==================== design 1
==> design_1/met4.png <==
Bar = 50 um.
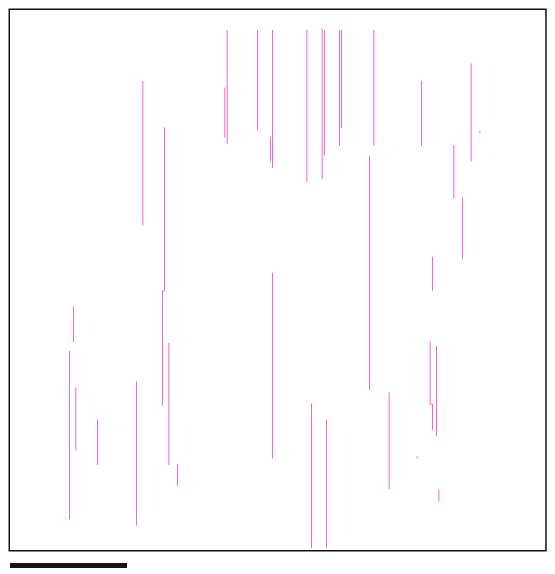

[src/rtl/issue_exe_stage_if.sv]
`default_nettype none
// ============================================================================
// Module  : issue_exe_stage_if
// Purpose : Issue-side bundle bus feeding the issue->EX pipeline register.
//           The upstream (decode/regfile read) side presents one bundle per
//           cycle; the stage answers with in_ready when it has consumed it.
// Ports   : in_valid/in_is_mem [LANES]        lane valid / lane is load-store
//           in_pc/in_rdata1/in_rdata2 [LANES*XLEN]  lane i at [i*XLEN+:XLEN]
//           in_ctrl [LANES*CTRL_W]             decoded control payload
//           in_ready                           bundle fully consumed
// Modports: master = upstream producer, slave = issue_exe_stage
// Revision: 1.0 - initial release
// ============================================================================
interface issue_exe_stage_if #(
  parameter int LANES  = 2,
  parameter int XLEN   = 32,
  parameter int CTRL_W = 48
) ();
  logic [LANES-1:0]        in_valid;
  logic [LANES-1:0]        in_is_mem;
  logic [LANES*XLEN-1:0]   in_pc;
  logic [LANES*XLEN-1:0]   in_rdata1;
  logic [LANES*XLEN-1:0]   in_rdata2;
  logic [LANES*CTRL_W-1:0] in_ctrl;
  logic                    in_ready;

  modport master (
    output in_valid, in_is_mem, in_pc, in_rdata1, in_rdata2, in_ctrl,
    input  in_ready
  );

  modport slave (
    input  in_valid, in_is_mem, in_pc, in_rdata1, in_rdata2, in_ctrl,
    output in_ready
  );
endinterface
`default_nettype wire

[src/rtl/issue_exe_stage.sv]
`default_nettype none
// ============================================================================
// Module  : issue_exe_stage
// Purpose : Parametrised issue->EX pipeline register for the N-wide in-order
//           core. Issues one decoded bundle per cycle in program order and
//           splits a bundle over several cycles when it carries more than one
//           memory op (single DCache port). Handles upstream valid/ready,
//           DCache stall hold and branch flush squash.
// Ports   : clk, rst (async, active-high)
//           up           issue_exe_stage_if.slave (bundle in, in_ready out)
//           stall_DCache hold EX register and pending state
//           flush_BR     squash incoming/pending bundle
//           ex_valid/ex_pc/ex_rdata1/ex_rdata2/ex_ctrl  compacted EX slots
//           ex_mem_valid/ex_mem_slot  which slot holds the memory op
// Option  : ISSUE_PERF_CNT_EN adds perf_issued/perf_split/perf_stall counters
// Revision: 1.0 - initial release
// ============================================================================
module issue_exe_stage #(
  parameter int LANES  = 2,
  parameter int XLEN   = 32,
  parameter int CTRL_W = 48
`ifdef ISSUE_PERF_CNT_EN
  ,
  parameter int CNT_W  = 32
`endif
) (
  input  logic                       clk,
  input  logic                       rst,
  issue_exe_stage_if.slave           up,
  input  logic                       stall_DCache,
  input  logic                       flush_BR,
  output logic [LANES-1:0]           ex_valid,
  output logic [LANES*XLEN-1:0]      ex_pc,
  output logic [LANES*XLEN-1:0]      ex_rdata1,
  output logic [LANES*XLEN-1:0]      ex_rdata2,
  output logic [LANES*CTRL_W-1:0]    ex_ctrl,
  output logic                       ex_mem_valid,
  output logic [$clog2(LANES)-1:0]   ex_mem_slot
`ifdef ISSUE_PERF_CNT_EN
  ,
  output logic [CNT_W-1:0]           perf_issued,
  output logic [CNT_W-1:0]           perf_split,
  output logic [CNT_W-1:0]           perf_stall
`endif
);

  localparam int SLOT_W = $clog2(LANES);
  localparam int GCNT_W = $clog2(LANES + 1);

  typedef enum logic [0:0] {
    ST_FRESH = 1'b0,
    ST_SPLIT = 1'b1
  } state_t;

  state_t                  r_state;
  logic [LANES-1:0]        r_pend;

  logic [LANES-1:0]        w_mask;
  logic [LANES-1:0]        w_grp;
  logic [LANES-1:0]        w_rem;
  logic [GCNT_W-1:0]       w_gcnt;
  logic [LANES-1:0]        w_slot_valid;
  logic [LANES*XLEN-1:0]   w_slot_pc;
  logic [LANES*XLEN-1:0]   w_slot_rd1;
  logic [LANES*XLEN-1:0]   w_slot_rd2;
  logic [LANES*CTRL_W-1:0] w_slot_ctrl;
  logic                    w_mem_valid;
  logic [SLOT_W-1:0]       w_mem_slot;

  // Issue group selection: walk the source mask oldest-first and stop at the
  // second memory lane, so each issue group carries at most one memory op.
  always_comb begin
    logic mem_seen;
    logic stop;
    mem_seen = 1'b0;
    stop     = 1'b0;
    w_mask   = (r_state == ST_SPLIT) ? r_pend : up.in_valid;
    w_grp    = '0;
    for (int i = 0; i < LANES; i++) begin
      if (w_mask[i] && !stop) begin
        if (up.in_is_mem[i] && mem_seen) begin
          stop = 1'b1;
        end else begin
          w_grp[i] = 1'b1;
          if (up.in_is_mem[i]) mem_seen = 1'b1;
        end
      end
    end
    w_rem = w_mask & ~w_grp;
  end

  // Compaction: the k-th selected lane lands in EX slot k. Unused slots are
  // all-zero so downstream never sees stale control on an invalid slot.
  always_comb begin
    int slot;
    slot         = 0;
    w_slot_valid = '0;
    w_slot_pc    = '0;
    w_slot_rd1   = '0;
    w_slot_rd2   = '0;
    w_slot_ctrl  = '0;
    w_mem_valid  = 1'b0;
    w_mem_slot   = '0;
    for (int i = 0; i < LANES; i++) begin
      if (w_grp[i]) begin
        w_slot_valid[slot]                = 1'b1;
        w_slot_pc[slot*XLEN +: XLEN]      = up.in_pc[i*XLEN +: XLEN];
        w_slot_rd1[slot*XLEN +: XLEN]     = up.in_rdata1[i*XLEN +: XLEN];
        w_slot_rd2[slot*XLEN +: XLEN]     = up.in_rdata2[i*XLEN +: XLEN];
        w_slot_ctrl[slot*CTRL_W +: CTRL_W] = up.in_ctrl[i*CTRL_W +: CTRL_W];
        if (up.in_is_mem[i]) begin
          w_mem_valid = 1'b1;
          w_mem_slot  = SLOT_W'(slot);
        end
        slot = slot + 1;
      end
    end
    w_gcnt = GCNT_W'(slot);
  end

  // Flush always releases upstream (bundle dropped), even under stall.
  assign up.in_ready = flush_BR | (~stall_DCache & (w_rem == '0));

  always_ff @(posedge clk or posedge rst) begin
    if (rst) begin
      r_state      <= ST_FRESH;
      r_pend       <= '0;
      ex_valid     <= '0;
      ex_pc        <= '0;
      ex_rdata1    <= '0;
      ex_rdata2    <= '0;
      ex_ctrl      <= '0;
      ex_mem_valid <= 1'b0;
      ex_mem_slot  <= '0;
    end else if (flush_BR) begin
      r_state <= ST_FRESH;
      r_pend  <= '0;
      // Under a concurrent stall the older op already in EX must survive.
      if (!stall_DCache) begin
        ex_valid     <= '0;
        ex_ctrl      <= '0;
        ex_mem_valid <= 1'b0;
        ex_mem_slot  <= '0;
      end
    end else if (!stall_DCache) begin
      ex_valid     <= w_slot_valid;
      ex_pc        <= w_slot_pc;
      ex_rdata1    <= w_slot_rd1;
      ex_rdata2    <= w_slot_rd2;
      ex_ctrl      <= w_slot_ctrl;
      ex_mem_valid <= w_mem_valid;
      ex_mem_slot  <= w_mem_slot;
      r_pend       <= w_rem;
      r_state      <= (w_rem != '0) ? ST_SPLIT : ST_FRESH;
    end
  end

`ifdef ISSUE_PERF_CNT_EN
  logic w_next_split;
  assign w_next_split = ~flush_BR &
                        (stall_DCache ? (r_state == ST_SPLIT) : (w_rem != '0));

  always_ff @(posedge clk or posedge rst) begin
    if (rst) begin
      perf_issued <= '0;
      perf_split  <= '0;
      perf_stall  <= '0;
    end else begin
      if (!stall_DCache && !flush_BR) perf_issued <= perf_issued + CNT_W'(w_gcnt);
      if (w_next_split)               perf_split  <= perf_split + 1'b1;
      if (stall_DCache)               perf_stall  <= perf_stall + 1'b1;
    end
  end
`endif

endmodule
`default_nettype wire

[src/flat_wrapper.sv]
// flat-port wrapper written by rule: the top's interface ports become plain ports
module issue_exe_stage_flat 
#(
  parameter int LANES  = 2,
  parameter int XLEN   = 32,
  parameter int CTRL_W = 48

)
  (clk, rst, stall_DCache, flush_BR, ex_valid, ex_pc, ex_rdata1, ex_rdata2, ex_ctrl, ex_mem_valid, ex_mem_slot, up_in_valid, up_in_is_mem, up_in_pc, up_in_rdata1, up_in_rdata2, up_in_ctrl, up_in_ready);
  issue_exe_stage_if #(.LANES(LANES), .XLEN(XLEN), .CTRL_W(CTRL_W)) up_i ();
  input  logic clk;
  input  logic rst;
  input  logic stall_DCache;
  input  logic flush_BR;
  output logic [LANES-1:0] ex_valid;
  output logic [LANES*XLEN-1:0] ex_pc;
  output logic [LANES*XLEN-1:0] ex_rdata1;
  output logic [LANES*XLEN-1:0] ex_rdata2;
  output logic [LANES*CTRL_W-1:0] ex_ctrl;
  output logic ex_mem_valid;
  output logic [$clog2(LANES)-1:0] ex_mem_slot;
  input wire logic [$bits(up_i.in_valid)-1:0] up_in_valid;
  input wire logic [$bits(up_i.in_is_mem)-1:0] up_in_is_mem;
  input wire logic [$bits(up_i.in_pc)-1:0] up_in_pc;
  input wire logic [$bits(up_i.in_rdata1)-1:0] up_in_rdata1;
  input wire logic [$bits(up_i.in_rdata2)-1:0] up_in_rdata2;
  input wire logic [$bits(up_i.in_ctrl)-1:0] up_in_ctrl;
  output wire logic [$bits(up_i.in_ready)-1:0] up_in_ready;
  assign up_i.in_valid = up_in_valid;
  assign up_i.in_is_mem = up_in_is_mem;
  assign up_i.in_pc = up_in_pc;
  assign up_i.in_rdata1 = up_in_rdata1;
  assign up_i.in_rdata2 = up_in_rdata2;
  assign up_i.in_ctrl = up_in_ctrl;
  assign up_in_ready = up_i.in_ready;
  issue_exe_stage #(.LANES(LANES), .XLEN(XLEN), .CTRL_W(CTRL_W)) u_core (.clk(clk), .rst(rst), .up(up_i), .stall_DCache(stall_DCache), .flush_BR(flush_BR), .ex_valid(ex_valid), .ex_pc(ex_pc), .ex_rdata1(ex_rdata1), .ex_rdata2(ex_rdata2), .ex_ctrl(ex_ctrl), .ex_mem_valid(ex_mem_valid), .ex_mem_slot(ex_mem_slot));
endmodule
[config.mk]
export PLATFORM = sky130hd
export DESIGN_NAME = issue_exe_stage_flat
export DESIGN_NICKNAME = d
export VERILOG_FILES = /design/src/rtl/issue_exe_stage_if.sv /design/src/rtl/issue_exe_stage.sv /design/src/flat_wrapper.sv
export SDC_FILE = /design/constraint.sdc
export NUM_CORES = 1
export LEC_CHECK = 0
export ABC_AREA = 1
export ABC_CLOCK_PERIOD_IN_PS = 13900
export CAP_MARGIN = 20
export CORE_AREA = 8 8 220 222
export DETAILED_ROUTE_END_ITERATION = 6
export DIE_AREA = 0 0 228 230
export PLACE_DENSITY = 0.54
export SYNTH_ARGS = -nofsm -noshare
export SYNTH_HDL_FRONTEND = slang
export SYNTH_SLANG_ARGS = --single-unit
[constraint.sdc]
create_clock -name clk -period 13.9 [get_ports clk]
set_clock_uncertainty 0.1 [all_clocks]
set_input_delay 2.78 -clock clk [delete_from_list [all_inputs] [get_ports clk]]
set_output_delay 2.78 -clock clk [all_outputs]
set_load 0.02 [all_outputs]
==================== design 2
$ cat src/rtl/nvdla_cdma_param_fifo_if.sv
// nvdla_cdma_param_fifo_if
//   Handshake bundle between a CDMA producer, the parameter FIFO and its
//   consumer.
//
//   Valid/ready contract (both sides): a transfer happens on a rising clk
//   edge where valid (wr_req / rd_req) and ready (wr_ready / rd_ready) are
//   both 1. Data travels with valid. A source holds valid and data steady
//   until the transfer. A sink may change ready at any time.
//
//   Signals:
//     wr_req   producer -> fifo  write valid
//     wr_ready fifo -> producer  write ready (registered)
//     wr_data  producer -> fifo  write data
//     rd_req   fifo -> consumer  read valid
//     rd_ready consumer -> fifo  read accept
//     rd_data  fifo -> consumer  read data, meaningful while rd_req=1
//   Modports:
//     slave  : the FIFO's own view
//     master : the view of the producer/consumer pair driving the FIFO
interface nvdla_cdma_param_fifo_if #(
   parameter int WIDTH = 11
);
   logic             wr_req;
   logic             wr_ready;
   logic [WIDTH-1:0] wr_data;
   logic             rd_req;
   logic             rd_ready;
   logic [WIDTH-1:0] rd_data;

   modport slave  (input  wr_req, wr_data, rd_ready,
                   output wr_ready, rd_req, rd_data);
   modport master (output wr_req, wr_data, rd_ready,
                   input  wr_ready, rd_req, rd_data);
endinterface

$ cat src/rtl/nvdla_cdma_param_fifo.sv
// nvdla_cdma_param_fifo
//   Single-clock show-ahead FIFO for CDMA datapaths. It has these features:
//     - a runtime occupancy cap
//     - a synchronous flush
//     - live occupancy and high-water-mark outputs
//     - an idle flag that can drive a clock-gate enable (enable = !idle)
//   Ports:
//     clk       core clock
//     reset_    asynchronous active-low reset
//     bus       write/read handshake bundle (slave view)
//     flush     synchronous clear; it overrides any push or pop in that cycle
//     wr_limit  occupancy cap. A value of 0 or above DEPTH means DEPTH.
//     wr_count  current occupancy (registered)
//     hwm       highest occupancy seen since reset or flush
//     idle      no handshake activity is possible next cycle
module nvdla_cdma_param_fifo #(
   parameter  int WIDTH = 11,
   parameter  int DEPTH = 128,
   localparam int CW    = $clog2(DEPTH + 1)
) (
   input  logic                clk,
   input  logic                reset_,
   nvdla_cdma_param_fifo_if.slave bus,
   input  logic                flush,
   input  logic [CW-1:0]       wr_limit,
   output logic [CW-1:0]       wr_count,
   output logic [CW-1:0]       hwm,
   output logic                idle
);
   localparam int AW = $clog2(DEPTH);

   logic [WIDTH-1:0] mem [DEPTH];
   logic [AW-1:0]    wr_adr;
   logic [AW-1:0]    rd_adr;
   logic [CW-1:0]    count;
   logic [CW-1:0]    count_next;
   logic [CW-1:0]    hwm_q;
   logic [CW-1:0]    eff_limit;
   logic             wr_ready_q;
   logic             rd_valid;
   logic             push;
   logic             pop;

   always_comb begin
      eff_limit = wr_limit;
      if (wr_limit == '0 || wr_limit > CW'(DEPTH)) eff_limit = CW'(DEPTH);
   end

   assign rd_valid   = (count != '0);
   assign push       = bus.wr_req & wr_ready_q;
   assign pop        = rd_valid & bus.rd_ready;
   assign count_next = count + CW'(push) - CW'(pop);

   // The ready flag is registered. As a result, a new wr_limit value only
   // affects wr_ready one cycle later. Lowering the cap below the current
   // occupancy blocks further writes. It never drops data.
   always_ff @(posedge clk or negedge reset_) begin
      if (!reset_) begin
         wr_adr     <= '0;
         rd_adr     <= '0;
         count      <= '0;
         hwm_q      <= '0;
         wr_ready_q <= 1'b1;
      end else if (flush) begin
         wr_adr     <= '0;
         rd_adr     <= '0;
         count      <= '0;
         hwm_q      <= '0;
         wr_ready_q <= 1'b1;
      end else begin
         if (push) wr_adr <= wr_adr + AW'(1);
         if (pop)  rd_adr <= rd_adr + AW'(1);
         count      <= count_next;
         wr_ready_q <= (count_next < eff_limit);
         if (count_next > hwm_q) hwm_q <= count_next;
      end
   end

   // The storage array has no reset. Its contents are only observable
   // through rd_adr while count is non-zero.
   always_ff @(posedge clk) begin
      if (push && !flush) mem[wr_adr] <= bus.wr_data;
   end

   assign bus.wr_ready = wr_ready_q;
   assign bus.rd_req   = rd_valid;
   assign bus.rd_data  = mem[rd_adr];
   assign wr_count     = count;
   assign hwm          = hwm_q;

   // The last term catches a pending wr_ready update, for example after
   // wr_limit has changed. In that case the clock must keep running.
   assign idle = !bus.wr_req && !pop && !flush && (wr_ready_q == (count < eff_limit));
endmodule

$ cat src/flat_wrapper.sv
// flat-port wrapper written by rule: the top's interface ports become plain ports
module nvdla_cdma_param_fifo_flat 
#(
   parameter  int WIDTH = 11,
   parameter  int DEPTH = 128,
   localparam int CW    = $clog2(DEPTH + 1)
)
  (clk, reset_, flush, wr_limit, wr_count, hwm, idle, bus_wr_req, bus_wr_data, bus_rd_ready, bus_wr_ready, bus_rd_req, bus_rd_data);
  nvdla_cdma_param_fifo_if #(.WIDTH(WIDTH)) bus_i ();
  input  logic clk;
  input  logic reset_;
  input  logic flush;
  input  logic [CW-1:0] wr_limit;
  output logic [CW-1:0] wr_count;
  output logic [CW-1:0] hwm;
  output logic idle;
  input wire logic [$bits(bus_i.wr_req)-1:0] bus_wr_req;
  input wire logic [$bits(bus_i.wr_data)-1:0] bus_wr_data;
  input wire logic [$bits(bus_i.rd_ready)-1:0] bus_rd_ready;
  output wire logic [$bits(bus_i.wr_ready)-1:0] bus_wr_ready;
  output wire logic [$bits(bus_i.rd_req)-1:0] bus_rd_req;
  output wire logic [$bits(bus_i.rd_data)-1:0] bus_rd_data;
  assign bus_i.wr_req = bus_wr_req;
  assign bus_i.wr_data = bus_wr_data;
  assign bus_i.rd_ready = bus_rd_ready;
  assign bus_wr_ready = bus_i.wr_ready;
  assign bus_rd_req = bus_i.rd_req;
  assign bus_rd_data = bus_i.rd_data;
  nvdla_cdma_param_fifo #(.WIDTH(WIDTH), .DEPTH(DEPTH)) u_core (.clk(clk), .reset_(reset_), .bus(bus_i), .flush(flush), .wr_limit(wr_limit), .wr_count(wr_count), .hwm(hwm), .idle(idle));
endmodule
$ cat config.mk
export PLATFORM = sky130hd
export DESIGN_NAME = nvdla_cdma_param_fifo_flat
export DESIGN_NICKNAME = d
export VERILOG_FILES = /design/src/rtl/nvdla_cdma_param_fifo_if.sv /design/src/rtl/nvdla_cdma_param_fifo.sv /design/src/flat_wrapper.sv
export SDC_FILE = /design/constraint.sdc
export NUM_CORES = 1
export LEC_CHECK = 0
export CAP_MARGIN = 20
export CORE_MARGIN = 10
export CORE_UTILIZATION = 55
export CTS_CLUSTER_DIAMETER = 120
export DETAILED_ROUTE_END_ITERATION = 12
export PLACE_DENSITY_LB_ADDON = 0.25
export SYNTH_ARGS = -nofsm -noshare
export SYNTH_HDL_FRONTEND = slang
export SYNTH_SLANG_ARGS = --single-unit
$ cat constraint.sdc
create_clock -name clk -period 5 [get_ports clk]
set_clock_uncertainty 0.2 [all_clocks]
set_input_delay 0.75 -clock clk [delete_from_list [all_inputs] [get_ports clk]]
set_output_delay 0.75 -clock clk [all_outputs]
set_load 0.02 [all_outputs]
==> design_1/final_congestion.png <==
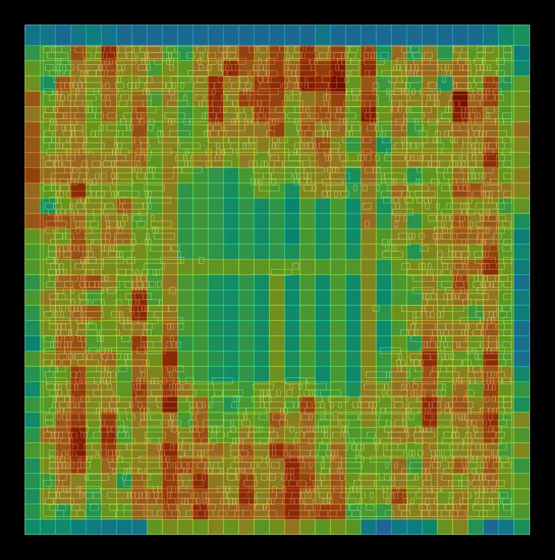
met3 usage: 8.274%
final core occ: 44.39%
total global-route track usage: 21.22%
WL/cell: 22.36 um
grt met2 use: 34.43%

About design_1/met4.png:
The layer carries 1480 um of wire. The longest straight run is 99.3 um. The layer holds 2.6% of the routed length.
drt total wl: 58220 um
Via Count: 12860

==> flow_summary.toml, design 1 <==
# flow metrics
[outcome]
status = "complete, no violations"

[synthesis]
synth_seq_share_pct = 58.55
synth.top_cells.by_count = "591 x nand2_1, 293 x dfrtp_1, 292 x nand3_1"
ys_area_um2 = 12520
yosys.area_share.simple_pct = 36.74
top_cells_by_area = "dfrtp_1 59%, nand2_1 18%, nand3_1 12%, nand4_1 7.3%, buf_2 2.0%"
yosys.area_share.aoi_pct = 0.1499
yosysUniqueCellTypes = 13

[clock_tree]
numCtsBuffers = 36
post_cts_buffers = 0

[power]
p_sw_uw = 706.7
total_power_uw = 2422

[placed_design]
port_buffers = 588
placed_cell_area_um2 = 18770

[finish]
area_delta_synth_final_pct = 59.14
seq_cells = 293

[timing]
worst_slew_pin_slew_ns = 1.130

[worst_hold_path]
worstHoldPathCells = 2
[design 1: state kept, by name (all words and copies together), names as in the netlist]
register / cells
u_core.r_state: 1
u_core.ex_mem_valid: 1
u_core.ex_ctrl: 96
u_core.ex_mem_slot: 1
u_core.ex_pc: 64
u_core.ex_rdata1: 64
u_core.ex_rdata2: 64
u_core.ex_valid: 2
[design 1: worst max-delay path: stages]
cell             delay (ns)
clkdlybuf4s50_1        0.46
inv_1                  0.09
nand2_4                0.07
buf_4                  0.71
nand2_1                0.15
nor2_1                 0.17
o21ai_0                0.11
clkdlybuf4s50_1        0.62
==> design_2/registers.png <==
Bar = 100 um. Other sequential cells in the stronger gray, the rest of the logic in the fainter gray.
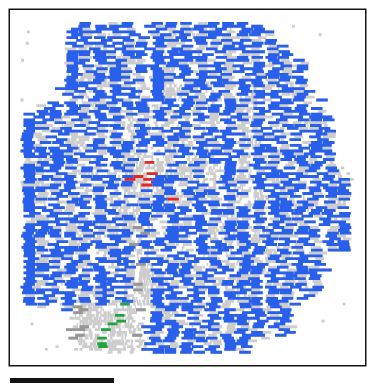
Blue shows u_core.mem, placed flops 1408, where widely spread. Red shows u_core.rd_adr, placed flops 7, where center. Green shows u_core.wr_count, placed flops 8, where south-west.
final core occ: 63.85%
Seq area share: 66.21%
Seq group: 13400 uW
Flop area: 43070 um^2

==> flow_summary.toml, design 2 <==
# flow metrics
[clock_tree]
tritoncts = "done"
cts_resized = 36
clkTransAtPathRegs_ns = 0.06
clk_path_buf_depth = 3
clock-sinks = 1439

[outcome]
status = "complete, no violations"

[worst_setup_path]
worstPathCellList = "buf_12 -> mux4_2 -> mux4_2 -> mux2i_1 -> nand2_1 -> o221ai_1 -> a22oi_1 -> dlygate4sd2_1"
cpPeakStageDelay_ns = 0.60
reg2reg_slack_ns = 0.55
critical_path_arrival_ns = 4.00
crit_path_start = "u_core.rd_adr[0]"

[drt]
ant_nets = 0
viasPerCell = 6.464
drt-initial-drc-count = 3705

[power]
p_leak_uw = 0.02042
p_clk_uw = 10300
power.share.combinational_pct = 19.8
p_comb_uw = 5870

[global_routing]
grt_pass1_vias = 28580
gr-usage-all-layers_pct = 23.85
use_met3_pct = 5.244

[finish]
top_register = "u_core.mem"
postLayoutCellArea_um2 = 65060
largest_reg_flops = 1408
finalNonFillerCells = 4394

[synthesis]
synthAdderAreaFrac_pct = 0.8099
synth-async-reset-ratio_pct = 2.154
edf_count = 1408
ys_sh_mux_pct = 16.81
top_area_share_pct = 74.77
synth_seq_share_pct = 76.15
yosys.area_share.simple_pct = 2.492
top_cell = "edfxtp_1"
fp_nets = 2666
netlist_logic_family_top = "multiplexers"

[die]
coreArea_um2 = 101900
die_area_um2 = 116000

[job]
tool_warnings = 31
drv_cap = 0

[placed_design]
port_buffers = 53
[design 2: final cells by class]
cell class	count	area (um^2)
clock buffer	179	3755
fill	6689	36830
multi-input combinational	1007	12860
sequential	1439	43070
clock inverter	77	747.0
inverter	23	86.33
tap	1368	1712
timing repair buffer	300	2821
antenna	1	2.502
[design 2: placed cells by master (no fill, tap or decap), drive strengths merged, types with 25 or more instances in the layout]
master,count
edfxtp,1408
mux4,383
buf,256
clkbuf,180
nor2,166
mux2i,64
clkinv,56
nand2,54
ha,35
a21oi,32
clkdlybuf4s50,31
dfrtp,30
inv,30
nor2b,25
a22oi,25

==> layout pictures side by side <==
Metal layers overlaid.
Only two layers are drawn.
image #1
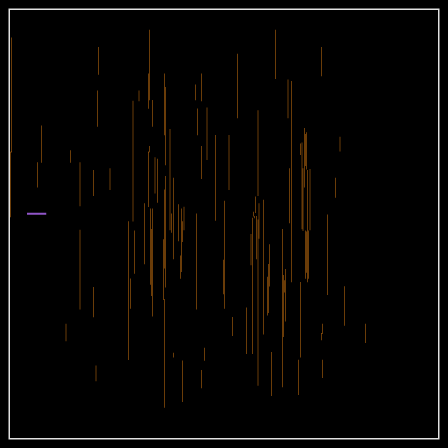
image #2
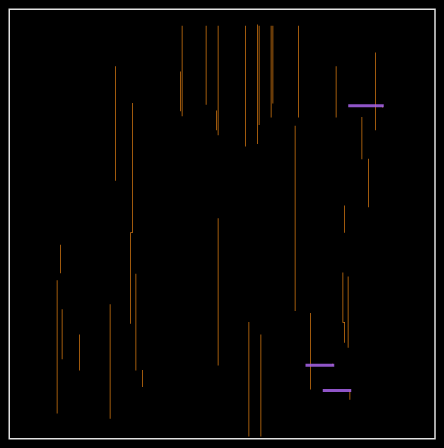
The one with the most wire is image #1.
Image #1 is design 2.
Image #2 is design 1.

Key to image #1:
Purple shows met5, wire length 13.8 um. Orange shows met4, wire length 4360 um.


==================== design 3
### src/rtl/pll_cfg_sequencer.sv
// pll_cfg_sequencer: shifts a config word into the PLL serial port, pulses reset, qualifies LOCK and supervises loss of lock.
// Optional `define PLL_RELOCK_EN: a lock loss retries from RESET with the latched config instead of entering FAIL.
module pll_cfg_sequencer #(
  parameter int CFG_W        = 27,
  parameter int SCLK_DIV     = 4,
  parameter int RST_HOLD     = 16,
  parameter int LOCK_TIMEOUT = 65535,
  parameter int LOCK_FILTER  = 8
) (
  input  logic             clk,
  input  logic             rst_n,
  input  logic             start,
  input  logic [CFG_W-1:0] cfg_word,
  input  logic [7:0]       dly_in,
  input  logic             pll_lock,
  output logic             pll_reset_n,
  output logic             pll_bypass,
  output logic             pll_sclk,
  output logic             pll_sdi,
  output logic             pll_latch,
  output logic [7:0]       pll_dyndelay,
  output logic             busy,
  output logic             locked,
  output logic             timeout_err,
  output logic [7:0]       loss_cnt
);
  localparam int CNT_MAX = (2 * SCLK_DIV > RST_HOLD) ? 2 * SCLK_DIV : RST_HOLD;
  localparam int CW      = $clog2(CNT_MAX + 1);
  localparam int IW      = (CFG_W > 1) ? $clog2(CFG_W) : 1;
  localparam int FW      = $clog2(LOCK_FILTER + 1);
  localparam int TW      = $clog2(LOCK_TIMEOUT + 1);

  typedef enum logic [2:0] {IDLE, SHIFT, LATCH, RESET, WAIT_LOCK, LOCKED, FAIL} state_t;

  state_t           state, state_d;
  logic [1:0]       sync;
  logic             lock_s;
  logic [CW-1:0]    cnt, cnt_d;
  logic [IW-1:0]    idx, idx_d;
  logic [FW-1:0]    filt, filt_d;
  logic [TW-1:0]    tcnt, tcnt_d;
  logic [CFG_W-1:0] cfg_q;
  logic [7:0]       dly_q, loss_q, loss_d;
  logic             tmo_q, tmo_d;
  logic             accept, bit_end, lock_hit, loss_hit, tmo_hit;
  logic             reset_n_d, bypass_d, sclk_d, sdi_d, latch_d, busy_d, locked_d;

  assign lock_s   = sync[1];
  assign accept   = start && (state == IDLE || state == LOCKED || state == FAIL);
  assign bit_end  = cnt == CW'(2 * SCLK_DIV - 1);
  assign lock_hit = lock_s && filt == FW'(LOCK_FILTER - 1);
  assign loss_hit = !lock_s && filt == FW'(LOCK_FILTER - 1);
  assign tmo_hit  = tcnt == TW'(LOCK_TIMEOUT - 1);

  always_ff @(posedge clk or negedge rst_n) begin
    if (!rst_n) sync <= 2'b00;
    else        sync <= {sync[0], pll_lock};
  end

  always_ff @(posedge clk or negedge rst_n) begin
    if (!rst_n) begin
      state  <= IDLE;
      cnt    <= '0;
      idx    <= '0;
      filt   <= '0;
      tcnt   <= '0;
      cfg_q  <= '0;
      dly_q  <= '0;
      tmo_q  <= 1'b0;
      loss_q <= '0;
    end else begin
      state  <= state_d;
      cnt    <= cnt_d;
      idx    <= idx_d;
      filt   <= filt_d;
      tcnt   <= tcnt_d;
      tmo_q  <= tmo_d;
      loss_q <= loss_d;
      if (accept) begin
        cfg_q <= cfg_word;
        dly_q <= dly_in;
      end
    end
  end

  // start has priority over a simultaneous loss event in LOCKED; lock beats timeout in WAIT_LOCK
  always_comb begin
    state_d = state;
    case (state)
      IDLE, FAIL: state_d = start ? SHIFT : state;
      SHIFT:      state_d = (bit_end && idx == '0) ? LATCH : SHIFT;
      LATCH:      state_d = (cnt == CW'(SCLK_DIV - 1)) ? RESET : LATCH;
      RESET:      state_d = (cnt == CW'(RST_HOLD - 1)) ? WAIT_LOCK : RESET;
      WAIT_LOCK:  state_d = lock_hit ? LOCKED : tmo_hit ? FAIL : WAIT_LOCK;
`ifdef PLL_RELOCK_EN
      LOCKED:     state_d = start ? SHIFT : loss_hit ? RESET : LOCKED;
`else
      LOCKED:     state_d = start ? SHIFT : loss_hit ? FAIL : LOCKED;
`endif
      default:    state_d = IDLE;
    endcase
    cnt_d  = (state_d != state || (state == SHIFT && bit_end)) ? '0 : cnt + CW'(1);
    idx_d  = accept ? IW'(CFG_W - 1) : (state == SHIFT && bit_end) ? idx - IW'(1) : idx;
    filt_d = (state_d != state) ? '0 :
             ((state == WAIT_LOCK && lock_s) || (state == LOCKED && !lock_s)) ? filt + FW'(1) : '0;
    tcnt_d = (state_d != state || state != WAIT_LOCK) ? '0 : tcnt + TW'(1);
    tmo_d  = accept ? 1'b0 : (state == WAIT_LOCK && state_d == FAIL) ? 1'b1 : tmo_q;
    loss_d = (state == LOCKED && !start && loss_hit && loss_q != 8'hFF) ? loss_q + 8'd1 : loss_q;
  end

  always_comb begin
    busy_d    = state == SHIFT || state == LATCH || state == RESET || state == WAIT_LOCK;
    locked_d  = state == LOCKED;
    bypass_d  = state != LOCKED;
    reset_n_d = state == WAIT_LOCK || state == LOCKED;
    sclk_d    = state == SHIFT && cnt >= CW'(SCLK_DIV);
    sdi_d     = state == SHIFT && cfg_q[idx];
    latch_d   = state == LATCH;
  end

  // every port is a flop; sticky flags follow the same one-cycle pipeline as the FSM outputs
  always_ff @(posedge clk or negedge rst_n) begin
    if (!rst_n) begin
      pll_reset_n  <= 1'b0;
      pll_bypass   <= 1'b1;
      pll_sclk     <= 1'b0;
      pll_sdi      <= 1'b0;
      pll_latch    <= 1'b0;
      pll_dyndelay <= '0;
      busy         <= 1'b0;
      locked       <= 1'b0;
      timeout_err  <= 1'b0;
      loss_cnt     <= '0;
    end else begin
      pll_reset_n  <= reset_n_d;
      pll_bypass   <= bypass_d;
      pll_sclk     <= sclk_d;
      pll_sdi      <= sdi_d;
      pll_latch    <= latch_d;
      pll_dyndelay <= dly_q;
      busy         <= busy_d;
      locked       <= locked_d;
      timeout_err  <= tmo_q;
      loss_cnt     <= loss_q;
    end
  end
endmodule

### config.mk
export PLATFORM = sky130hd
export DESIGN_NAME = pll_cfg_sequencer
export DESIGN_NICKNAME = d
export VERILOG_FILES = /design/src/rtl/pll_cfg_sequencer.sv
export SDC_FILE = /design/constraint.sdc
export NUM_CORES = 1
export LEC_CHECK = 0
export ABC_CLOCK_PERIOD_IN_PS = 3000
export CORE_MARGIN = 1.5
export CORE_UTILIZATION = 38
export CTS_CLUSTER_DIAMETER = 40
export DETAILED_ROUTE_END_ITERATION = 8
export SKIP_LAST_GASP = 1
export SLEW_MARGIN = 20
export SYNTH_ARGS = -nofsm -noshare
export SYNTH_HDL_FRONTEND = slang
export SYNTH_SLANG_ARGS = --single-unit
### constraint.sdc
create_clock -name clk -period 3 [get_ports clk]
set_input_delay 0.3 -clock clk [delete_from_list [all_inputs] [get_ports clk]]
set_output_delay 0.3 -clock clk [all_outputs]
set_load 0.02 [all_outputs]
==================== design 4
[src/rtl/bcd_display_feeder.sv]
// bcd_display_feeder
// Sequential 16-bit binary to 4-digit packed BCD converter using double dabble.
// It accepts one value over a valid/ready handshake. It performs 14 shift-and-add-3
// steps and then publishes the result on data_out with a one-cycle out_valid pulse.
// Values above 9999 raise ovf and drive an overflow pattern instead of digits.
// Build option: define BCD_FEEDER_OVF_BLANK_EN to show "EEEE" on overflow.
// When it is left undefined, overflow saturates the display at 9999.
module bcd_display_feeder (
    input  logic        clk,
    input  logic        reset_n,
    input  logic        in_valid,
    output logic        in_ready,
    input  logic [15:0] in_data,
    output logic [15:0] data_out,
    output logic        out_valid,
    output logic        ovf
);

`ifdef BCD_FEEDER_OVF_BLANK_EN
    localparam logic [15:0] OVF_PATTERN = 16'hEEEE;
`else
    localparam logic [15:0] OVF_PATTERN = 16'h9999;
`endif

    // Only 14 bits of input reach the shifter; bits [15:14] matter only for overflow.
    localparam logic [3:0] LAST_SHIFT = 4'd13;

    typedef enum logic [1:0] {
        IDLE  = 2'd0,
        SHIFT = 2'd1,
        DONE  = 2'd2
    } state_t;

    state_t      state_reg, state_next;
    logic [15:0] acc_reg, acc_next;
    logic [13:0] bin_reg, bin_next;
    logic [3:0]  cnt_reg, cnt_next;
    logic        ovf_pend_reg, ovf_pend_next;
    logic [15:0] data_out_reg, data_out_next;
    logic        ovf_reg, ovf_next;
    logic        out_valid_reg, out_valid_next;
    logic [15:0] acc_adj;

    // Per-nibble add-3 correction, with no carry between nibbles.
    generate
        for (genvar gi = 0; gi < 4; gi++) begin : g_nibble
            assign acc_adj[gi*4 +: 4] = (acc_reg[gi*4 +: 4] >= 4'd5)
                                        ? acc_reg[gi*4 +: 4] + 4'd3
                                        : acc_reg[gi*4 +: 4];
        end
    endgenerate

    assign in_ready  = (state_reg == IDLE);
    assign data_out  = data_out_reg;
    assign out_valid = out_valid_reg;
    assign ovf       = ovf_reg;

    // State and datapath registers with a synchronous active-low reset.
    always_ff @(posedge clk) begin
        if (!reset_n) begin
            state_reg     <= IDLE;
            acc_reg       <= 16'h0000;
            bin_reg       <= 14'h0000;
            cnt_reg       <= 4'd0;
            ovf_pend_reg  <= 1'b0;
            data_out_reg  <= 16'h0000;
            ovf_reg       <= 1'b0;
            out_valid_reg <= 1'b0;
        end else begin
            state_reg     <= state_next;
            acc_reg       <= acc_next;
            bin_reg       <= bin_next;
            cnt_reg       <= cnt_next;
            ovf_pend_reg  <= ovf_pend_next;
            data_out_reg  <= data_out_next;
            ovf_reg       <= ovf_next;
            out_valid_reg <= out_valid_next;
        end
    end

    // Next-state logic and conversion datapath. The visible outputs change only in DONE.
    always_comb begin
        state_next     = state_reg;
        acc_next       = acc_reg;
        bin_next       = bin_reg;
        cnt_next       = cnt_reg;
        ovf_pend_next  = ovf_pend_reg;
        data_out_next  = data_out_reg;
        ovf_next       = ovf_reg;
        out_valid_next = 1'b0;

        case (state_reg)
            IDLE: begin
                if (in_valid) begin
                    bin_next      = in_data[13:0];
                    acc_next      = 16'h0000;
                    ovf_pend_next = (in_data > 16'd9999);
                    cnt_next      = 4'd0;
                    state_next    = SHIFT;
                end
            end
            SHIFT: begin
                // Shift {corrected accumulator, binary field} left by one bit (30 bits wide).
                acc_next = {acc_adj[14:0], bin_reg[13]};
                bin_next = {bin_reg[12:0], 1'b0};
                cnt_next = cnt_reg + 4'd1;
                if (cnt_reg == LAST_SHIFT) begin
                    state_next = DONE;
                end
            end
            DONE: begin
                out_valid_next = 1'b1;
                if (ovf_pend_reg) begin
                    data_out_next = OVF_PATTERN;
                    ovf_next      = 1'b1;
                end else begin
                    data_out_next = acc_reg;
                    ovf_next      = 1'b0;
                end
                state_next = IDLE;
            end
            default: begin
                state_next = IDLE;
            end
        endcase
    end

endmodule

[config.mk]
export PLATFORM = sky130hd
export DESIGN_NAME = bcd_display_feeder
export DESIGN_NICKNAME = d
export VERILOG_FILES = /design/src/rtl/bcd_display_feeder.sv
export SDC_FILE = /design/constraint.sdc
export NUM_CORES = 1
export LEC_CHECK = 0
export ABC_AREA = 1
export CORE_MARGIN = 2
export CORE_UTILIZATION = 53
export CTS_CLUSTER_DIAMETER = 80
export DETAILED_ROUTE_END_ITERATION = 8
export PLACE_DENSITY_LB_ADDON = 0.08
export SYNTH_ARGS = -nofsm -noshare
export SYNTH_HDL_FRONTEND = slang
export SYNTH_SLANG_ARGS = --single-unit
export TNS_END_PERCENT = 1
[constraint.sdc]
create_clock -name clk -period 1.4 [get_ports clk]
set_input_delay 0.14 -clock clk [delete_from_list [all_inputs] [get_ports clk]]
set_output_delay 0.14 -clock clk [all_outputs]
set_load 0.1 [all_outputs]
==================== design 5
**src/rtl/xorshift_rng_stream.sv**
```systemverilog
// Xorshift pseudo-random generator with a valid/ready output stream, reseeding,
// warm-up discard and zero-state guard. Define RNG_DRAW_COUNT_EN to add the draw_count output.
module xorshift_rng_stream #(
  parameter int                STATE_W      = 32,
  parameter int                SEED_W       = 8,
  parameter int                OUT_W        = 8,
  parameter int                SH_A         = 13,
  parameter int                SH_B         = 17,
  parameter int                SH_C         = 5,
  parameter logic [SEED_W-1:0] DEFAULT_SEED = 8'hA5,
  parameter int                WARMUP       = 8
) (
  input  logic              clk,
  input  logic              rst_n,
  input  logic              seed_load,
  input  logic [SEED_W-1:0] seed,
  output logic              out_valid,
  input  logic              out_ready,
  output logic [OUT_W-1:0]  out_data,
  output logic              busy
`ifdef RNG_DRAW_COUNT_EN
  ,
  output logic [31:0]       draw_count
`endif
);

  typedef enum logic {WARM, READY} fsm_e;

  localparam int                 REP           = STATE_W / SEED_W;
  localparam fsm_e               START_FSM     = (WARMUP > 0) ? WARM : READY;
  localparam logic [STATE_W-1:0] DEFAULT_STATE = {REP{DEFAULT_SEED}};
  localparam logic [7:0]         WARM_LAST     = 8'(WARMUP - 1);

  function automatic logic [STATE_W-1:0] xs_next(input logic [STATE_W-1:0] s);
    logic [STATE_W-1:0] s1;
    logic [STATE_W-1:0] s2;
    s1 = s ^ (s << SH_A);
    s2 = s1 ^ (s1 >> SH_B);
    return s2 ^ (s2 << SH_C);
  endfunction

  // A zero seed would lock xorshift at zero forever, so it falls back to the default.
  function automatic logic [STATE_W-1:0] expand_seed(input logic [SEED_W-1:0] sd);
    logic [SEED_W-1:0] eff;
    eff = (sd == '0) ? DEFAULT_SEED : sd;
    return {REP{eff}};
  endfunction

  logic [STATE_W-1:0] state_q, state_d;
  logic [7:0]         warm_cnt_q, warm_cnt_d;
  fsm_e               fsm_q, fsm_d;
  logic               accept;

  always_ff @(posedge clk or negedge rst_n) begin
    if (!rst_n) begin
      state_q    <= DEFAULT_STATE;
      warm_cnt_q <= 8'd0;
      fsm_q      <= START_FSM;
    end else begin
      state_q    <= state_d;
      warm_cnt_q <= warm_cnt_d;
      fsm_q      <= fsm_d;
    end
  end

  always_comb begin
    state_d    = state_q;
    warm_cnt_d = warm_cnt_q;
    fsm_d      = fsm_q;
    accept     = 1'b0;
    if (seed_load) begin
      state_d    = expand_seed(seed);
      warm_cnt_d = 8'd0;
      fsm_d      = START_FSM;
    end else begin
      case (fsm_q)
        WARM: begin
          state_d    = xs_next(state_q);
          warm_cnt_d = warm_cnt_q + 8'd1;
          if (warm_cnt_q == WARM_LAST) begin
            fsm_d = READY;
          end
        end
        READY: begin
          if (out_ready) begin
            accept  = 1'b1;
            state_d = xs_next(state_q);
          end
        end
        default: fsm_d = START_FSM;
      endcase
    end
  end

  // rst_n gates valid so it drops immediately even when reset parks the FSM in READY.
  assign out_valid = rst_n & (fsm_q == READY);
  assign busy      = (fsm_q == WARM);
  assign out_data  = state_q[OUT_W-1:0];

`ifdef RNG_DRAW_COUNT_EN
  logic [31:0] draw_count_q, draw_count_d;

  always_ff @(posedge clk or negedge rst_n) begin
    if (!rst_n) begin
      draw_count_q <= 32'd0;
    end else begin
      draw_count_q <= draw_count_d;
    end
  end

  always_comb begin
    draw_count_d = draw_count_q;
    if (seed_load) begin
      draw_count_d = 32'd0;
    end else if (accept) begin
      draw_count_d = draw_count_q + 32'd1;
    end
  end

  assign draw_count = draw_count_q;
`endif

endmodule

```
**config.mk**
```make
export PLATFORM = sky130hd
export DESIGN_NAME = xorshift_rng_stream
export DESIGN_NICKNAME = d
export VERILOG_FILES = /design/src/rtl/xorshift_rng_stream.sv
export SDC_FILE = /design/constraint.sdc
export NUM_CORES = 1
export LEC_CHECK = 0
export CAP_MARGIN = 20
export CORE_UTILIZATION = 30
export DETAILED_ROUTE_END_ITERATION = 10
export GPL_ROUTABILITY_DRIVEN = 0
export HOLD_SLACK_MARGIN = 0.15
export PLACE_DENSITY = 0.46
export SETUP_SLACK_MARGIN = 0.2
export SLEW_MARGIN = 40
export SYNTH_ARGS = -nofsm -noshare
export SYNTH_HDL_FRONTEND = slang
export SYNTH_SLANG_ARGS = --single-unit
```
**constraint.sdc**
```tcl
create_clock -name clk -period 1.9 [get_ports clk]
set_clock_uncertainty 0.05 [all_clocks]
set_input_delay 0.285 -clock clk [delete_from_list [all_inputs] [get_ports clk]]
set_output_delay 0.285 -clock clk [all_outputs]
set_load 0.01 [all_outputs]
```
==> design_5/gate_families.png <==
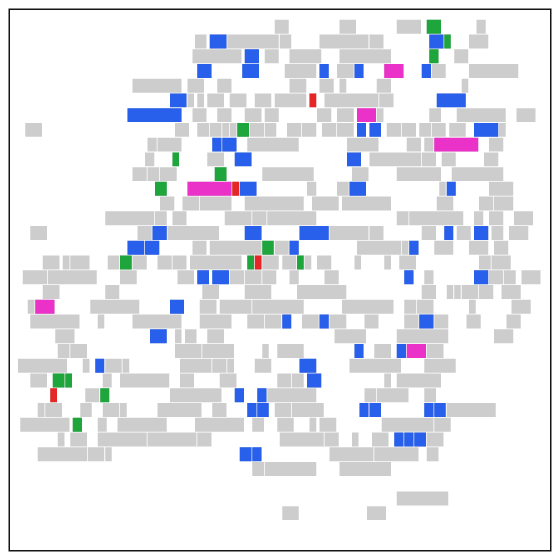
Green shows NAND gates, cells 15, where widely spread. Blue shows inverting AOI/OAI gates, cells 57. Red shows inverters, cells 4. Magenta shows multiplexers, cells 6.
Comb/total area: 47.13%
post-route insts no fill: 481
Top cell excl fill/tap: buf_4

==> flow_summary.toml, design 5 <==
# flow metrics
[die]
fp_util_pct = 30.95
coreArea_um2 = 9240
die_h_um = 99.64
placementRows = 35

[global_routing]
met2_usage_pct = 26.92
use_met3_pct = 2.811
overflow = 0
grt_pass1_vias = 2325
gr-usage-all-layers_pct = 16.25
grt_max_degree = 42

[finish]
area_delta_synth_final_pct = 32.81
diodes = 0

[power]
total_power_uw = 7759
cell_internal_pwr_uw = 4740
p_leak_uw = 0.001597
p_sw_uw = 3019
p_comb_uw = 5170
p_seq_uw = 1860
top_power_group = "combinational logic"
clkPwrFrac_pct = 9.3

[clock_tree]
tritoncts = "done"
clock-sinks = 41
clkTransAtPathRegs_ns = 0.08
ctsHoldBuffers = 1

[synthesis]
synthCells = 292
top_cell = "xnor2_1"
yosys.area_share.simple_pct = 16.49
synth.top_cells.by_count = "42 x xnor2_1, 30 x nor2_1, 25 x dfrtp_1"
flop_cell = "dfrtp_1"
fp_nets = 305
ys_sh_mux_pct = 2.975
synthAdderAreaFrac_pct = 0.4374
yosys.area_share.aoi_pct = 13.95
yosys_cells = 292
syn_area_per_cell_um2 = 9.795
edf_count = 0
ys_area_um2 = 2860
syn-cell-area_um2 = 2860

[worst_setup_path]
worstPathRequired_ns = 2.06
cp_top_family = "multiplexers"
worstReg2RegEnd = "state_q[19]"
cp_num_buf_inv = 0
worstPathCellList = "xnor2_1 -> xnor2_2 -> mux4_2 -> a211oi_2"
slowest_stage = "mux4_2"
startpoint_type = "flip-flop"
reg2reg_slack_ns = 0.20
critPathKind = "flip-flop to flip-flop"

[timing]
period_used_pct = 89.55
min_period_ns = 1.701
rsz0062_at_grt = "true"
fmax_mhz = 587.7

[worst_hold_path]
hp-start = "state_q[26]"
worstHoldPathCells = 1
hold_path_class = "flip-flop to flip-flop"

[placed_design]
port_buffers = 21
dp_hpwl_um = 5512

[drt]
vias = 2352
firstDrtPassIters = 4
met2_length_um = 3664
top_layer = "met4"
wl_met1_um = 3709
ant_nets = 0
wl_per_cell_um = 15.91

[job]
drv_cap = 0

[outcome]
status = "complete, no violations"
[design 5: cell type report]
cell class	count	area, um^2	share of cell area, %
timing repair buffer	82	675.6	17.79
inverter	4	15.01	0.3953
sequential	41	1049	27.60
tap	129	161.4	4.249
multi-input combinational	217	1790	47.13
clock inverter	2	35.03	0.9223
clock buffer	6	72.57	1.910
[design 5: metrics by stage]
step                      TNS (ns)  area, um^2
after floorplan                  0        2870
after global placement      -1.758        3426
after detailed placement    -1.891        3426
after CTS                        0        3654
after global routing             0        3799
final                            0        3799
[design 5: state kept, by name (all words and copies together), names as in the netlist]
register,count
warm_cnt_q,8
state_q,32
fsm_q,1
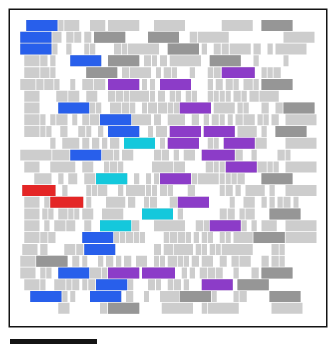
(design_4/registers.png)
Bar = 20 um. Other sequential cells in the stronger gray, the rest of the logic in the fainter gray.
Red shows state_reg, placed flops 2. Cyan shows cnt_reg, placed flops 4. Purple shows acc_reg, placed flops 16. Blue shows bin_reg, placed flops 14.
Another 19 sequential cells are not colored.
Seq group: 1640 uW
Flop area: 1107 um^2
Seq area share: 33.35%
final core occ: 71.25%

==> flow_summary.toml, design 4 <==
# flow metrics
[placed_design]
placed_cell_area_um2 = 3223
gp_congestion = 0.8230
dp_cells = 440
port_buffers = 37

[power]
ir_drop_mv = 0.5921
power_density_nw_per_um2 = 871.8

[synthesis]
top_cells_by_area = "dfxtp_1 44%, nand2_1 13%, a21oi_1 7.9%, ha_1 5.0%, nand3_1 5.0%"
synthAdderAreaFrac_pct = 4.968
ys_warn_count = 0
yosys.area_share.simple_pct = 26.58
synth_seq_share_pct = 43.72
synth-async-reset-ratio_pct = 0
flop_cell = "dfxtp_1"
yosysTopAreaCell = "dfxtp_1"
yosysUniqueCellTypes = 23
top_area_share_pct = 43.72

[timing]
hold_slack_ns = 0.4205
worst_slew_pin_slew_ns = 0.3397
rsz0062_at_grt = "true"
fmax_mhz = 778.7
hold_viol_final = 0
maxSlewViolCount = 0

[finish]
inv_count = 37
buffers = 53
seq_cells = 55
lay_top_count = "nand2_1"
final_cell_mix = "90 x nand2_1, 50 x dfxtp_1, 40 x a21oi_1"
diodes = 0
clkbuf_count = 6
comb_area_um2 = 1224

[clock_tree]
post_cts_buffers = 0
clkTransAtPathRegs_ns = 0.10
ctsHoldBuffers = 0
clock-sinks = 55

[global_routing]
grt_pass1_vias = 2197
grtUsageMet1_pct = 31.92
overflow = 0
met2_usage_pct = 40.20

[worst_hold_path]
hp-start = "in_data[13]"
worstHoldPathCells = 3
holdPathEnd = "ovf_pend_reg"

[drt]
vias = 2365
firstDrtPassIters = 4
ant_nets = 0

[worst_setup_path]
worstPathCellList = "inv_1 -> ha_1 -> inv_1 -> nand2_1 -> nand3_2 -> nand2_1 -> nor2_1 -> nor2_1 -> nor2_1"
slowest_stage = "dfxtp_2"
cpPeakStageDelay_ns = 0.35
cp-end-kind = "flip-flop"

[die]
dieWidth_um = 72.94
die_area_um2 = 5320
coreArea_um2 = 4661
placementRows = 25

[outcome]
status = "complete, no violations"
[design 4: where the power goes]
group | switching (uW) | internal (uW) | leakage [uW] | total (uW)
Sequential | 33.4 | 1610 | 0.000449 | 1640
Clock | 497 | 390 | 0.0000470 | 887
Combinational | 205 | 158 | 0.000841 | 363
[design 4: worst max-delay path, delay by kind of cell (launching register included)]
family | cells | cell delay (ns)
fa+ha+maj | 1 | 0.18
simple gates | 6 | 0.48
buf+inv | 2 | 0.16
flops | 1 | 0.35
==> design_3/gate_families.png <==
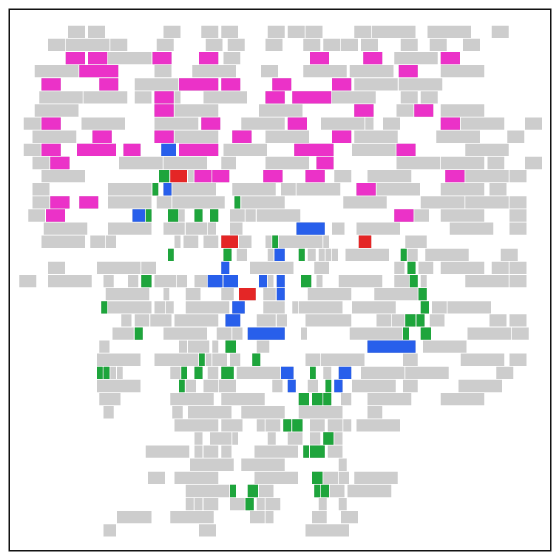
Magenta shows multiplexers, cells 47, where a horizontal strip, top. Green shows NAND gates, cells 49. Blue shows inverting AOI/OAI gates, cells 19, where center. Red shows AND-OR and OR-AND gates, cells 4, where center.
Top cell excl fill/tap: dfrtp_1
post-route insts no fill: 563
Comb/total area: 32.60%

==> flow_summary.toml, design 3 <==
# flow metrics
[synthesis]
yosysUniqueCellTypes = 53
ys_area_um2 = 4512
fp_nets = 405
ys_sh_mux_pct = 13.12
top_cells_by_area = "dfrtp_1 57%, mux2_2 9.2%, xor2_1 3.3%, mux4_2 3.0%, ha_1 2.5%"
top_cell = "dfrtp_1"
yosys.area_share.aoi_pct = 4.187
ys_warn_count = 0
top_area_share_pct = 56.57
yosysTopAreaCell = "dfrtp_1"

[timing]
fmax_mhz = 418.8
hold_slack_ns = -0.03573
maxSlewViolCount = 0
hold_viol_final = 13
finalSetupViolCount = 0

[outcome]
violations = "DRC, hold timing"
status = "complete, but fails checks"

[finish]
area_delta_synth_final_pct = 24.29
top_register = "cfg_q"
reg.largest.list = "cfg_q (27), tcnt (16)"
nNetsFinal = 463
layout-drive-gt1-share_pct = 17.14
largest_reg_flops = 27
bufAreaShareNonClock_pct = 11.91
seq_area_um2 = 2579

[power]
power_density_nw_per_um2 = 722.0
total_power_uw = 4049
p_seq_uw = 1890
p_comb_uw = 910
cell_internal_pwr_uw = 2948
top_power_group = "registers"
swShare_pct = 27.18

[die]
placementRows = 39
taps = 143

[worst_setup_path]
cp-end-kind = "flip-flop"
worstPathCellList = "ha_1 -> and4b_1 -> or4_1 -> o211ai_4 -> nor4_1"
critPathKind = "flip-flop to flip-flop"

[global_routing]
met2_usage_pct = 22.96
grt_max_degree = 104
antenna_found_initial = 0

[clock_tree]
cts_root_buf = "clkbuf_16"
post_cts_buffers = 0
cts_resized = 0

[job]
drv_cap = 0

[worst_hold_path]
hold_path_class = "primary input to async pin"

[drt]
drc = 12
viasPerCell = 5.107
drt-initial-drc-count = 203
[design 3: worst paths after layout]
path / slack (ns) / end / cells after the start / from
max reg2reg: 0.61 / cnt[0] / 5 / filt[0]
min in group clk: 0.37 / sync[1] / 0 / sync[0]
min reg2reg: 0.37 / sync[1] / 0 / sync[0]
min: -0.04 / pll_reset_n / 2 / rst_n
max: 0.61 / cnt[0] / 5 / filt[0]
max in group asynchronous: 2.55 / tcnt[10] / 2 / rst_n

==================== design 6
==> design_6/registers.png <==
Bar = 50 um. Other sequential cells in the stronger gray, the rest of the logic in the fainter gray.
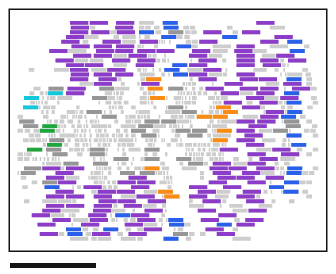

## config.mk

```make
export PLATFORM = sky130hd
export DESIGN_NAME = dphy_lane_deskew
export DESIGN_NICKNAME = d
export VERILOG_FILES = /design/src/rtl/dphy_lane_deskew.sv
export SDC_FILE = /design/constraint.sdc
export NUM_CORES = 1
export LEC_CHECK = 0
export CORE_ASPECT_RATIO = 0.75
export CORE_MARGIN = 4
export CORE_UTILIZATION = 45
export CTS_CLUSTER_SIZE = 24
export DETAILED_ROUTE_END_ITERATION = 6
export PLACE_DENSITY = 0.64
export SLEW_MARGIN = 30
export SYNTH_ARGS = -nofsm -noshare
export SYNTH_HDL_FRONTEND = slang
export SYNTH_SLANG_ARGS = --single-unit
export TNS_END_PERCENT = 100
```

## constraint.sdc

```tcl
create_clock -name byte_clk_i -period 7.1 [get_ports byte_clk_i]
set_input_delay 1.42 -clock byte_clk_i [delete_from_list [all_inputs] [get_ports byte_clk_i]]
set_output_delay 1.42 -clock byte_clk_i [all_outputs]
set_load 0.005 [all_outputs]
```

## src/rtl/dphy_lane_deskew.sv

```systemverilog
// D-PHY lane deskew: buffers each lane's bytes until every active lane has
// delivered its first byte, then releases them as aligned words so that
// word_o byte lane i always carries the next byte from input lane i.
module dphy_lane_deskew #(
    parameter int DATA_LANES = 4,
    parameter int MAX_SKEW   = 3
) (
    input  logic                    byte_clk_i,
    input  logic                    rst_i,
    input  logic                    enable_i,
    input  logic [3:0]              active_lanes_i,
    input  logic                    wait_for_sync_i,
    input  logic                    pkt_done_i,
    input  logic [DATA_LANES*8-1:0] byte_data_i,
    input  logic [DATA_LANES-1:0]   valid_i,
    output logic [DATA_LANES*8-1:0] word_o,
    output logic [DATA_LANES-1:0]   keep_o,
    output logic                    valid_o,
    output logic                    pkt_done_o,
    output logic                    skew_err_o
);
    localparam int DEPTH = MAX_SKEW + 2;
    localparam int AW    = $clog2(DEPTH);
    localparam int PW    = $clog2(DEPTH + 1);
    localparam int SW    = $clog2(MAX_SKEW + 2);

    typedef enum logic [1:0] {IDLE, SYNC, ALIGNED, DRAIN} state_t;

    state_t                state, state_nx;
    logic [1:0]            rst_sync;
    logic                  rst_n;
    logic [3:0]            lanes_q, lanes_clamped;
    logic                  started;
    logic [SW-1:0]         skew_cnt;
    logic [DATA_LANES-1:0] valid_q;
    logic [7:0]            mem [DATA_LANES][DEPTH];
    logic [AW-1:0]         wr_ptr [DATA_LANES];
    logic [AW-1:0]         rd_ptr [DATA_LANES];
    logic [PW-1:0]         cnt [DATA_LANES];
    logic [DATA_LANES-1:0] active_mask, v_act, wr, pop, empty, full;
    logic                  ready, all_nonempty, fell, skew_over, overflow;
    logic                  flush, skew_err_nx, done_nx;

    function automatic logic [AW-1:0] next_ptr(input logic [AW-1:0] p);
        return (p == AW'(DEPTH - 1)) ? '0 : p + AW'(1);
    endfunction

    // Reset asserts asynchronously but releases only on a clock edge.
    always_ff @(posedge byte_clk_i or negedge rst_i) begin
        if (!rst_i) rst_sync <= 2'b00;
        else        rst_sync <= {rst_sync[0], 1'b1};
    end
    assign rst_n = rst_sync[1];

    for (genvar g = 0; g < DATA_LANES; g++) begin : g_lane
        assign active_mask[g] = lanes_q > 4'(g);
        assign empty[g]       = cnt[g] == '0;
        assign full[g]        = cnt[g] == PW'(DEPTH);
    end

    assign v_act        = valid_i & active_mask;
    assign wr           = (state == IDLE) ? '0 : v_act;
    assign ready        = &(~empty | wr | ~active_mask);
    assign all_nonempty = &(~empty | ~active_mask);
    assign fell         = |(valid_q & ~valid_i & active_mask);
    assign skew_over    = started && (skew_cnt == SW'(MAX_SKEW + 1));
    assign overflow     = |(wr & full & ~pop);

    // Clamp the requested lane count into 1..DATA_LANES.
    // NOTE: every combinational output gets a default first so no latch is inferred.
    always_comb begin
        lanes_clamped = active_lanes_i;
        if (active_lanes_i == 4'd0)                 lanes_clamped = 4'd1;
        else if (active_lanes_i > 4'(DATA_LANES))   lanes_clamped = 4'(DATA_LANES);
    end

    // Pop all lanes together once aligned; drain each lane independently at the end.
    always_comb begin
        pop = '0;
        if (enable_i) begin
            if (state == ALIGNED && all_nonempty) pop = active_mask;
            else if (state == DRAIN)              pop = ~empty & active_mask;
        end
    end

    // Next-state and pulse decisions; a skew error always beats an end of packet.
    always_comb begin
        state_nx    = state;
        flush       = 1'b0;
        skew_err_nx = 1'b0;
        done_nx     = 1'b0;
        if (!enable_i) begin
            state_nx = IDLE;
            flush    = 1'b1;
        end else begin
            case (state)
                IDLE: if (wait_for_sync_i) state_nx = SYNC;
                SYNC: begin
                    if (skew_over || overflow) begin
                        state_nx    = IDLE;
                        flush       = 1'b1;
                        skew_err_nx = 1'b1;
                    end else if (pkt_done_i) begin
                        state_nx = IDLE;
                        flush    = 1'b1;
                    end else if (ready) begin
                        state_nx = ALIGNED;
                    end
                end
                ALIGNED: begin
                    if (overflow) begin
                        state_nx    = IDLE;
                        flush       = 1'b1;
                        skew_err_nx = 1'b1;
                    end else if (pkt_done_i || fell) begin
                        state_nx = DRAIN;
                    end
                end
                DRAIN: begin
                    if (overflow) begin
                        state_nx    = IDLE;
                        flush       = 1'b1;
                        skew_err_nx = 1'b1;
                    end else if (&empty && v_act == '0) begin
                        state_nx = IDLE;
                        done_nx  = 1'b1;
                    end
                end
                default: state_nx = IDLE;
            endcase
        end
    end

    // State register.
    // NOTE: sequential state uses non-blocking assignments so every flop samples pre-edge values.
    always_ff @(posedge byte_clk_i or negedge rst_n) begin
        if (!rst_n) state <= IDLE;
        else        state <= state_nx;
    end

    // Lane-count latch, skew counter and previous-cycle valids for fall detection.
    always_ff @(posedge byte_clk_i or negedge rst_n) begin
        if (!rst_n) begin
            lanes_q  <= '0;
            started  <= 1'b0;
            skew_cnt <= '0;
            valid_q  <= '0;
        end else begin
            valid_q <= valid_i;
            if (state == IDLE && state_nx == SYNC) lanes_q <= lanes_clamped;
            if (state == SYNC && state_nx == SYNC) begin
                if (started) begin
                    skew_cnt <= skew_cnt + SW'(1);
                end else if (|v_act) begin
                    started  <= 1'b1;
                    skew_cnt <= SW'(1);
                end
            end else begin
                started  <= 1'b0;
                skew_cnt <= '0;
            end
        end
    end

    // Per-lane FIFO pointers and occupancy.
    always_ff @(posedge byte_clk_i or negedge rst_n) begin
        if (!rst_n) begin
            for (int i = 0; i < DATA_LANES; i++) begin
                wr_ptr[i] <= '0;
                rd_ptr[i] <= '0;
                cnt[i]    <= '0;
            end
        end else begin
            for (int i = 0; i < DATA_LANES; i++) begin
                if (flush) begin
                    wr_ptr[i] <= '0;
                    rd_ptr[i] <= '0;
                    cnt[i]    <= '0;
                end else begin
                    if (wr[i])  wr_ptr[i] <= next_ptr(wr_ptr[i]);
                    if (pop[i]) rd_ptr[i] <= next_ptr(rd_ptr[i]);
                    cnt[i] <= cnt[i] + PW'(wr[i]) - PW'(pop[i]);
                end
            end
        end
    end

    // FIFO storage.
    // NOTE: storage has no reset; the occupancy counters alone decide which entries are live.
    always_ff @(posedge byte_clk_i) begin
        for (int i = 0; i < DATA_LANES; i++)
            if (wr[i] && !flush) mem[i][wr_ptr[i]] <= byte_data_i[i*8 +: 8];
    end

    // Registered outputs: popped bytes, keep mask and the two single-cycle pulses.
    always_ff @(posedge byte_clk_i or negedge rst_n) begin
        if (!rst_n) begin
            word_o     <= '0;
            keep_o     <= '0;
            valid_o    <= 1'b0;
            pkt_done_o <= 1'b0;
            skew_err_o <= 1'b0;
        end else begin
            valid_o    <= !flush && (|pop);
            keep_o     <= flush ? '0 : pop;
            pkt_done_o <= done_nx;
            skew_err_o <= skew_err_nx;
            for (int i = 0; i < DATA_LANES; i++)
                word_o[i*8 +: 8] <= (pop[i] && !flush) ? mem[i][rd_ptr[i]] : 8'h00;
        end
    end
endmodule

```

==================== design 7
### src/rtl/pushbutton_conditioner_if.sv
`default_nettype none
// ============================================================================
// Module   : pushbutton_conditioner_if
// Purpose  : Signal bundle between the raw pushbutton source / processor side
//            and the pushbutton conditioner.
// Signals  : btn_raw     - raw asynchronous buttons, 1 = pressed
//            clr         - clear strobe for sticky flags and overruns
//            btn_level   - debounced level (feeds uP.pushbuttons)
//            btn_pulse   - one-cycle pulse on each debounced 0->1 edge
//            btn_flag    - sticky press indicator per bit
//            btn_overrun - sticky: a press arrived while its flag was set
//            any_flag    - OR of btn_flag
// Modports : master - drives btn_raw/clr, observes the conditioned outputs
//            slave  - the conditioner itself
// Revision : 1.0 - initial release
// ============================================================================
interface pushbutton_conditioner_if #(
    parameter int WIDTH = 4
);
    logic [WIDTH-1:0] btn_raw;
    logic             clr;
    logic [WIDTH-1:0] btn_level;
    logic [WIDTH-1:0] btn_pulse;
    logic [WIDTH-1:0] btn_flag;
    logic [WIDTH-1:0] btn_overrun;
    logic             any_flag;

    modport master (
        output btn_raw,
        output clr,
        input  btn_level,
        input  btn_pulse,
        input  btn_flag,
        input  btn_overrun,
        input  any_flag
    );

    modport slave (
        input  btn_raw,
        input  clr,
        output btn_level,
        output btn_pulse,
        output btn_flag,
        output btn_overrun,
        output any_flag
    );
endinterface
`default_nettype wire

### src/rtl/pushbutton_conditioner.sv
`default_nettype none
// ============================================================================
// Module   : pushbutton_conditioner
// Purpose  : Per-bit 2-flop synchronizer plus consecutive-cycle debounce
//            filter for the pushbutton inputs, producing clean levels,
//            one-cycle press pulses and sticky press/overrun flags that the
//            processor clears with a strobe when it reads its input port.
// Ports    : clock - system clock, rising edge
//            reset - synchronous, active-high
//            bus   - pushbutton_conditioner_if.slave (see interface header)
// Revision : 1.0 - initial release
// ============================================================================
module pushbutton_conditioner #(
    parameter int WIDTH           = 4,
    parameter int DEBOUNCE_CYCLES = 4
) (
    input  wire logic                     clock,
    input  wire logic                     reset,
    pushbutton_conditioner_if.slave       bus
);
    localparam int             C_CNT_W = $clog2(DEBOUNCE_CYCLES + 1);
    localparam [C_CNT_W-1:0]   C_LAST  = C_CNT_W'(DEBOUNCE_CYCLES - 1);

    logic [WIDTH-1:0]   r_sync1;
    logic [WIDTH-1:0]   r_sync2;
    logic [WIDTH-1:0]   r_level;
    logic [WIDTH-1:0]   r_pulse;
    logic [WIDTH-1:0]   r_flag;
    logic [WIDTH-1:0]   r_overrun;
    logic [C_CNT_W-1:0] r_cnt [WIDTH];

    // w_update: the mismatch has persisted long enough, level takes sync2 now.
    // w_rise  : that update is a 0->1 transition.
    logic [WIDTH-1:0]   w_update;
    logic [WIDTH-1:0]   w_rise;

    always_comb begin
        w_update = '0;
        w_rise   = '0;
        for (int i = 0; i < WIDTH; i++) begin
            w_update[i] = (r_sync2[i] != r_level[i]) && (r_cnt[i] == C_LAST);
            w_rise[i]   = w_update[i] && r_sync2[i];
        end
    end

    always_ff @(posedge clock) begin
        if (reset) begin
            r_sync1   <= '0;
            r_sync2   <= '0;
            r_level   <= '0;
            r_pulse   <= '0;
            r_flag    <= '0;
            r_overrun <= '0;
            for (int i = 0; i < WIDTH; i++) begin
                r_cnt[i] <= '0;
            end
        end else begin
            r_sync1 <= bus.btn_raw;
            r_sync2 <= r_sync1;
            r_pulse <= w_rise;

            for (int i = 0; i < WIDTH; i++) begin
                // Any return to the current level restarts the count, so only
                // an uninterrupted run of DEBOUNCE_CYCLES mismatches commits.
                if (r_sync2[i] == r_level[i]) begin
                    r_cnt[i] <= '0;
                end else if (w_update[i]) begin
                    r_level[i] <= r_sync2[i];
                    r_cnt[i]   <= '0;
                end else begin
                    r_cnt[i] <= r_cnt[i] + 1'b1;
                end

                // A rise always sets the flag, even when clr arrives on the
                // same edge, so a press coinciding with a read is not lost.
                if (w_rise[i]) begin
                    r_flag[i] <= 1'b1;
                    if (bus.clr) begin
                        r_overrun[i] <= 1'b0;
                    end else if (r_flag[i]) begin
                        r_overrun[i] <= 1'b1;
                    end
                end else if (bus.clr) begin
                    r_flag[i]    <= 1'b0;
                    r_overrun[i] <= 1'b0;
                end
            end
        end
    end

    assign bus.btn_level   = r_level;
    assign bus.btn_pulse   = r_pulse;
    assign bus.btn_flag    = r_flag;
    assign bus.btn_overrun = r_overrun;
    assign bus.any_flag    = |r_flag;

endmodule
`default_nettype wire

### src/flat_wrapper.sv
// flat-port wrapper written by rule: the top's interface ports become plain ports
module pushbutton_conditioner_flat 
#(
    parameter int WIDTH           = 4,
    parameter int DEBOUNCE_CYCLES = 4
)
  (clock, reset, bus_btn_raw, bus_clr, bus_btn_level, bus_btn_pulse, bus_btn_flag, bus_btn_overrun, bus_any_flag);
  pushbutton_conditioner_if #(.WIDTH(WIDTH)) bus_i ();
  input  wire logic clock;
  input  wire logic reset;
  input wire logic [$bits(bus_i.btn_raw)-1:0] bus_btn_raw;
  input wire logic [$bits(bus_i.clr)-1:0] bus_clr;
  output wire logic [$bits(bus_i.btn_level)-1:0] bus_btn_level;
  output wire logic [$bits(bus_i.btn_pulse)-1:0] bus_btn_pulse;
  output wire logic [$bits(bus_i.btn_flag)-1:0] bus_btn_flag;
  output wire logic [$bits(bus_i.btn_overrun)-1:0] bus_btn_overrun;
  output wire logic [$bits(bus_i.any_flag)-1:0] bus_any_flag;
  assign bus_i.btn_raw = bus_btn_raw;
  assign bus_i.clr = bus_clr;
  assign bus_btn_level = bus_i.btn_level;
  assign bus_btn_pulse = bus_i.btn_pulse;
  assign bus_btn_flag = bus_i.btn_flag;
  assign bus_btn_overrun = bus_i.btn_overrun;
  assign bus_any_flag = bus_i.any_flag;
  pushbutton_conditioner #(.WIDTH(WIDTH), .DEBOUNCE_CYCLES(DEBOUNCE_CYCLES)) u_core (.clock(clock), .reset(reset), .bus(bus_i));
endmodule
### config.mk
export PLATFORM = sky130hd
export DESIGN_NAME = pushbutton_conditioner_flat
export DESIGN_NICKNAME = d
export VERILOG_FILES = /design/src/rtl/pushbutton_conditioner_if.sv /design/src/rtl/pushbutton_conditioner.sv /design/src/flat_wrapper.sv
export SDC_FILE = /design/constraint.sdc
export NUM_CORES = 1
export LEC_CHECK = 0
export ABC_AREA = 1
export CORE_ASPECT_RATIO = 0.6
export CORE_UTILIZATION = 50
export CTS_CLUSTER_SIZE = 40
export DETAILED_ROUTE_END_ITERATION = 10
export HOLD_SLACK_MARGIN = 0.05
export PLACE_DENSITY = 0.76
export SLEW_MARGIN = 0
export SYNTH_ARGS = -nofsm -noshare
export SYNTH_HDL_FRONTEND = slang
export SYNTH_SLANG_ARGS = --single-unit
export TNS_END_PERCENT = 100
### constraint.sdc
create_clock -name clock -period 1.7 [get_ports clock]
set_clock_uncertainty 0.15 [all_clocks]
set_input_delay 0.34 -clock clock [delete_from_list [all_inputs] [get_ports clock]]
set_output_delay 0.34 -clock clock [all_outputs]
set_load 0.005 [all_outputs]
==> design_6/met4.png <==
Bar = 50 um.
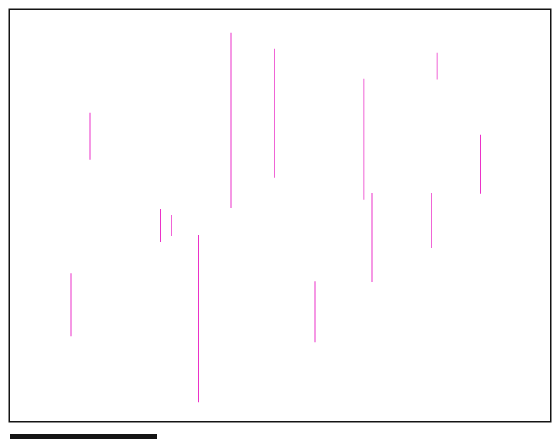
The layer holds 1.7% of the routed length. The layer carries 352 um of wire. 5 nets have wire on it.
Via Count: 6200
drt total wl: 20840 um

About design_6/registers.png:
Blue shows word_o, placed flops 32. Green shows valid_q, placed flops 4, where west. Orange shows rd_ptr, placed flops 12. Purple shows mem, placed flops 160, where widely spread. Cyan shows skew_cnt, placed flops 3.
Another 40 sequential cells are not colored.
Seq group: 1670 uW
Seq area share: 56.47%
Flop area: 7086 um^2

==> flow_summary.toml, design 6 <==
# flow metrics
[finish]
diodes = 0
layout-drive-gt1-share_pct = 14.49
comb_area_um2 = 2999
bufAreaShareNonClock_pct = 7.938
logic_gates = 371
clkbuf_count = 25
lay_top_count = "edfxtp_1"
seq_cells = 251
final_cell_mix = "160 x edfxtp_1, 90 x dfrtp_1, 83 x clkdlybuf4s50_1"
finalNonFillerCells = 1115

[job]
tool_warnings = 35

[clock_tree]
clkLatencyLatePin_ns = 0.51
numCtsBuffers = 25
post_cts_buffers = 0
cts_root_buf = "clkbuf_16"
clkTransAtPathRegs_ns = 0.06
ctsHoldBuffers = 0

[die]
taps = 294
placementRows = 47
die_h_um = 139.4
dieWidth_um = 183.2
die_area_um2 = 25540

[worst_setup_path]
worstReg2RegEnd = "cnt[8]"
cp_top_family = "adder cells"
startpoint_type = "primary input"
crit_path_start = "enable_i"
reg2reg_slack_ns = 3.63
worstPathRequired_ns = 7.48

[synthesis]
synthCells = 699
yosys_cells = 699
yosysTopAreaCell = "edfxtp_1"
synth-async-reset-ratio_pct = 36.25
syn_area_per_cell_um2 = 14.82
syn-cell-area_um2 = 10360
ys_ff = 251
flop_cell = "edfxtp_1"

[placed_design]
dp_cells = 1070
dp_hpwl_um = 14190
gp_congestion = 0.8625

[global_routing]
grt_pass1_vias = 6394
gr-usage-all-layers_pct = 16.56

[drt]
wl_per_cell_um = 18.69
wl_met3_um = 1294
firstDrtPassIters = 5
drt-initial-drc-count = 530
top_layer = "met4"

[power]
top_power_group = "registers"
power.share.combinational_pct = 10.5
clkPwrFrac_pct = 41.4
p_sw_uw = 822.0
ir_drop_mv = 0.1877

[timing]
hold_slack_ns = 0.2565
slew-limit-headroom_pct = 43.99
finalSetupViolCount = 0
min_period_ns = 3.923

[outcome]
status = "complete, no violations"

[worst_hold_path]
hold_path_class = "flip-flop to async pin"
==> design 6: logic make-up (layout without fill, tap and decap cells) <==
| family | count (synthesis) | in the layout | share of synthesized area [%] |
|---|---|---|---|
| mux | 33 | 33 | 7.052 |
| buf+inv | 77 | 199 | 3.043 |
| simple gates | 194 | 194 | 9.866 |
| compound gates | 105 | 105 | 7.064 |
| xor+xnor | 8 | 8 | 0.6763 |
| fa+ha+maj | 30 | 30 | 3.913 |
| other cells | 1 | 1 | 0.03619 |
| flops | 251 | 251 | 68.35 |
==> design_7/gate_families.png <==
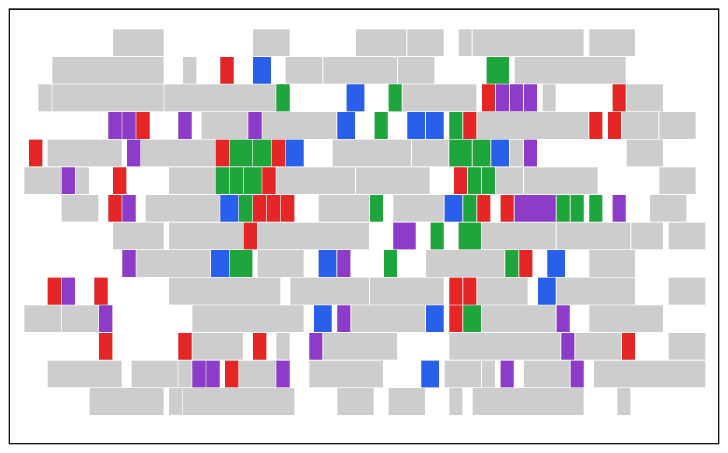
Red shows inverters, cells 31. Green shows NAND gates, cells 26. Blue shows inverting AOI/OAI gates, cells 16. Purple shows NOR gates, cells 27.
Top cell excl fill/tap: inv_1
Comb/total area: 24.57%
post-route insts no fill: 221

==> flow_summary.toml, design 7 <==
# flow metrics
[finish]
inv_count = 31
nNetsFinal = 203
area_dominant_class = "registers"
diodes = 0
fillers = 175
seq_cells = 36
clkbuf_count = 7

[worst_setup_path]
critPathKind = "flip-flop to output pin"
worstPathMaxFanout = 4
critical_path_arrival_ns = 1.17
worstReg2RegEnd = "u_core.r_cnt[0][0]"
cp_top_family = "buffers and inverters"
worstPathCellList = "clkdlybuf4s50_1"
reg2reg_from = "u_core.r_cnt[0][0]"
worst-path-stages = 1
cp_num_buf_inv = 1

[global_routing]
grt.busiest_layer = "met2"
use_met3_pct = 8.314
gr-usage-all-layers_pct = 18.87
grtUsageMet1_pct = 19.78

[clock_tree]
cts_resized = 6
cts_root_buf = "clkbuf_8"
htreeDepth = 2
tritoncts = "done"

[outcome]
status = "complete, no violations"

[timing]
min_period_ns = 1.661
finalWorstSetupSlack_ns = 0.03860
finalSetupViolCount = 0
rsz0062_at_grt = "false"
fmax_mhz = 601.9
hold_slack_ns = 0.2544

[synthesis]
ys_ff = 36
ys_warn_count = 0
yosys.area_share.simple_pct = 16.26
yosysUniqueCellTypes = 16
syn-cell-area_um2 = 1378
synthCells = 147

[drt]
ant_nets = 0
drt-initial-drc-count = 81
wl_met1_um = 1111

[power]
p_clk_uw = 806
p_seq_share_pct = 50.9
clkPwrFrac_pct = 44.4
swShare_pct = 19.12
top_power_group = "registers"
total_power_uw = 1813

[placed_design]
pre_cts_slack_ns = 0.02111
placed_cell_area_um2 = 1697
gp_congestion = 0.7196
port_buffers = 23

[die]
die_h_um = 42.66
dieWidth_um = 69.77
num_io_pins = 24
taps = 32
coreArea_um2 = 2557

[worst_hold_path]
holdPathEnd = "u_core.r_sync2[2]"
hold_path_class = "flip-flop to flip-flop"

[job]
drv_cap = 0
-- design 7: synthesized netlist by cell type (all sizes together) --
library cell / count / area, um^2
o21ai: 11 / 55.05
dfxtp: 24 / 480.5
nor2: 27 / 108.9
inv: 31 / 116.4
nand3: 4 / 20.02
buf: 2 / 12.51
a21oi: 5 / 25.02
edfxtp: 12 / 360.4
ha: 8 / 100.1
conb: 1 / 3.750
nand2: 17 / 63.81
nand4: 5 / 31.28

==================== design 8
==> design_8/registers.png <==
Bar = 20 um. Other sequential cells in the stronger gray, the rest of the logic in the fainter gray.
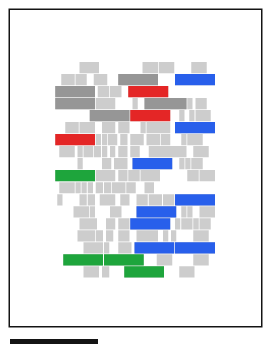

--- src/rtl/uart_tx.sv ---
// UART transmitter: start bit, DBIT data bits LSB first, SB_TICK/16 stop bits, paced by 16x s_tick.
// Define UART_TX_PARITY_EN to insert an even-parity bit between the data bits and the stop bit.
module uart_tx #(
    parameter int DBIT    = 8,
    parameter int SB_TICK = 16
) (
    input  logic            clk,
    input  logic            reset_n,
    input  logic            s_tick,
    input  logic            tx_start,
    input  logic [DBIT-1:0] din,
    output logic            tx,
    output logic            tx_busy,
    output logic            tx_done_tick
);

    // The tick counter must reach SB_TICK-1 in STOP, so it widens beyond 4 bits for 2 stop bits.
    localparam int SW = (SB_TICK > 16) ? $clog2(SB_TICK) : 4;
    localparam int NW = (DBIT > 1) ? $clog2(DBIT) : 1;

    localparam logic [SW-1:0] S_BIT_LAST  = SW'(15);
    localparam logic [SW-1:0] S_STOP_LAST = SW'(SB_TICK - 1);
    localparam logic [NW-1:0] N_LAST      = NW'(DBIT - 1);

    typedef enum logic [2:0] {
        IDLE,
        START,
        DATA,
`ifdef UART_TX_PARITY_EN
        PARITY,
`endif
        STOP
    } state_t;

    state_t          state_reg, state_next;
    logic [SW-1:0]   s_cnt_reg, s_cnt_next;
    logic [NW-1:0]   n_cnt_reg, n_cnt_next;
    logic [DBIT-1:0] b_reg, b_next;
    logic            tx_reg, tx_next;
    logic            done_reg, done_next;
`ifdef UART_TX_PARITY_EN
    logic            parity_reg, parity_next;
`endif

    always_ff @(posedge clk or negedge reset_n) begin
        if (!reset_n) begin
            state_reg  <= IDLE;
            s_cnt_reg  <= '0;
            n_cnt_reg  <= '0;
            b_reg      <= '0;
            tx_reg     <= 1'b1;
            done_reg   <= 1'b0;
`ifdef UART_TX_PARITY_EN
            parity_reg <= 1'b0;
`endif
        end else begin
            state_reg  <= state_next;
            s_cnt_reg  <= s_cnt_next;
            n_cnt_reg  <= n_cnt_next;
            b_reg      <= b_next;
            tx_reg     <= tx_next;
            done_reg   <= done_next;
`ifdef UART_TX_PARITY_EN
            parity_reg <= parity_next;
`endif
        end
    end

    always_comb begin
        state_next  = state_reg;
        s_cnt_next  = s_cnt_reg;
        n_cnt_next  = n_cnt_reg;
        b_next      = b_reg;
        done_next   = 1'b0;
`ifdef UART_TX_PARITY_EN
        parity_next = parity_reg;
`endif
        case (state_reg)
            IDLE: begin
                if (tx_start) begin
                    state_next  = START;
                    s_cnt_next  = '0;
                    b_next      = din;
`ifdef UART_TX_PARITY_EN
                    parity_next = ^din;
`endif
                end
            end
            START: begin
                if (s_tick) begin
                    if (s_cnt_reg == S_BIT_LAST) begin
                        state_next = DATA;
                        s_cnt_next = '0;
                        n_cnt_next = '0;
                    end else begin
                        s_cnt_next = s_cnt_reg + 1'b1;
                    end
                end
            end
            DATA: begin
                if (s_tick) begin
                    if (s_cnt_reg == S_BIT_LAST) begin
                        s_cnt_next = '0;
                        b_next     = b_reg >> 1;
                        if (n_cnt_reg == N_LAST) begin
`ifdef UART_TX_PARITY_EN
                            state_next = PARITY;
`else
                            state_next = STOP;
`endif
                        end else begin
                            n_cnt_next = n_cnt_reg + 1'b1;
                        end
                    end else begin
                        s_cnt_next = s_cnt_reg + 1'b1;
                    end
                end
            end
`ifdef UART_TX_PARITY_EN
            PARITY: begin
                if (s_tick) begin
                    if (s_cnt_reg == S_BIT_LAST) begin
                        state_next = STOP;
                        s_cnt_next = '0;
                    end else begin
                        s_cnt_next = s_cnt_reg + 1'b1;
                    end
                end
            end
`endif
            STOP: begin
                if (s_tick) begin
                    if (s_cnt_reg == S_STOP_LAST) begin
                        state_next = IDLE;
                        done_next  = 1'b1;
                    end else begin
                        s_cnt_next = s_cnt_reg + 1'b1;
                    end
                end
            end
            default: state_next = IDLE;
        endcase
    end

    // Line value is decoded from the next state so tx changes on the same edge as the state.
    always_comb begin
        tx_next = 1'b1;
        case (state_next)
            START:   tx_next = 1'b0;
            DATA:    tx_next = b_next[0];
`ifdef UART_TX_PARITY_EN
            PARITY:  tx_next = parity_next;
`endif
            default: tx_next = 1'b1;
        endcase
    end

    assign tx           = tx_reg;
    assign tx_busy      = (state_reg != IDLE);
    assign tx_done_tick = done_reg;

endmodule
--- config.mk ---
export PLATFORM = sky130hd
export DESIGN_NAME = uart_tx
export DESIGN_NICKNAME = d
export VERILOG_FILES = /design/src/rtl/uart_tx.sv
export SDC_FILE = /design/constraint.sdc
export NUM_CORES = 1
export LEC_CHECK = 0
export CORE_ASPECT_RATIO = 1.4
export CORE_MARGIN = 10
export CORE_UTILIZATION = 57
export DETAILED_ROUTE_END_ITERATION = 8
export PLACE_DENSITY_LB_ADDON = 0.12
export SLEW_MARGIN = 0
export SYNTH_ARGS = -nofsm -noshare
export SYNTH_HDL_FRONTEND = slang
export SYNTH_SLANG_ARGS = --single-unit
--- constraint.sdc ---
create_clock -name clk -period 3.3 [get_ports clk]
set_input_delay 0.66 -clock clk [delete_from_list [all_inputs] [get_ports clk]]
set_output_delay 0.66 -clock clk [all_outputs]
set_load 0.01 [all_outputs]
==================== design 9
<file path="config.mk">
export PLATFORM = sky130hd
export DESIGN_NAME = imem_loader
export DESIGN_NICKNAME = d
export VERILOG_FILES = /design/src/rtl/imem_loader.sv
export SDC_FILE = /design/constraint.sdc
export NUM_CORES = 1
export LEC_CHECK = 0
export CORE_MARGIN = 1
export CORE_UTILIZATION = 55
export CTS_CLUSTER_SIZE = 20
export DETAILED_ROUTE_END_ITERATION = 10
export PLACE_DENSITY = 0.74
export RECOVER_POWER = 50
export SYNTH_ARGS = -nofsm -noshare
export SYNTH_HDL_FRONTEND = slang
export SYNTH_SLANG_ARGS = --single-unit
export TNS_END_PERCENT = 1
</file>
<file path="constraint.sdc">
create_clock -name clk -period 7.5 [get_ports clk]
set_input_delay 1.875 -clock clk [delete_from_list [all_inputs] [get_ports clk]]
set_output_delay 1.875 -clock clk [all_outputs]
set_load 0.05 [all_outputs]
</file>
<file path="src/rtl/imem_loader.sv">
// imem_loader: unpacks a framed byte stream into 32-bit imem writes and holds the
// CPU in reset until a checksum-valid image has been loaded.
module imem_loader #(
  parameter int ADDR_W    = 8,
  parameter int BASE_ADDR = 0
) (
  input  logic              clk,
  input  logic              reset,
  input  logic [7:0]        byte_in,
  input  logic              byte_valid,
  output logic              byte_ready,
  input  logic              rearm,
  output logic              wr_en,
  output logic [ADDR_W-1:0] wr_addr,
  output logic [31:0]       wr_data,
  output logic              cpu_hold,
  output logic              done,
  output logic              error
);
  typedef enum logic [2:0] {INIT, LEN_HI, LEN_LO, DATA, CSUM, DONE, ERROR} state_t;
  // Words available from BASE_ADDR to the top of memory, compared at full width.
  localparam logic [31:0] LIMIT = (32'd1 << ADDR_W) - 32'(BASE_ADDR);
  state_t            state_q, state_d;
  logic [7:0]        len_hi_q, len_hi_d;
  logic [15:0]       n_q, n_d;
  logic [17:0]       cnt_q, cnt_d;
  logic [7:0]        xor_q, xor_d;
  logic [23:0]       sh_q, sh_d;
  logic              wr_en_q, wr_en_d;
  logic [ADDR_W-1:0] wr_addr_q, wr_addr_d;
  logic [31:0]       wr_data_q, wr_data_d;
  logic              xfer;
  logic [15:0]       n_in;
  assign byte_ready = (state_q == LEN_HI) || (state_q == LEN_LO) ||
                      (state_q == DATA) || (state_q == CSUM);
  assign cpu_hold   = state_q != DONE;
  assign done       = state_q == DONE;
  assign error      = state_q == ERROR;
  assign wr_en      = wr_en_q;
  assign wr_addr    = wr_addr_q;
  assign wr_data    = wr_data_q;
  assign xfer       = byte_valid & byte_ready;
  assign n_in       = {len_hi_q, byte_in};
  always_comb begin
    state_d   = state_q;
    len_hi_d  = len_hi_q;
    n_d       = n_q;
    cnt_d     = cnt_q;
    xor_d     = xor_q;
    sh_d      = sh_q;
    wr_en_d   = 1'b0;
    wr_addr_d = wr_addr_q;
    wr_data_d = wr_data_q;
    case (state_q)
      INIT: begin
        state_d = LEN_HI;
        cnt_d   = '0;
        xor_d   = '0;
      end
      LEN_HI: if (xfer) begin
        len_hi_d = byte_in;
        state_d  = LEN_LO;
      end
      LEN_LO: if (xfer) begin
        n_d     = n_in;
        state_d = (n_in == 16'd0 || 32'(n_in) > LIMIT) ? ERROR : DATA;
      end
      DATA: if (xfer) begin
        cnt_d = cnt_q + 18'd1;
        xor_d = xor_q ^ byte_in;
        sh_d  = {sh_q[15:0], byte_in};
        if (cnt_q[1:0] == 2'd3) begin
          wr_en_d   = 1'b1;
          wr_addr_d = ADDR_W'(32'(BASE_ADDR) + 32'(cnt_q[17:2]));
          wr_data_d = {sh_q, byte_in};
        end
        if (cnt_d == {n_q, 2'b00}) state_d = CSUM;
      end
      CSUM: if (xfer) state_d = (byte_in == xor_q) ? DONE : ERROR;
      default: if (rearm) state_d = INIT;
    endcase
  end
  always_ff @(posedge clk or negedge reset) begin
    if (!reset) begin
      state_q   <= INIT;
      len_hi_q  <= '0;
      n_q       <= '0;
      cnt_q     <= '0;
      xor_q     <= '0;
      sh_q      <= '0;
      wr_en_q   <= 1'b0;
      wr_addr_q <= '0;
      wr_data_q <= '0;
    end else begin
      state_q   <= state_d;
      len_hi_q  <= len_hi_d;
      n_q       <= n_d;
      cnt_q     <= cnt_d;
      xor_q     <= xor_d;
      sh_q      <= sh_d;
      wr_en_q   <= wr_en_d;
      wr_addr_q <= wr_addr_d;
      wr_data_q <= wr_data_d;
    end
  end
endmodule

</file>
==================== design 10
<file path="src/rtl/jtdd_adpcm_seq.sv">
// ADPCM nibble sequencer: per-channel ROM pointers and one-byte buffers, fed by a
// round-robin fetch engine on a shared ROM port and drained one nibble per sample strobe.
module jtdd_adpcm_seq #(
    parameter  int CH  = 2,
    parameter  int AW  = 16,
    localparam int CHW = (CH > 1) ? $clog2(CH) : 1
) (
    input  logic              clk,
    input  logic              rstn,
    input  logic              cpu_cen,
    input  logic              cen_oki,
    input  logic              cs,
    input  logic [CHW-1:0]    cpu_ch,
    input  logic [1:0]        cpu_reg,
    input  logic [7:0]        cpu_dout,
    output logic [CHW+AW-1:0] rom_addr,
    output logic              rom_cs,
    input  logic [7:0]        rom_data,
    input  logic              rom_ok,
    output logic [4*CH-1:0]   nib,
    output logic [CH-1:0]     nib_stb,
    output logic [CH-1:0]     busy,
    output logic [CH-1:0]     underrun
);

    localparam int PW = AW - 8;

    typedef enum logic [1:0] {IDLE, SETTLE, READ} state_t;

    state_t              state_q;
    logic [CHW-1:0]      gnt_q;
    logic [CHW-1:0]      rr_q;
    logic                discard_q;
    logic [CHW+AW-1:0]   romAddr_q;
    logic                romCs_q;

    logic [AW-1:0]       ptr_q     [CH];
    logic [PW-1:0]       startPg_q [CH];
    logic [PW-1:0]       endPg_q   [CH];
    logic [7:0]          data_q    [CH];
    logic [CH-1:0]       valid_q;
    logic [CH-1:0]       half_q;
    logic [CH-1:0]       busy_q;
    logic [CH-1:0]       underrun_q;
    logic [CH-1:0]       nibStb_q;
    logic [4*CH-1:0]     nib_q;

    logic [CHW-1:0]      gnt_d;
    logic                anyReq;
    logic [CHW-1:0]      scanIdx;
    logic [31:0]         chExt;
    logic                wrEn;
    logic [CH-1:0]       wrHit;
    logic [CH-1:0]       ctlHit;
    logic [CH-1:0]       req;
    logic [CH-1:0]       fill;
    logic                unused_dout;

    assign unused_dout = &{1'b0, cpu_dout};

    // ctlHit marks start/stop writes; they cancel any fetch in flight for that channel
    always_comb begin
        chExt  = 32'(cpu_ch);
        wrEn   = cs & cpu_cen & (chExt < 32'(CH));
        wrHit  = '0;
        ctlHit = '0;
        req    = '0;
        fill   = '0;
        for (int c = 0; c < CH; c++) begin
            wrHit[c]  = wrEn && (cpu_ch == CHW'(c));
            ctlHit[c] = wrHit[c] & cpu_reg[1];
            req[c]    = busy_q[c] & ~valid_q[c] &
                        ~((state_q != IDLE) && (gnt_q == CHW'(c)));
            fill[c]   = (state_q == READ) & rom_ok & (gnt_q == CHW'(c)) &
                        ~discard_q & ~ctlHit[c];
        end
    end

    // Scan from rr_q upwards; iterating backwards lets the closest requester win
    always_comb begin
        gnt_d   = '0;
        anyReq  = 1'b0;
        scanIdx = '0;
        for (int i = CH - 1; i >= 0; i--) begin
            scanIdx = CHW'((int'(rr_q) + i) % CH);
            if (req[scanIdx]) begin
                anyReq = 1'b1;
                gnt_d  = scanIdx;
            end
        end
    end

    always_ff @(posedge clk or negedge rstn) begin
        if (!rstn) begin
            state_q   <= IDLE;
            gnt_q     <= '0;
            rr_q      <= '0;
            discard_q <= 1'b0;
            romAddr_q <= '0;
            romCs_q   <= 1'b0;
        end else begin
            unique case (state_q)
                IDLE: begin
                    if (anyReq) begin
                        gnt_q     <= gnt_d;
                        rr_q      <= CHW'((int'(gnt_d) + 1) % CH);
                        romAddr_q <= {gnt_d, ptr_q[gnt_d]};
                        romCs_q   <= 1'b1;
                        discard_q <= ctlHit[gnt_d];
                        state_q   <= SETTLE;
                    end
                end
                SETTLE: begin
                    discard_q <= discard_q | ctlHit[gnt_q];
                    state_q   <= READ;
                end
                READ: begin
                    discard_q <= discard_q | ctlHit[gnt_q];
                    if (rom_ok) begin
                        romCs_q   <= 1'b0;
                        discard_q <= 1'b0;
                        state_q   <= IDLE;
                    end
                end
                default: state_q <= IDLE;
            endcase
        end
    end

    // A register write to a channel takes priority over its sample strobe
    always_ff @(posedge clk or negedge rstn) begin
        if (!rstn) begin
            for (int c = 0; c < CH; c++) begin
                ptr_q[c]     <= '0;
                startPg_q[c] <= '0;
                endPg_q[c]   <= '0;
                data_q[c]    <= '0;
            end
            valid_q    <= '0;
            half_q     <= '0;
            busy_q     <= '0;
            underrun_q <= '0;
            nibStb_q   <= '0;
            nib_q      <= '0;
        end else begin
            nibStb_q <= '0;
            for (int c = 0; c < CH; c++) begin
                if (fill[c]) begin
                    data_q[c]  <= rom_data;
                    valid_q[c] <= 1'b1;
                end
                if (wrHit[c]) begin
                    case (cpu_reg)
                        2'd0: startPg_q[c] <= cpu_dout[PW-1:0];
                        2'd1: endPg_q[c]   <= cpu_dout[PW-1:0];
                        2'd2: begin
                            ptr_q[c]      <= {startPg_q[c], 8'h00};
                            busy_q[c]     <= 1'b1;
                            underrun_q[c] <= 1'b0;
                            valid_q[c]    <= 1'b0;
                            half_q[c]     <= 1'b0;
                        end
                        default: begin
                            busy_q[c]  <= 1'b0;
                            valid_q[c] <= 1'b0;
                        end
                    endcase
                end else if (cen_oki && busy_q[c]) begin
                    if (valid_q[c]) begin
                        nibStb_q[c]      <= 1'b1;
                        half_q[c]        <= ~half_q[c];
                        nib_q[4*c +: 4]  <= half_q[c] ? data_q[c][3:0] : data_q[c][7:4];
                        if (half_q[c]) begin
                            valid_q[c] <= 1'b0;
                            if (ptr_q[c] == {endPg_q[c], 8'hFF}) begin
                                busy_q[c] <= 1'b0;
                            end else begin
                                ptr_q[c] <= ptr_q[c] + 1'b1;
                            end
                        end
                    end else begin
                        underrun_q[c] <= 1'b1;
                    end
                end
            end
        end
    end

    assign rom_addr = romAddr_q;
    assign rom_cs   = romCs_q;
    assign nib      = nib_q;
    assign nib_stb  = nibStb_q;
    assign busy     = busy_q;
    assign underrun = underrun_q;

endmodule

</file>
<file path="config.mk">
export PLATFORM = sky130hd
export DESIGN_NAME = jtdd_adpcm_seq
export DESIGN_NICKNAME = d
export VERILOG_FILES = /design/src/rtl/jtdd_adpcm_seq.sv
export SDC_FILE = /design/constraint.sdc
export NUM_CORES = 1
export LEC_CHECK = 0
export ABC_AREA = 1
export CORE_ASPECT_RATIO = 1.2
export CORE_MARGIN = 1
export CORE_UTILIZATION = 35
export CTS_BUF_LIST = sky130_fd_sc_hd__clkbuf_2
export CTS_CLUSTER_SIZE = 12
export DETAILED_ROUTE_END_ITERATION = 6
export GPL_TIMING_DRIVEN = 1
export PLACE_DENSITY_LB_ADDON = 0.1
export SETUP_SLACK_MARGIN = 0.4
export SLEW_MARGIN = 10
export SYNTH_ARGS = -nofsm -noshare
export SYNTH_HDL_FRONTEND = slang
export SYNTH_SLANG_ARGS = --single-unit
</file>
<file path="constraint.sdc">
create_clock -name clk -period 2.05 [get_ports clk]
set_input_delay 0.5125 -clock clk [delete_from_list [all_inputs] [get_ports clk]]
set_output_delay 0.5125 -clock clk [all_outputs]
set_load 0.03 [all_outputs]
</file>
==> design_10/met4.png <==
Bar = 20 um.
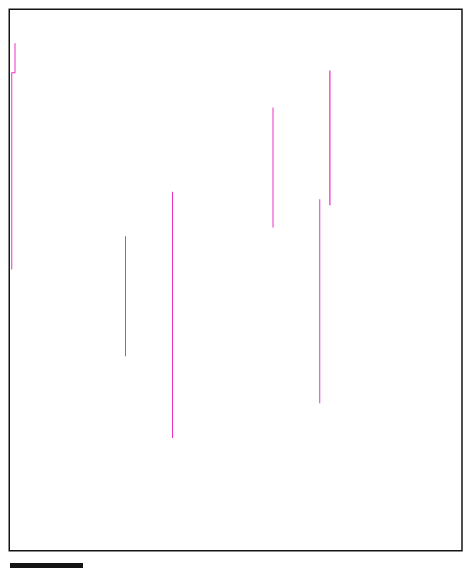
4 nets have wire on it. The layer holds 1.6% of the routed length. The wires run mostly vertical. The longest straight run is 67.3 um.
Via Count: 5755
drt total wl: 18100 um

==> flow_summary.toml, design 10 <==
# flow metrics
[outcome]
status = "complete, no violations"

[worst_setup_path]
cp_top_family = "flip-flops"
crit_path_start = "busy[0]"
cp-endpoint = "busy[0]"
startpoint_type = "flip-flop"
critPathKind = "flip-flop to output pin"
cpPeakStageDelay_ns = 0.49
critical_path_arrival_ns = 1.38

[global_routing]
grt_pass1_wl_um = 28290
grtUsageMet1_pct = 26.23
grt_pass1_vias = 5466

[power]
power.share.combinational_pct = 46.7
p_seq_share_pct = 36.6
p_seq_uw = 3750
p_comb_uw = 4790

[timing]
min_period_ns = 1.890
period_used_pct = 92.17
maxSlewViolCount = 0

[synthesis]
yosys.area_share.aoi_pct = 8.896
synth-async-reset-ratio_pct = 100.0
synth.top_cells.by_count = "343 x nand2_1, 120 x dfrtp_1, 84 x inv_1"
syn_area_per_cell_um2 = 7.381
edf_count = 0
netlist_logic_family_top = "simple AND/OR/NAND/NOR gates"
syn-cell-area_um2 = 6245
xor_area_share_pct = 1.683
yosys.area_share.simple_pct = 32.54
ys_ff = 120
ys_area_um2 = 6245
synth_seq_share_pct = 48.09

[clock_tree]
numCtsBuffers = 17
cts_resized = 270
clk_path_buf_depth = 2
ctsHoldBuffers = 1

[die]
die_h_um = 148.3
die_area_um2 = 18380
placementRows = 53

[drt]
wl_met3_um = 671
viasPerCell = 4.664
drc = 0

[finish]
final_cell_mix = "309 x nand2_1, 108 x dfrtp_1, 80 x buf_4"

[job]
tool_warnings = 31

[placed_design]
port_buffers = 56
design 10: through the flow:
stage	power, uW	hold WS, ns	area [um^2]	std cells
2_1_floorplan	5767	0.2169	6257	846
3_3_place_gp	7090	0.4650	7456	1149
3_5_place_dp	7111	0.4616	7456	1149
4_1_cts	9671	0.2370	8158	1207
5_1_grt	10980	0.2779	8708	1234
6_report	10240	0.2919	8708	1234
design 10: final cells by class:
type                    instances  area, um^2
diodes                          2       5.005
clock buffers                  17       85.08
clock inverters                15       177.7
fillers                      1756        8798
inverters                      93       364.1
multi-input cells             609        3178
flip-flops and latches        120        3018
well taps                     220       275.3
repair buffers                158        1605
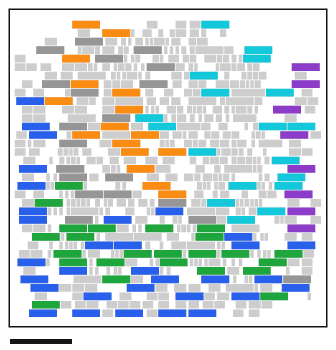
(design_9/registers.png)
Bar = 20 um. Other sequential cells in the stronger gray, the rest of the logic in the fainter gray.
Blue shows wr_data, placed flops 32. Green shows sh_q, placed flops 24. Cyan shows cnt_q, placed flops 18. Orange shows n_q, placed flops 16. Purple shows wr_addr, placed flops 8.
Another 20 sequential cells are not colored.
final core occ: 70.13%
Seq area share: 44.93%
Flop area: 2953 um^2
Seq group: 1030 uW

==> flow_summary.toml, design 9 <==
# flow metrics
[outcome]
status = "complete, but fails checks"
violations = "capacitance limit, slew limit"

[finish]
postLayoutCellArea_um2 = 6573
largest_reg_flops = 32
fillers = 719

[synthesis]
top_cells_by_area = "dfrtp_1 54%, mux2_2 13%, nand2_1 8.5%, o21ai_0 3.3%, xor2_1 2.7%"
yosysTopAreaCell = "dfrtp_1"
ys_warn_count = 0
syn_area_per_cell_um2 = 10.71
syn-cell-area_um2 = 5419
yosys.area_share.simple_pct = 16.83
ys_ff = 118

[placed_design]
dp_cells = 669
dp_hpwl_um = 7495
gp_congestion = 0.8810

[worst_hold_path]
hold_path_class = "flip-flop to flip-flop"
holdPathEnd = "sh_q[21]"

[die]
die_h_um = 101.3
die_area_um2 = 10250
placementRows = 35

[job]
drv_cap = 4

[timing]
slew-limit-headroom_pct = -43.23
maxSlewViolCount = 209
finalSetupViolCount = 0

[power]
top_power_group = "registers"
power_density_nw_per_um2 = 397.1
p_comb_uw = 865
power.share.combinational_pct = 33.2

[worst_setup_path]
crit_path_start = "byte_valid"
cp-end-kind = "flip-flop"
cpPeakStageDelay_ns = 1.20

[drt]
top_layer = "met4"
ant_nets = 0
wl_met1_um = 5366

[global_routing]
antenna_found_initial = 0
grt_pass1_vias = 3854
use_met3_pct = 6.142
grt.busiest_layer = "met2"

[clock_tree]
cts_resized = 0
clock-sinks = 118
tritoncts = "done"
[design 9: synth_stat cells, types with 2 or more instances]
cell and number:
buf_2 6, clkbuf_1 16, nand4_1 3, a21o_1 2
o31ai_1 10, nor2_1 12, a21oi_1 7, a22o_1 3
or4_1 3, o21ai_0 36, and4_1 2, nand2_1 123
and3_1 4, inv_1 4, mux2i_1 3, mux2_2 64
xnor2_1 13, nand3_1 14, nor4_4 2, buf_1 5
dfrtp_1 118, nor2b_1 4, nor3_1 7, xor2_1 17
nor4_1 5, nand2b_1 3
==> design_8/final_congestion.png <==
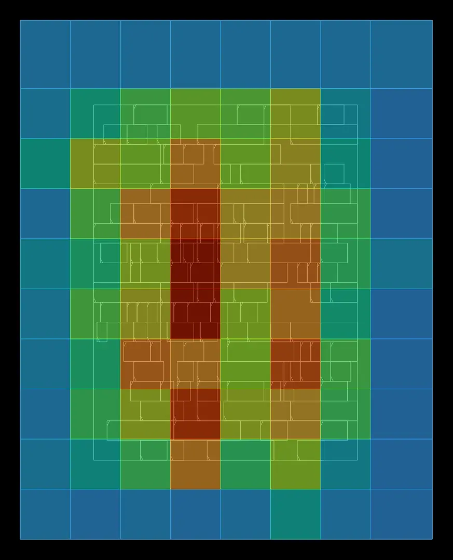
met3 usage: 3.704%
WL/cell: 15.97 um

==> design_8/gate_families.png <==
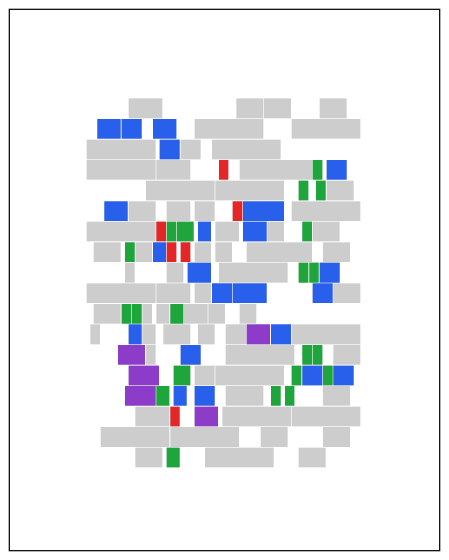
Green shows NAND gates, cells 21. Purple shows AND-OR and OR-AND gates, cells 5. Red shows inverters, cells 6, where center. Blue shows inverting AOI/OAI gates, cells 22.
Top cell excl fill/tap: dfrtp_1
Comb/total area: 42.23%
post-route insts no fill: 139

Notes on design_8/registers.png above:
Green shows s_cnt_reg, placed flops 4. Red shows state_reg, placed flops 3. Blue shows b_reg, placed flops 8.
Another 5 sequential cells are not colored.
Flop area: 501.7 um^2
Seq group: 284 uW
final core occ: 70.60%
Seq area share: 39.94%

==> flow_summary.toml, design 8 <==
# flow metrics
[worst_setup_path]
crit_path_start = "state_reg[0]"
startpoint_type = "flip-flop"
worstRegToRegCells = 4
slowest_stage = "dfrtp_1"
worstReg2RegEnd = "tx"
reg2reg_from = "state_reg[0]"
cp-endpoint = "tx_busy"
critPathKind = "flip-flop to output pin"

[worst_hold_path]
holdPathEnd = "b_reg[6]"
worstHoldPathCells = 2
hp-start = "b_reg[6]"

[die]
die_area_um2 = 4060
num_io_pins = 15
die_h_um = 71.50
taps = 20
dieWidth_um = 56.79

[timing]
maxSlewViolCount = 0
slew-limit-headroom_pct = 42.20
fin_worst_skew_ns = 0.001909
min_period_ns = 2.467
fmax_mhz = 405.3
fin_tns_setup_ns = 0
period_used_pct = 74.77
hold_slack_ns = 0.4951
rsz0062_at_grt = "false"
hold_viol_final = 0

[synthesis]
top_cell = "dfrtp_1"
synth.top_cells.by_count = "19 x dfrtp_1, 16 x nand2_1, 8 x a22oi_1"
synth-async-reset-ratio_pct = 100.0
top_cells_by_area = "dfrtp_1 44%, a22oi_1 5.6%, nand2_1 5.6%, ha_1 3.5%, dfstp_2 2.4%"
ys_area_um2 = 1080
top_area_share_pct = 44.03
ys_ff = 20
yosysUniqueCellTypes = 40
edf_count = 0

[global_routing]
met2_usage_pct = 20.17
gr-usage-all-layers_pct = 11.48
grt.busiest_layer = "met2"
grt_pass1_wl_um = 3967
grt_max_degree = 21
grtUsageMet1_pct = 12.38

[outcome]
status = "complete, no violations"

[finish]
bufAreaShareNonClock_pct = 11.16
layout-drive-gt1-share_pct = 8.403
area_delta_synth_final_pct = 16.34
inv_count = 6
seq_cells = 20
fillers = 145
comb_area_um2 = 530.5
final_cell_mix = "19 x dfrtp_1, 16 x nand2_1, 14 x clkdlybuf4s50_1"

[clock_tree]
clkLatencyLatePin_ns = 0.29
htreeDepth = 1
clock-sinks = 20
numCtsBuffers = 3
cts_resized = 0
cts_root_buf = "clkbuf_4"
clkTransAtPathRegs_ns = 0.11

[placed_design]
dp_cells = 135

[drt]
met2_length_um = 1102
drt-initial-drc-count = 25
viasPerCell = 6.180
drc = 0
totalWireLength_um = 2220

[power]
power_density_nw_per_um2 = 390.8
p_leak_uw = 0.0005587
total_power_uw = 491.0

[job]
drv_cap = 0
[design 8: cells by family after synthesis]
group	count (synthesis)	share of synthesized area [%]
flops	20	46.47
compound gates	27	20.74
mux	2	1.854
other cells	1	0.3473
fa+ha+maj	3	3.477
simple gates	42	22.71
buf+inv	10	4.403
[design 8: critical path, delay by kind of cell (launching register included)]
family | cells | cell delay, ns
simple gates | 2 | 0.27
flops | 1 | 0.71
buf+inv | 1 | 0.53
[design 8: where the power goes]
part           internal [uW]  switching, uW  total (uW)
Combinational           35.8           32.5        68.3
Sequential               267           17.2         284
Clock                   67.2           71.7         139
Total                    370            121         491

==> layout pictures side by side <==
Metal layers overlaid.
Only two layers are drawn.
Plate I
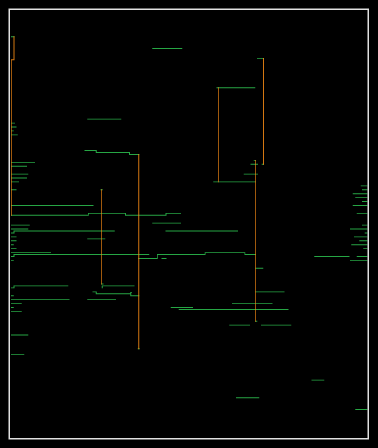
Plate II
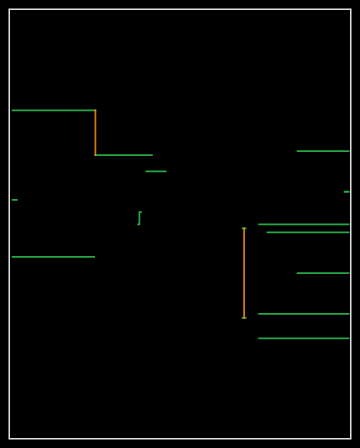
Plate III
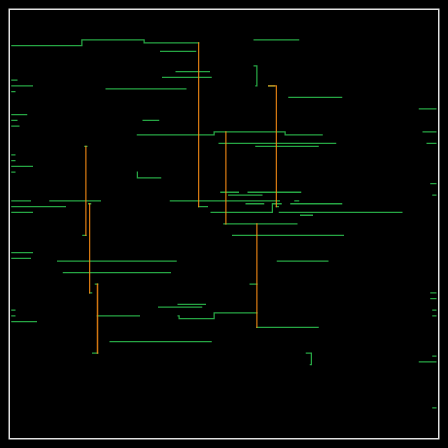
Plate I: design 10
Plate III: design 9
Plate II: design 8
Of these, least wire: Plate II
Of these, most wire: Plate I


==================== design 11
==> design_11/gate_families.png <==
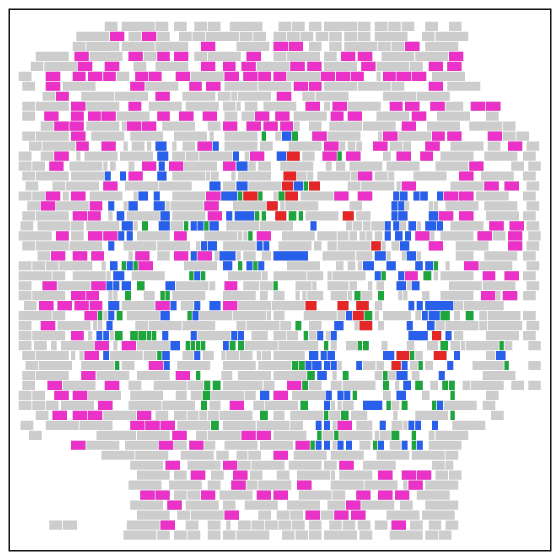
==> design_11/met4.png <==
Bar = 50 um.
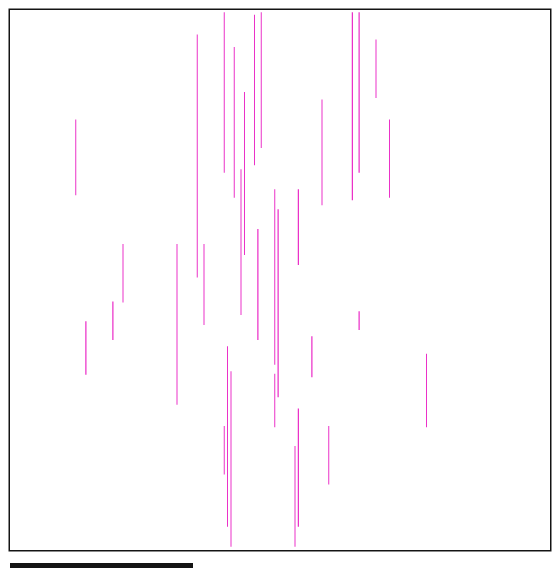
==> design_11/metal_stack.png <==
Only two layers are drawn.
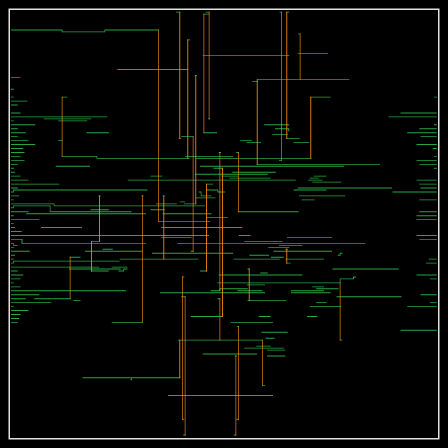
--- src/rtl/tblink_rpc_invoke_initiator_if.sv ---
// Handshake bundle between the invoke initiator and its request/tx/rx/response partners.
// master: the initiator side; slave: the environment driving requests and byte streams.
interface tblink_rpc_invoke_initiator_if #(
    parameter int unsigned MAX_PARAMS = 4
);
    logic                    req_valid;
    logic                    req_ready;
    logic [7:0]              req_method_id;
    logic [3:0]              req_nparams;
    logic [32*MAX_PARAMS-1:0] req_params;

    logic [7:0]              tx_dat;
    logic                    tx_valid;
    logic                    tx_ready;

    logic [7:0]              rx_dat;
    logic                    rx_valid;
    logic                    rx_ready;

    logic                    rsp_valid;
    logic                    rsp_ready;
    logic [7:0]              rsp_status;
    logic [31:0]             rsp_retval;
    logic                    rsp_err;

    modport master (
        input  req_valid, req_method_id, req_nparams, req_params,
        input  tx_ready, rx_dat, rx_valid, rsp_ready,
        output req_ready, tx_dat, tx_valid, rx_ready,
        output rsp_valid, rsp_status, rsp_retval, rsp_err
    );

    modport slave (
        output req_valid, req_method_id, req_nparams, req_params,
        output tx_ready, rx_dat, rx_valid, rsp_ready,
        input  req_ready, tx_dat, tx_valid, rx_ready,
        input  rsp_valid, rsp_status, rsp_retval, rsp_err
    );
endinterface

--- src/rtl/tblink_rpc_invoke_initiator.sv ---
// TBLink RPC invoke initiator: serialises one method call into a framed byte
// stream, then parses the matching response frame. One call outstanding.
// Optional response timeout: define TBLINK_RPC_INVOKE_TIMEOUT_EN.
module tblink_rpc_invoke_initiator #(
    parameter int unsigned MAX_PARAMS = 4,
    parameter logic [7:0]  SYNC_BYTE  = 8'hA5
`ifdef TBLINK_RPC_INVOKE_TIMEOUT_EN
    ,
    parameter int unsigned TIMEOUT_CYCLES = 1024
`endif
) (
    input  logic clk_i,
    input  logic rst_i,
    tblink_rpc_invoke_initiator_if.master bus_if,
    output logic busy_o
);

    localparam int unsigned PW     = 32 * MAX_PARAMS;
    localparam int unsigned IDX_W  = 6;
    localparam logic [3:0]  MAX_NP = 4'(MAX_PARAMS);

`ifdef TBLINK_RPC_INVOKE_TIMEOUT_EN
    localparam int unsigned TMO_W = (TIMEOUT_CYCLES > 1) ? $clog2(TIMEOUT_CYCLES) : 1;
    localparam logic [TMO_W-1:0] TMO_LAST = TMO_W'(TIMEOUT_CYCLES - 1);
`endif

    typedef enum logic [2:0] {
        S_IDLE,
        S_TX_HDR,
        S_TX_PARAM,
        S_TX_CSUM,
        S_RX_HUNT,
        S_RX_BODY,
        S_RSP
    } state_e;

    state_e            state_q, state_d;
    logic [IDX_W-1:0]  idx_q, idx_d;
    logic [7:0]        call_id_q, call_id_d;
    logic [7:0]        method_q, method_d;
    logic [3:0]        nparams_q, nparams_d;
    logic [PW-1:0]     params_q, params_d;
    logic [7:0]        tx_csum_q, tx_csum_d;
    logic [7:0]        rx_csum_q, rx_csum_d;
    logic              id_ok_q, id_ok_d;

    logic              req_ready_q, req_ready_d;
    logic              tx_valid_q, tx_valid_d;
    logic [7:0]        tx_dat_q, tx_dat_d;
    logic              rx_ready_q, rx_ready_d;
    logic              rsp_valid_q, rsp_valid_d;
    logic [7:0]        rsp_status_q, rsp_status_d;
    logic [31:0]       rsp_retval_q, rsp_retval_d;
    logic              rsp_err_q, rsp_err_d;
    logic              busy_q, busy_d;

`ifdef TBLINK_RPC_INVOKE_TIMEOUT_EN
    logic [TMO_W-1:0]  tmo_q, tmo_d;
`endif

    logic tx_fire;
    logic rx_fire;
    logic rsp_fire;
    logic [IDX_W-1:0] param_last;

    assign tx_fire    = tx_valid_q && bus_if.tx_ready;
    assign rx_fire    = rx_ready_q && bus_if.rx_valid;
    assign rsp_fire   = rsp_valid_q && bus_if.rsp_ready;
    assign param_last = {nparams_q, 2'b00} - 6'd1;

    // Next-state, datapath and next-cycle output decode
    always_comb begin
        state_d      = state_q;
        idx_d        = idx_q;
        call_id_d    = call_id_q;
        method_d     = method_q;
        nparams_d    = nparams_q;
        params_d     = params_q;
        tx_csum_d    = tx_csum_q;
        rx_csum_d    = rx_csum_q;
        id_ok_d      = id_ok_q;
        rsp_status_d = rsp_status_q;
        rsp_retval_d = rsp_retval_q;
        rsp_err_d    = rsp_err_q;
        req_ready_d  = 1'b0;
        tx_valid_d   = 1'b0;
        tx_dat_d     = 8'h00;
        rx_ready_d   = 1'b0;
        rsp_valid_d  = 1'b0;
        busy_d       = 1'b0;
`ifdef TBLINK_RPC_INVOKE_TIMEOUT_EN
        tmo_d        = tmo_q;
`endif

        case (state_q)
            S_IDLE: begin
                if (bus_if.req_valid) begin
                    method_d  = bus_if.req_method_id;
                    nparams_d = (bus_if.req_nparams > MAX_NP) ? MAX_NP : bus_if.req_nparams;
                    params_d  = bus_if.req_params;
                    tx_csum_d = 8'h00;
                    idx_d     = '0;
                    state_d   = S_TX_HDR;
                end
            end
            S_TX_HDR: begin
                if (tx_fire) begin
                    // SYNC is excluded from the checksum
                    if (idx_q != 6'd0) begin
                        tx_csum_d = tx_csum_q ^ tx_dat_q;
                    end
                    if (idx_q == 6'd3) begin
                        idx_d   = '0;
                        state_d = (nparams_q == 4'd0) ? S_TX_CSUM : S_TX_PARAM;
                    end else begin
                        idx_d = idx_q + 6'd1;
                    end
                end
            end
            S_TX_PARAM: begin
                if (tx_fire) begin
                    tx_csum_d = tx_csum_q ^ tx_dat_q;
                    if (idx_q == param_last) begin
                        idx_d   = '0;
                        state_d = S_TX_CSUM;
                    end else begin
                        idx_d = idx_q + 6'd1;
                    end
                end
            end
            S_TX_CSUM: begin
                if (tx_fire) begin
                    idx_d   = '0;
                    state_d = S_RX_HUNT;
`ifdef TBLINK_RPC_INVOKE_TIMEOUT_EN
                    tmo_d   = '0;
`endif
                end
            end
            S_RX_HUNT: begin
                if (rx_fire && (bus_if.rx_dat == SYNC_BYTE)) begin
                    idx_d     = '0;
                    rx_csum_d = 8'h00;
                    state_d   = S_RX_BODY;
                end
            end
            S_RX_BODY: begin
                if (rx_fire) begin
                    idx_d = idx_q + 6'd1;
                    if (idx_q != 6'd6) begin
                        rx_csum_d = rx_csum_q ^ bus_if.rx_dat;
                    end
                    case (idx_q)
                        6'd0: id_ok_d = (bus_if.rx_dat == call_id_q);
                        6'd1: rsp_status_d = bus_if.rx_dat;
                        6'd2: rsp_retval_d[7:0]   = bus_if.rx_dat;
                        6'd3: rsp_retval_d[15:8]  = bus_if.rx_dat;
                        6'd4: rsp_retval_d[23:16] = bus_if.rx_dat;
                        6'd5: rsp_retval_d[31:24] = bus_if.rx_dat;
                        6'd6: begin
                            // A frame for another call is swallowed whole before re-hunting
                            if (id_ok_q) begin
                                rsp_err_d = (rx_csum_q != bus_if.rx_dat);
                                state_d   = S_RSP;
                            end else begin
                                state_d   = S_RX_HUNT;
                            end
                        end
                        default: ;
                    endcase
                end
            end
            S_RSP: begin
                if (rsp_fire) begin
                    call_id_d = call_id_q + 8'd1;
                    state_d   = S_IDLE;
                end
            end
            default: state_d = S_IDLE;
        endcase

`ifdef TBLINK_RPC_INVOKE_TIMEOUT_EN
        // Counter spans the whole receive phase of one call, including re-hunts
        if ((state_q == S_RX_HUNT) || (state_q == S_RX_BODY)) begin
            if (tmo_q == TMO_LAST) begin
                state_d      = S_RSP;
                rsp_err_d    = 1'b1;
                rsp_status_d = 8'hFF;
                rsp_retval_d = 32'h0;
            end else begin
                tmo_d = tmo_q + TMO_W'(1);
            end
        end
`endif

        req_ready_d = (state_d == S_IDLE);
        busy_d      = (state_d != S_IDLE);
        tx_valid_d  = (state_d == S_TX_HDR) || (state_d == S_TX_PARAM) || (state_d == S_TX_CSUM);
        rx_ready_d  = (state_d == S_RX_HUNT) || (state_d == S_RX_BODY);
        rsp_valid_d = (state_d == S_RSP);

        case (state_d)
            S_TX_HDR: begin
                case (idx_d[1:0])
                    2'd0: tx_dat_d = SYNC_BYTE;
                    2'd1: tx_dat_d = call_id_d;
                    2'd2: tx_dat_d = method_d;
                    default: tx_dat_d = {4'h0, nparams_d};
                endcase
            end
            S_TX_PARAM: tx_dat_d = 8'(params_d >> {idx_d, 3'b000});
            S_TX_CSUM:  tx_dat_d = tx_csum_d;
            default:    tx_dat_d = 8'h00;
        endcase
    end

    // State, datapath and registered outputs
    always_ff @(posedge clk_i or posedge rst_i) begin
        if (rst_i) begin
            state_q      <= S_IDLE;
            idx_q        <= '0;
            call_id_q    <= 8'h00;
            method_q     <= 8'h00;
            nparams_q    <= 4'h0;
            params_q     <= '0;
            tx_csum_q    <= 8'h00;
            rx_csum_q    <= 8'h00;
            id_ok_q      <= 1'b0;
            req_ready_q  <= 1'b1;
            tx_valid_q   <= 1'b0;
            tx_dat_q     <= 8'h00;
            rx_ready_q   <= 1'b0;
            rsp_valid_q  <= 1'b0;
            rsp_status_q <= 8'h00;
            rsp_retval_q <= 32'h0;
            rsp_err_q    <= 1'b0;
            busy_q       <= 1'b0;
`ifdef TBLINK_RPC_INVOKE_TIMEOUT_EN
            tmo_q        <= '0;
`endif
        end else begin
            state_q      <= state_d;
            idx_q        <= idx_d;
            call_id_q    <= call_id_d;
            method_q     <= method_d;
            nparams_q    <= nparams_d;
            params_q     <= params_d;
            tx_csum_q    <= tx_csum_d;
            rx_csum_q    <= rx_csum_d;
            id_ok_q      <= id_ok_d;
            req_ready_q  <= req_ready_d;
            tx_valid_q   <= tx_valid_d;
            tx_dat_q     <= tx_dat_d;
            rx_ready_q   <= rx_ready_d;
            rsp_valid_q  <= rsp_valid_d;
            rsp_status_q <= rsp_status_d;
            rsp_retval_q <= rsp_retval_d;
            rsp_err_q    <= rsp_err_d;
            busy_q       <= busy_d;
`ifdef TBLINK_RPC_INVOKE_TIMEOUT_EN
            tmo_q        <= tmo_d;
`endif
        end
    end

    assign bus_if.req_ready  = req_ready_q;
    assign bus_if.tx_valid   = tx_valid_q;
    assign bus_if.tx_dat     = tx_dat_q;
    assign bus_if.rx_ready   = rx_ready_q;
    assign bus_if.rsp_valid  = rsp_valid_q;
    assign bus_if.rsp_status = rsp_status_q;
    assign bus_if.rsp_retval = rsp_retval_q;
    assign bus_if.rsp_err    = rsp_err_q;
    assign busy_o            = busy_q;

endmodule

--- src/flat_wrapper.sv ---
// flat-port wrapper written by rule: the top's interface ports become plain ports
module tblink_rpc_invoke_initiator_flat 
#(
    parameter int unsigned MAX_PARAMS = 4,
    parameter logic [7:0]  SYNC_BYTE  = 8'hA5

)
  (clk_i, rst_i, busy_o, bus_if_req_valid, bus_if_req_method_id, bus_if_req_nparams, bus_if_req_params, bus_if_tx_ready, bus_if_rx_dat, bus_if_rx_valid, bus_if_rsp_ready, bus_if_req_ready, bus_if_tx_dat, bus_if_tx_valid, bus_if_rx_ready, bus_if_rsp_valid, bus_if_rsp_status, bus_if_rsp_retval, bus_if_rsp_err);
  tblink_rpc_invoke_initiator_if #(.MAX_PARAMS(MAX_PARAMS)) bus_if_i ();
  input  logic clk_i;
  input  logic rst_i;
  output logic busy_o;
  input wire logic [$bits(bus_if_i.req_valid)-1:0] bus_if_req_valid;
  input wire logic [$bits(bus_if_i.req_method_id)-1:0] bus_if_req_method_id;
  input wire logic [$bits(bus_if_i.req_nparams)-1:0] bus_if_req_nparams;
  input wire logic [$bits(bus_if_i.req_params)-1:0] bus_if_req_params;
  input wire logic [$bits(bus_if_i.tx_ready)-1:0] bus_if_tx_ready;
  input wire logic [$bits(bus_if_i.rx_dat)-1:0] bus_if_rx_dat;
  input wire logic [$bits(bus_if_i.rx_valid)-1:0] bus_if_rx_valid;
  input wire logic [$bits(bus_if_i.rsp_ready)-1:0] bus_if_rsp_ready;
  output wire logic [$bits(bus_if_i.req_ready)-1:0] bus_if_req_ready;
  output wire logic [$bits(bus_if_i.tx_dat)-1:0] bus_if_tx_dat;
  output wire logic [$bits(bus_if_i.tx_valid)-1:0] bus_if_tx_valid;
  output wire logic [$bits(bus_if_i.rx_ready)-1:0] bus_if_rx_ready;
  output wire logic [$bits(bus_if_i.rsp_valid)-1:0] bus_if_rsp_valid;
  output wire logic [$bits(bus_if_i.rsp_status)-1:0] bus_if_rsp_status;
  output wire logic [$bits(bus_if_i.rsp_retval)-1:0] bus_if_rsp_retval;
  output wire logic [$bits(bus_if_i.rsp_err)-1:0] bus_if_rsp_err;
  assign bus_if_i.req_valid = bus_if_req_valid;
  assign bus_if_i.req_method_id = bus_if_req_method_id;
  assign bus_if_i.req_nparams = bus_if_req_nparams;
  assign bus_if_i.req_params = bus_if_req_params;
  assign bus_if_i.tx_ready = bus_if_tx_ready;
  assign bus_if_i.rx_dat = bus_if_rx_dat;
  assign bus_if_i.rx_valid = bus_if_rx_valid;
  assign bus_if_i.rsp_ready = bus_if_rsp_ready;
  assign bus_if_req_ready = bus_if_i.req_ready;
  assign bus_if_tx_dat = bus_if_i.tx_dat;
  assign bus_if_tx_valid = bus_if_i.tx_valid;
  assign bus_if_rx_ready = bus_if_i.rx_ready;
  assign bus_if_rsp_valid = bus_if_i.rsp_valid;
  assign bus_if_rsp_status = bus_if_i.rsp_status;
  assign bus_if_rsp_retval = bus_if_i.rsp_retval;
  assign bus_if_rsp_err = bus_if_i.rsp_err;
  tblink_rpc_invoke_initiator #(.MAX_PARAMS(MAX_PARAMS), .SYNC_BYTE(SYNC_BYTE)) u_core (.clk_i(clk_i), .rst_i(rst_i), .bus_if(bus_if_i), .busy_o(busy_o));
endmodule
--- config.mk ---
export PLATFORM = sky130hd
export DESIGN_NAME = tblink_rpc_invoke_initiator_flat
export DESIGN_NICKNAME = d
export VERILOG_FILES = /design/src/rtl/tblink_rpc_invoke_initiator_if.sv /design/src/rtl/tblink_rpc_invoke_initiator.sv /design/src/flat_wrapper.sv
export SDC_FILE = /design/constraint.sdc
export NUM_CORES = 1
export LEC_CHECK = 0
export CORE_MARGIN = 2
export CORE_UTILIZATION = 55
export DETAILED_ROUTE_END_ITERATION = 6
export PLACE_DENSITY = 0.83
export SYNTH_ARGS = -nofsm -noshare
export SYNTH_HDL_FRONTEND = slang
export SYNTH_SLANG_ARGS = --single-unit
--- constraint.sdc ---
create_clock -name clk_i -period 11.6 [get_ports clk_i]
set_clock_uncertainty 0.05 [all_clocks]
set_input_delay 2.32 -clock clk_i [delete_from_list [all_inputs] [get_ports clk_i]]
set_output_delay 2.32 -clock clk_i [all_outputs]
set_load 0.005 [all_outputs]
==> flow_summary.toml <==
# flow metrics
[outcome]
status = "complete, no violations"

[die]
placementRows = 52
num_io_pins = 208
taps = 270

[power]
p_sw_uw = 1403
power.share.combinational_pct = 45.1
power_density_nw_per_um2 = 264.7
p_comb_uw = 1710
cell_internal_pwr_uw = 2385
clkPwrFrac_pct = 21.7
top_power_group = "combinational logic"
ir_drop_mv = 0.1738

[synthesis]
syn-cell-area_um2 = 11290
synthAdderAreaFrac_pct = 0.7756
xor_area_share_pct = 2.460
ys_sh_mux_pct = 21.84
yosys.area_share.aoi_pct = 10.27
top_area_share_pct = 50.30
ys_warn_count = 0
top_cell = "dfrtp_1"
syn_area_per_cell_um2 = 11.64
yosys_cells = 970
top_cells_by_area = "dfrtp_1 50%, mux2_2 19%, mux2i_1 3.2%, o21ai_0 2.7%, nor2_1 2.0%"
fp_nets = 1131
ys_area_um2 = 11290
synth_seq_share_pct = 50.54

[worst_setup_path]
crit_path_start = "bus_if_rx_dat[6]"
worstPathCellList = "clkdlybuf4s50_1 -> and4bb_1 -> a2111oi_2 -> or3_1 -> a21o_1 -> nor2_4 -> buf_4 -> inv_1 -> nor2_1 -> a22o_1 -> o211ai_1 -> a311o_1"
cp_num_buf_inv = 3
worstReg2RegEnd = "u_core.bus_if.tx_dat[4]"
reg2reg_slack_ns = 6.43
worst-path-stages = 12
reg2reg_from = "u_core.idx_q[0]"
cp-endpoint = "u_core.bus_if.tx_dat[4]"
cpPeakStageDelay_ns = 0.72
worstRegToRegCells = 12
worstPathRequired_ns = 11.96
critPathKind = "primary input to flip-flop"

[finish]
diodes = 1
clkbuf_count = 31
logic_gates = 659
largest_reg_flops = 128
seq_cells = 228
final_cell_mix = "227 x dfrtp_1, 207 x clkdlybuf4s50_1, 187 x mux2_2"
fillers = 1453
inv_count = 19
buffers = 216

[drt]
drc = 0
firstDrtPassIters = 6

[timing]
hold_viol_final = 0
min_period_ns = 6.249
finalSetupViolCount = 0
maxSlewViolCount = 0
worst_slew_pin_slew_ns = 1.179
fin_tns_setup_ns = 0
slew-limit-headroom_pct = 21.32

[global_routing]
grt_max_degree = 148

[clock_tree]
tritoncts = "done"
clk_path_buf_depth = 3
post_cts_buffers = 0
clkLatencyLatePin_ns = 0.52

[worst_hold_path]
worstHoldPathCells = 2
hold_path_class = "flip-flop to flip-flop"
## Picture notes: design_11/gate_families.png
Magenta shows multiplexers, cells 223, where widely spread. Green shows NAND gates, cells 93. Red shows AND-OR and OR-AND gates, cells 19. Blue shows inverting AOI/OAI gates, cells 151.
Comb/total area: 36.32%
post-route insts no fill: 1436
Top cell excl fill/tap: dfrtp_1

## Picture notes: design_11/met4.png
The wires run mostly vertical. 24 nets have wire on it. The layer carries 980 um of wire. The longest straight run is 66.0 um. The layer holds 3.3% of the routed length.
Via Count: 8497
drt total wl: 29970 um

## Picture notes: design_11/metal_stack.png
Orange shows met4, wire length 980 um. Green shows met3, wire length 2400 um.
total global-route track usage: 27.50%
WL/cell: 20.87 um

[metal layers]
metal | vias to the layer above | GRT usage, % | part of all wire (%)
met1 | 4223 | 38.19 | 42
met2 | 340 | 42.99 | 47
met3 | 67 | 6.335 | 8.0
met4 | 0 | 9.423 | 3.3
li1 | 3867 | - | -
met5 | - | 0 | 0
[stage by stage]
step	cells	hold slack, ns	cell area [um^2]	setup WS (ns)
finish	1436	0.4372	14310	5.351
global route	1435	0.4565	14310	5.100
CTS	1435	0.4456	14310	5.437
detailed placement	1392	0.4322	13460	4.901
global placement	1392	0.4278	13460	4.993
floorplan	970	0.3902	11290	2.984


==> gallery <==
Congestion heat map.
panel A
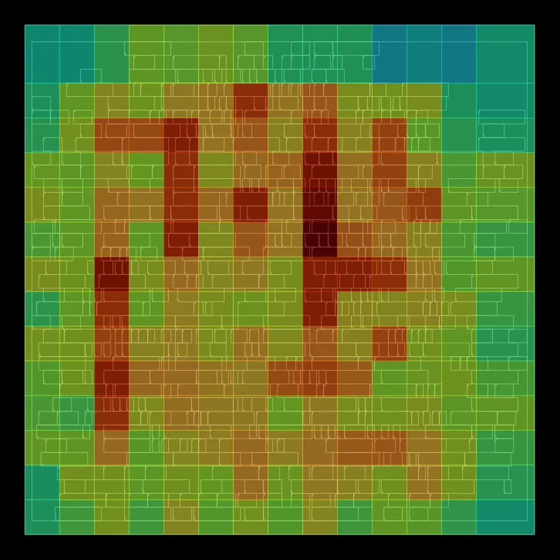
panel B
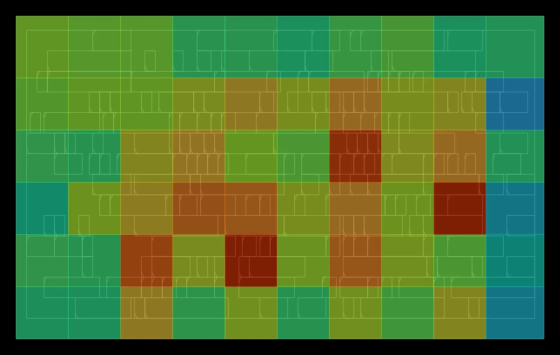
panel C
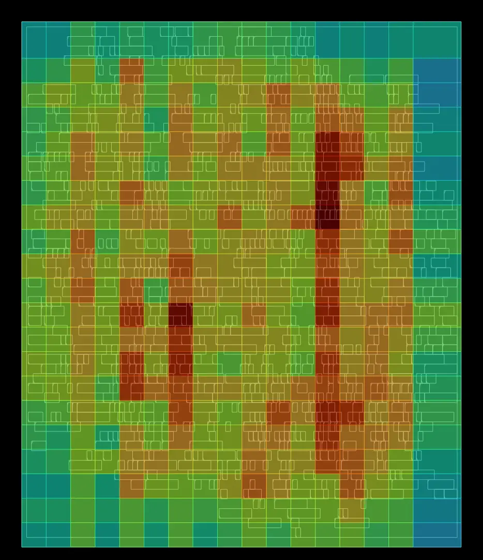
panel D
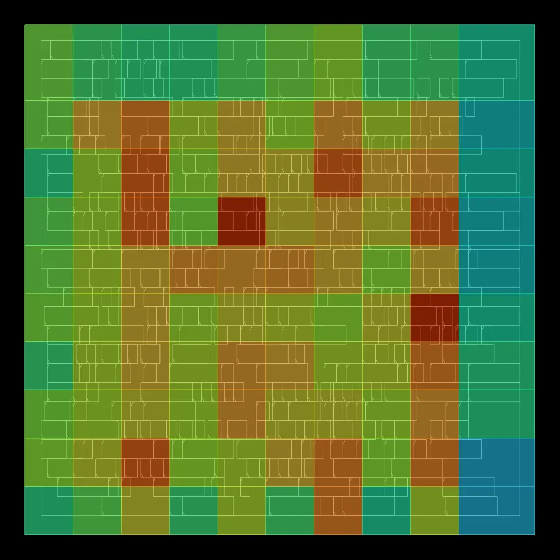
panel E
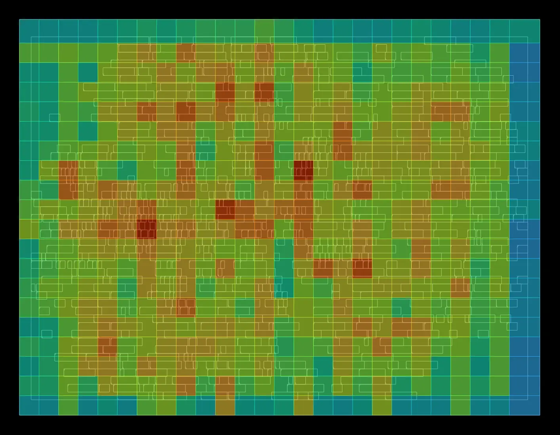
panel F
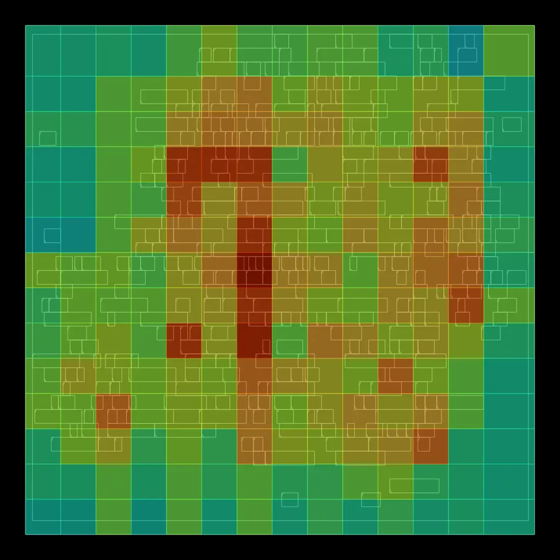
| from | picture |
|---|---|
| design 5 | panel F |
| design 9 | panel A |
| design 10 | panel C |
| design 4 | panel D |
| design 6 | panel E |
| design 7 | panel B |
The one with the lowest utilization is panel F.


==> notes/layouts.md <==
Pictures saved along the way, in no particular order.

Gate-type map.
(a)
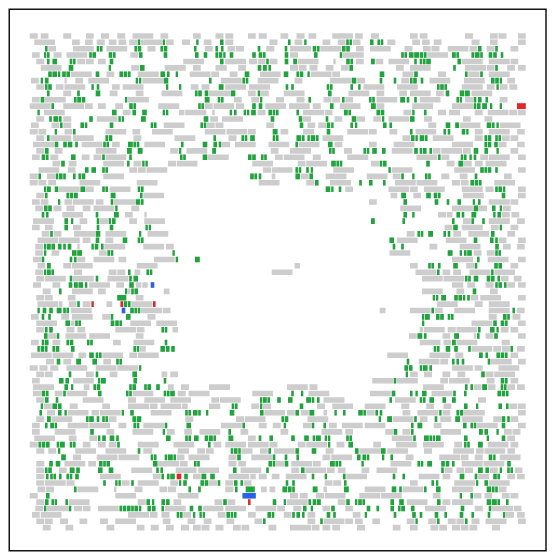
(b)
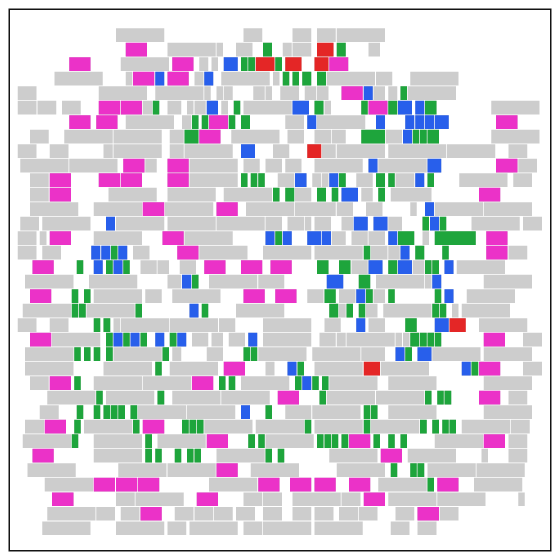
(c)
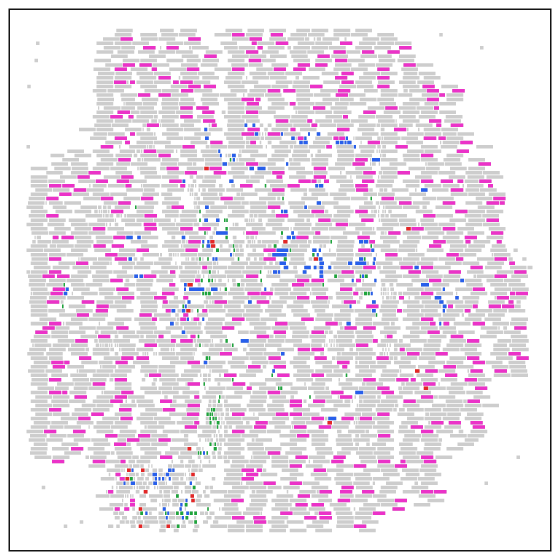
- (c) = design 2
- (a) = design 1
- (b) = design 9
The one with the fewest cells is (b).

Power and IR drop assume default switching activity.
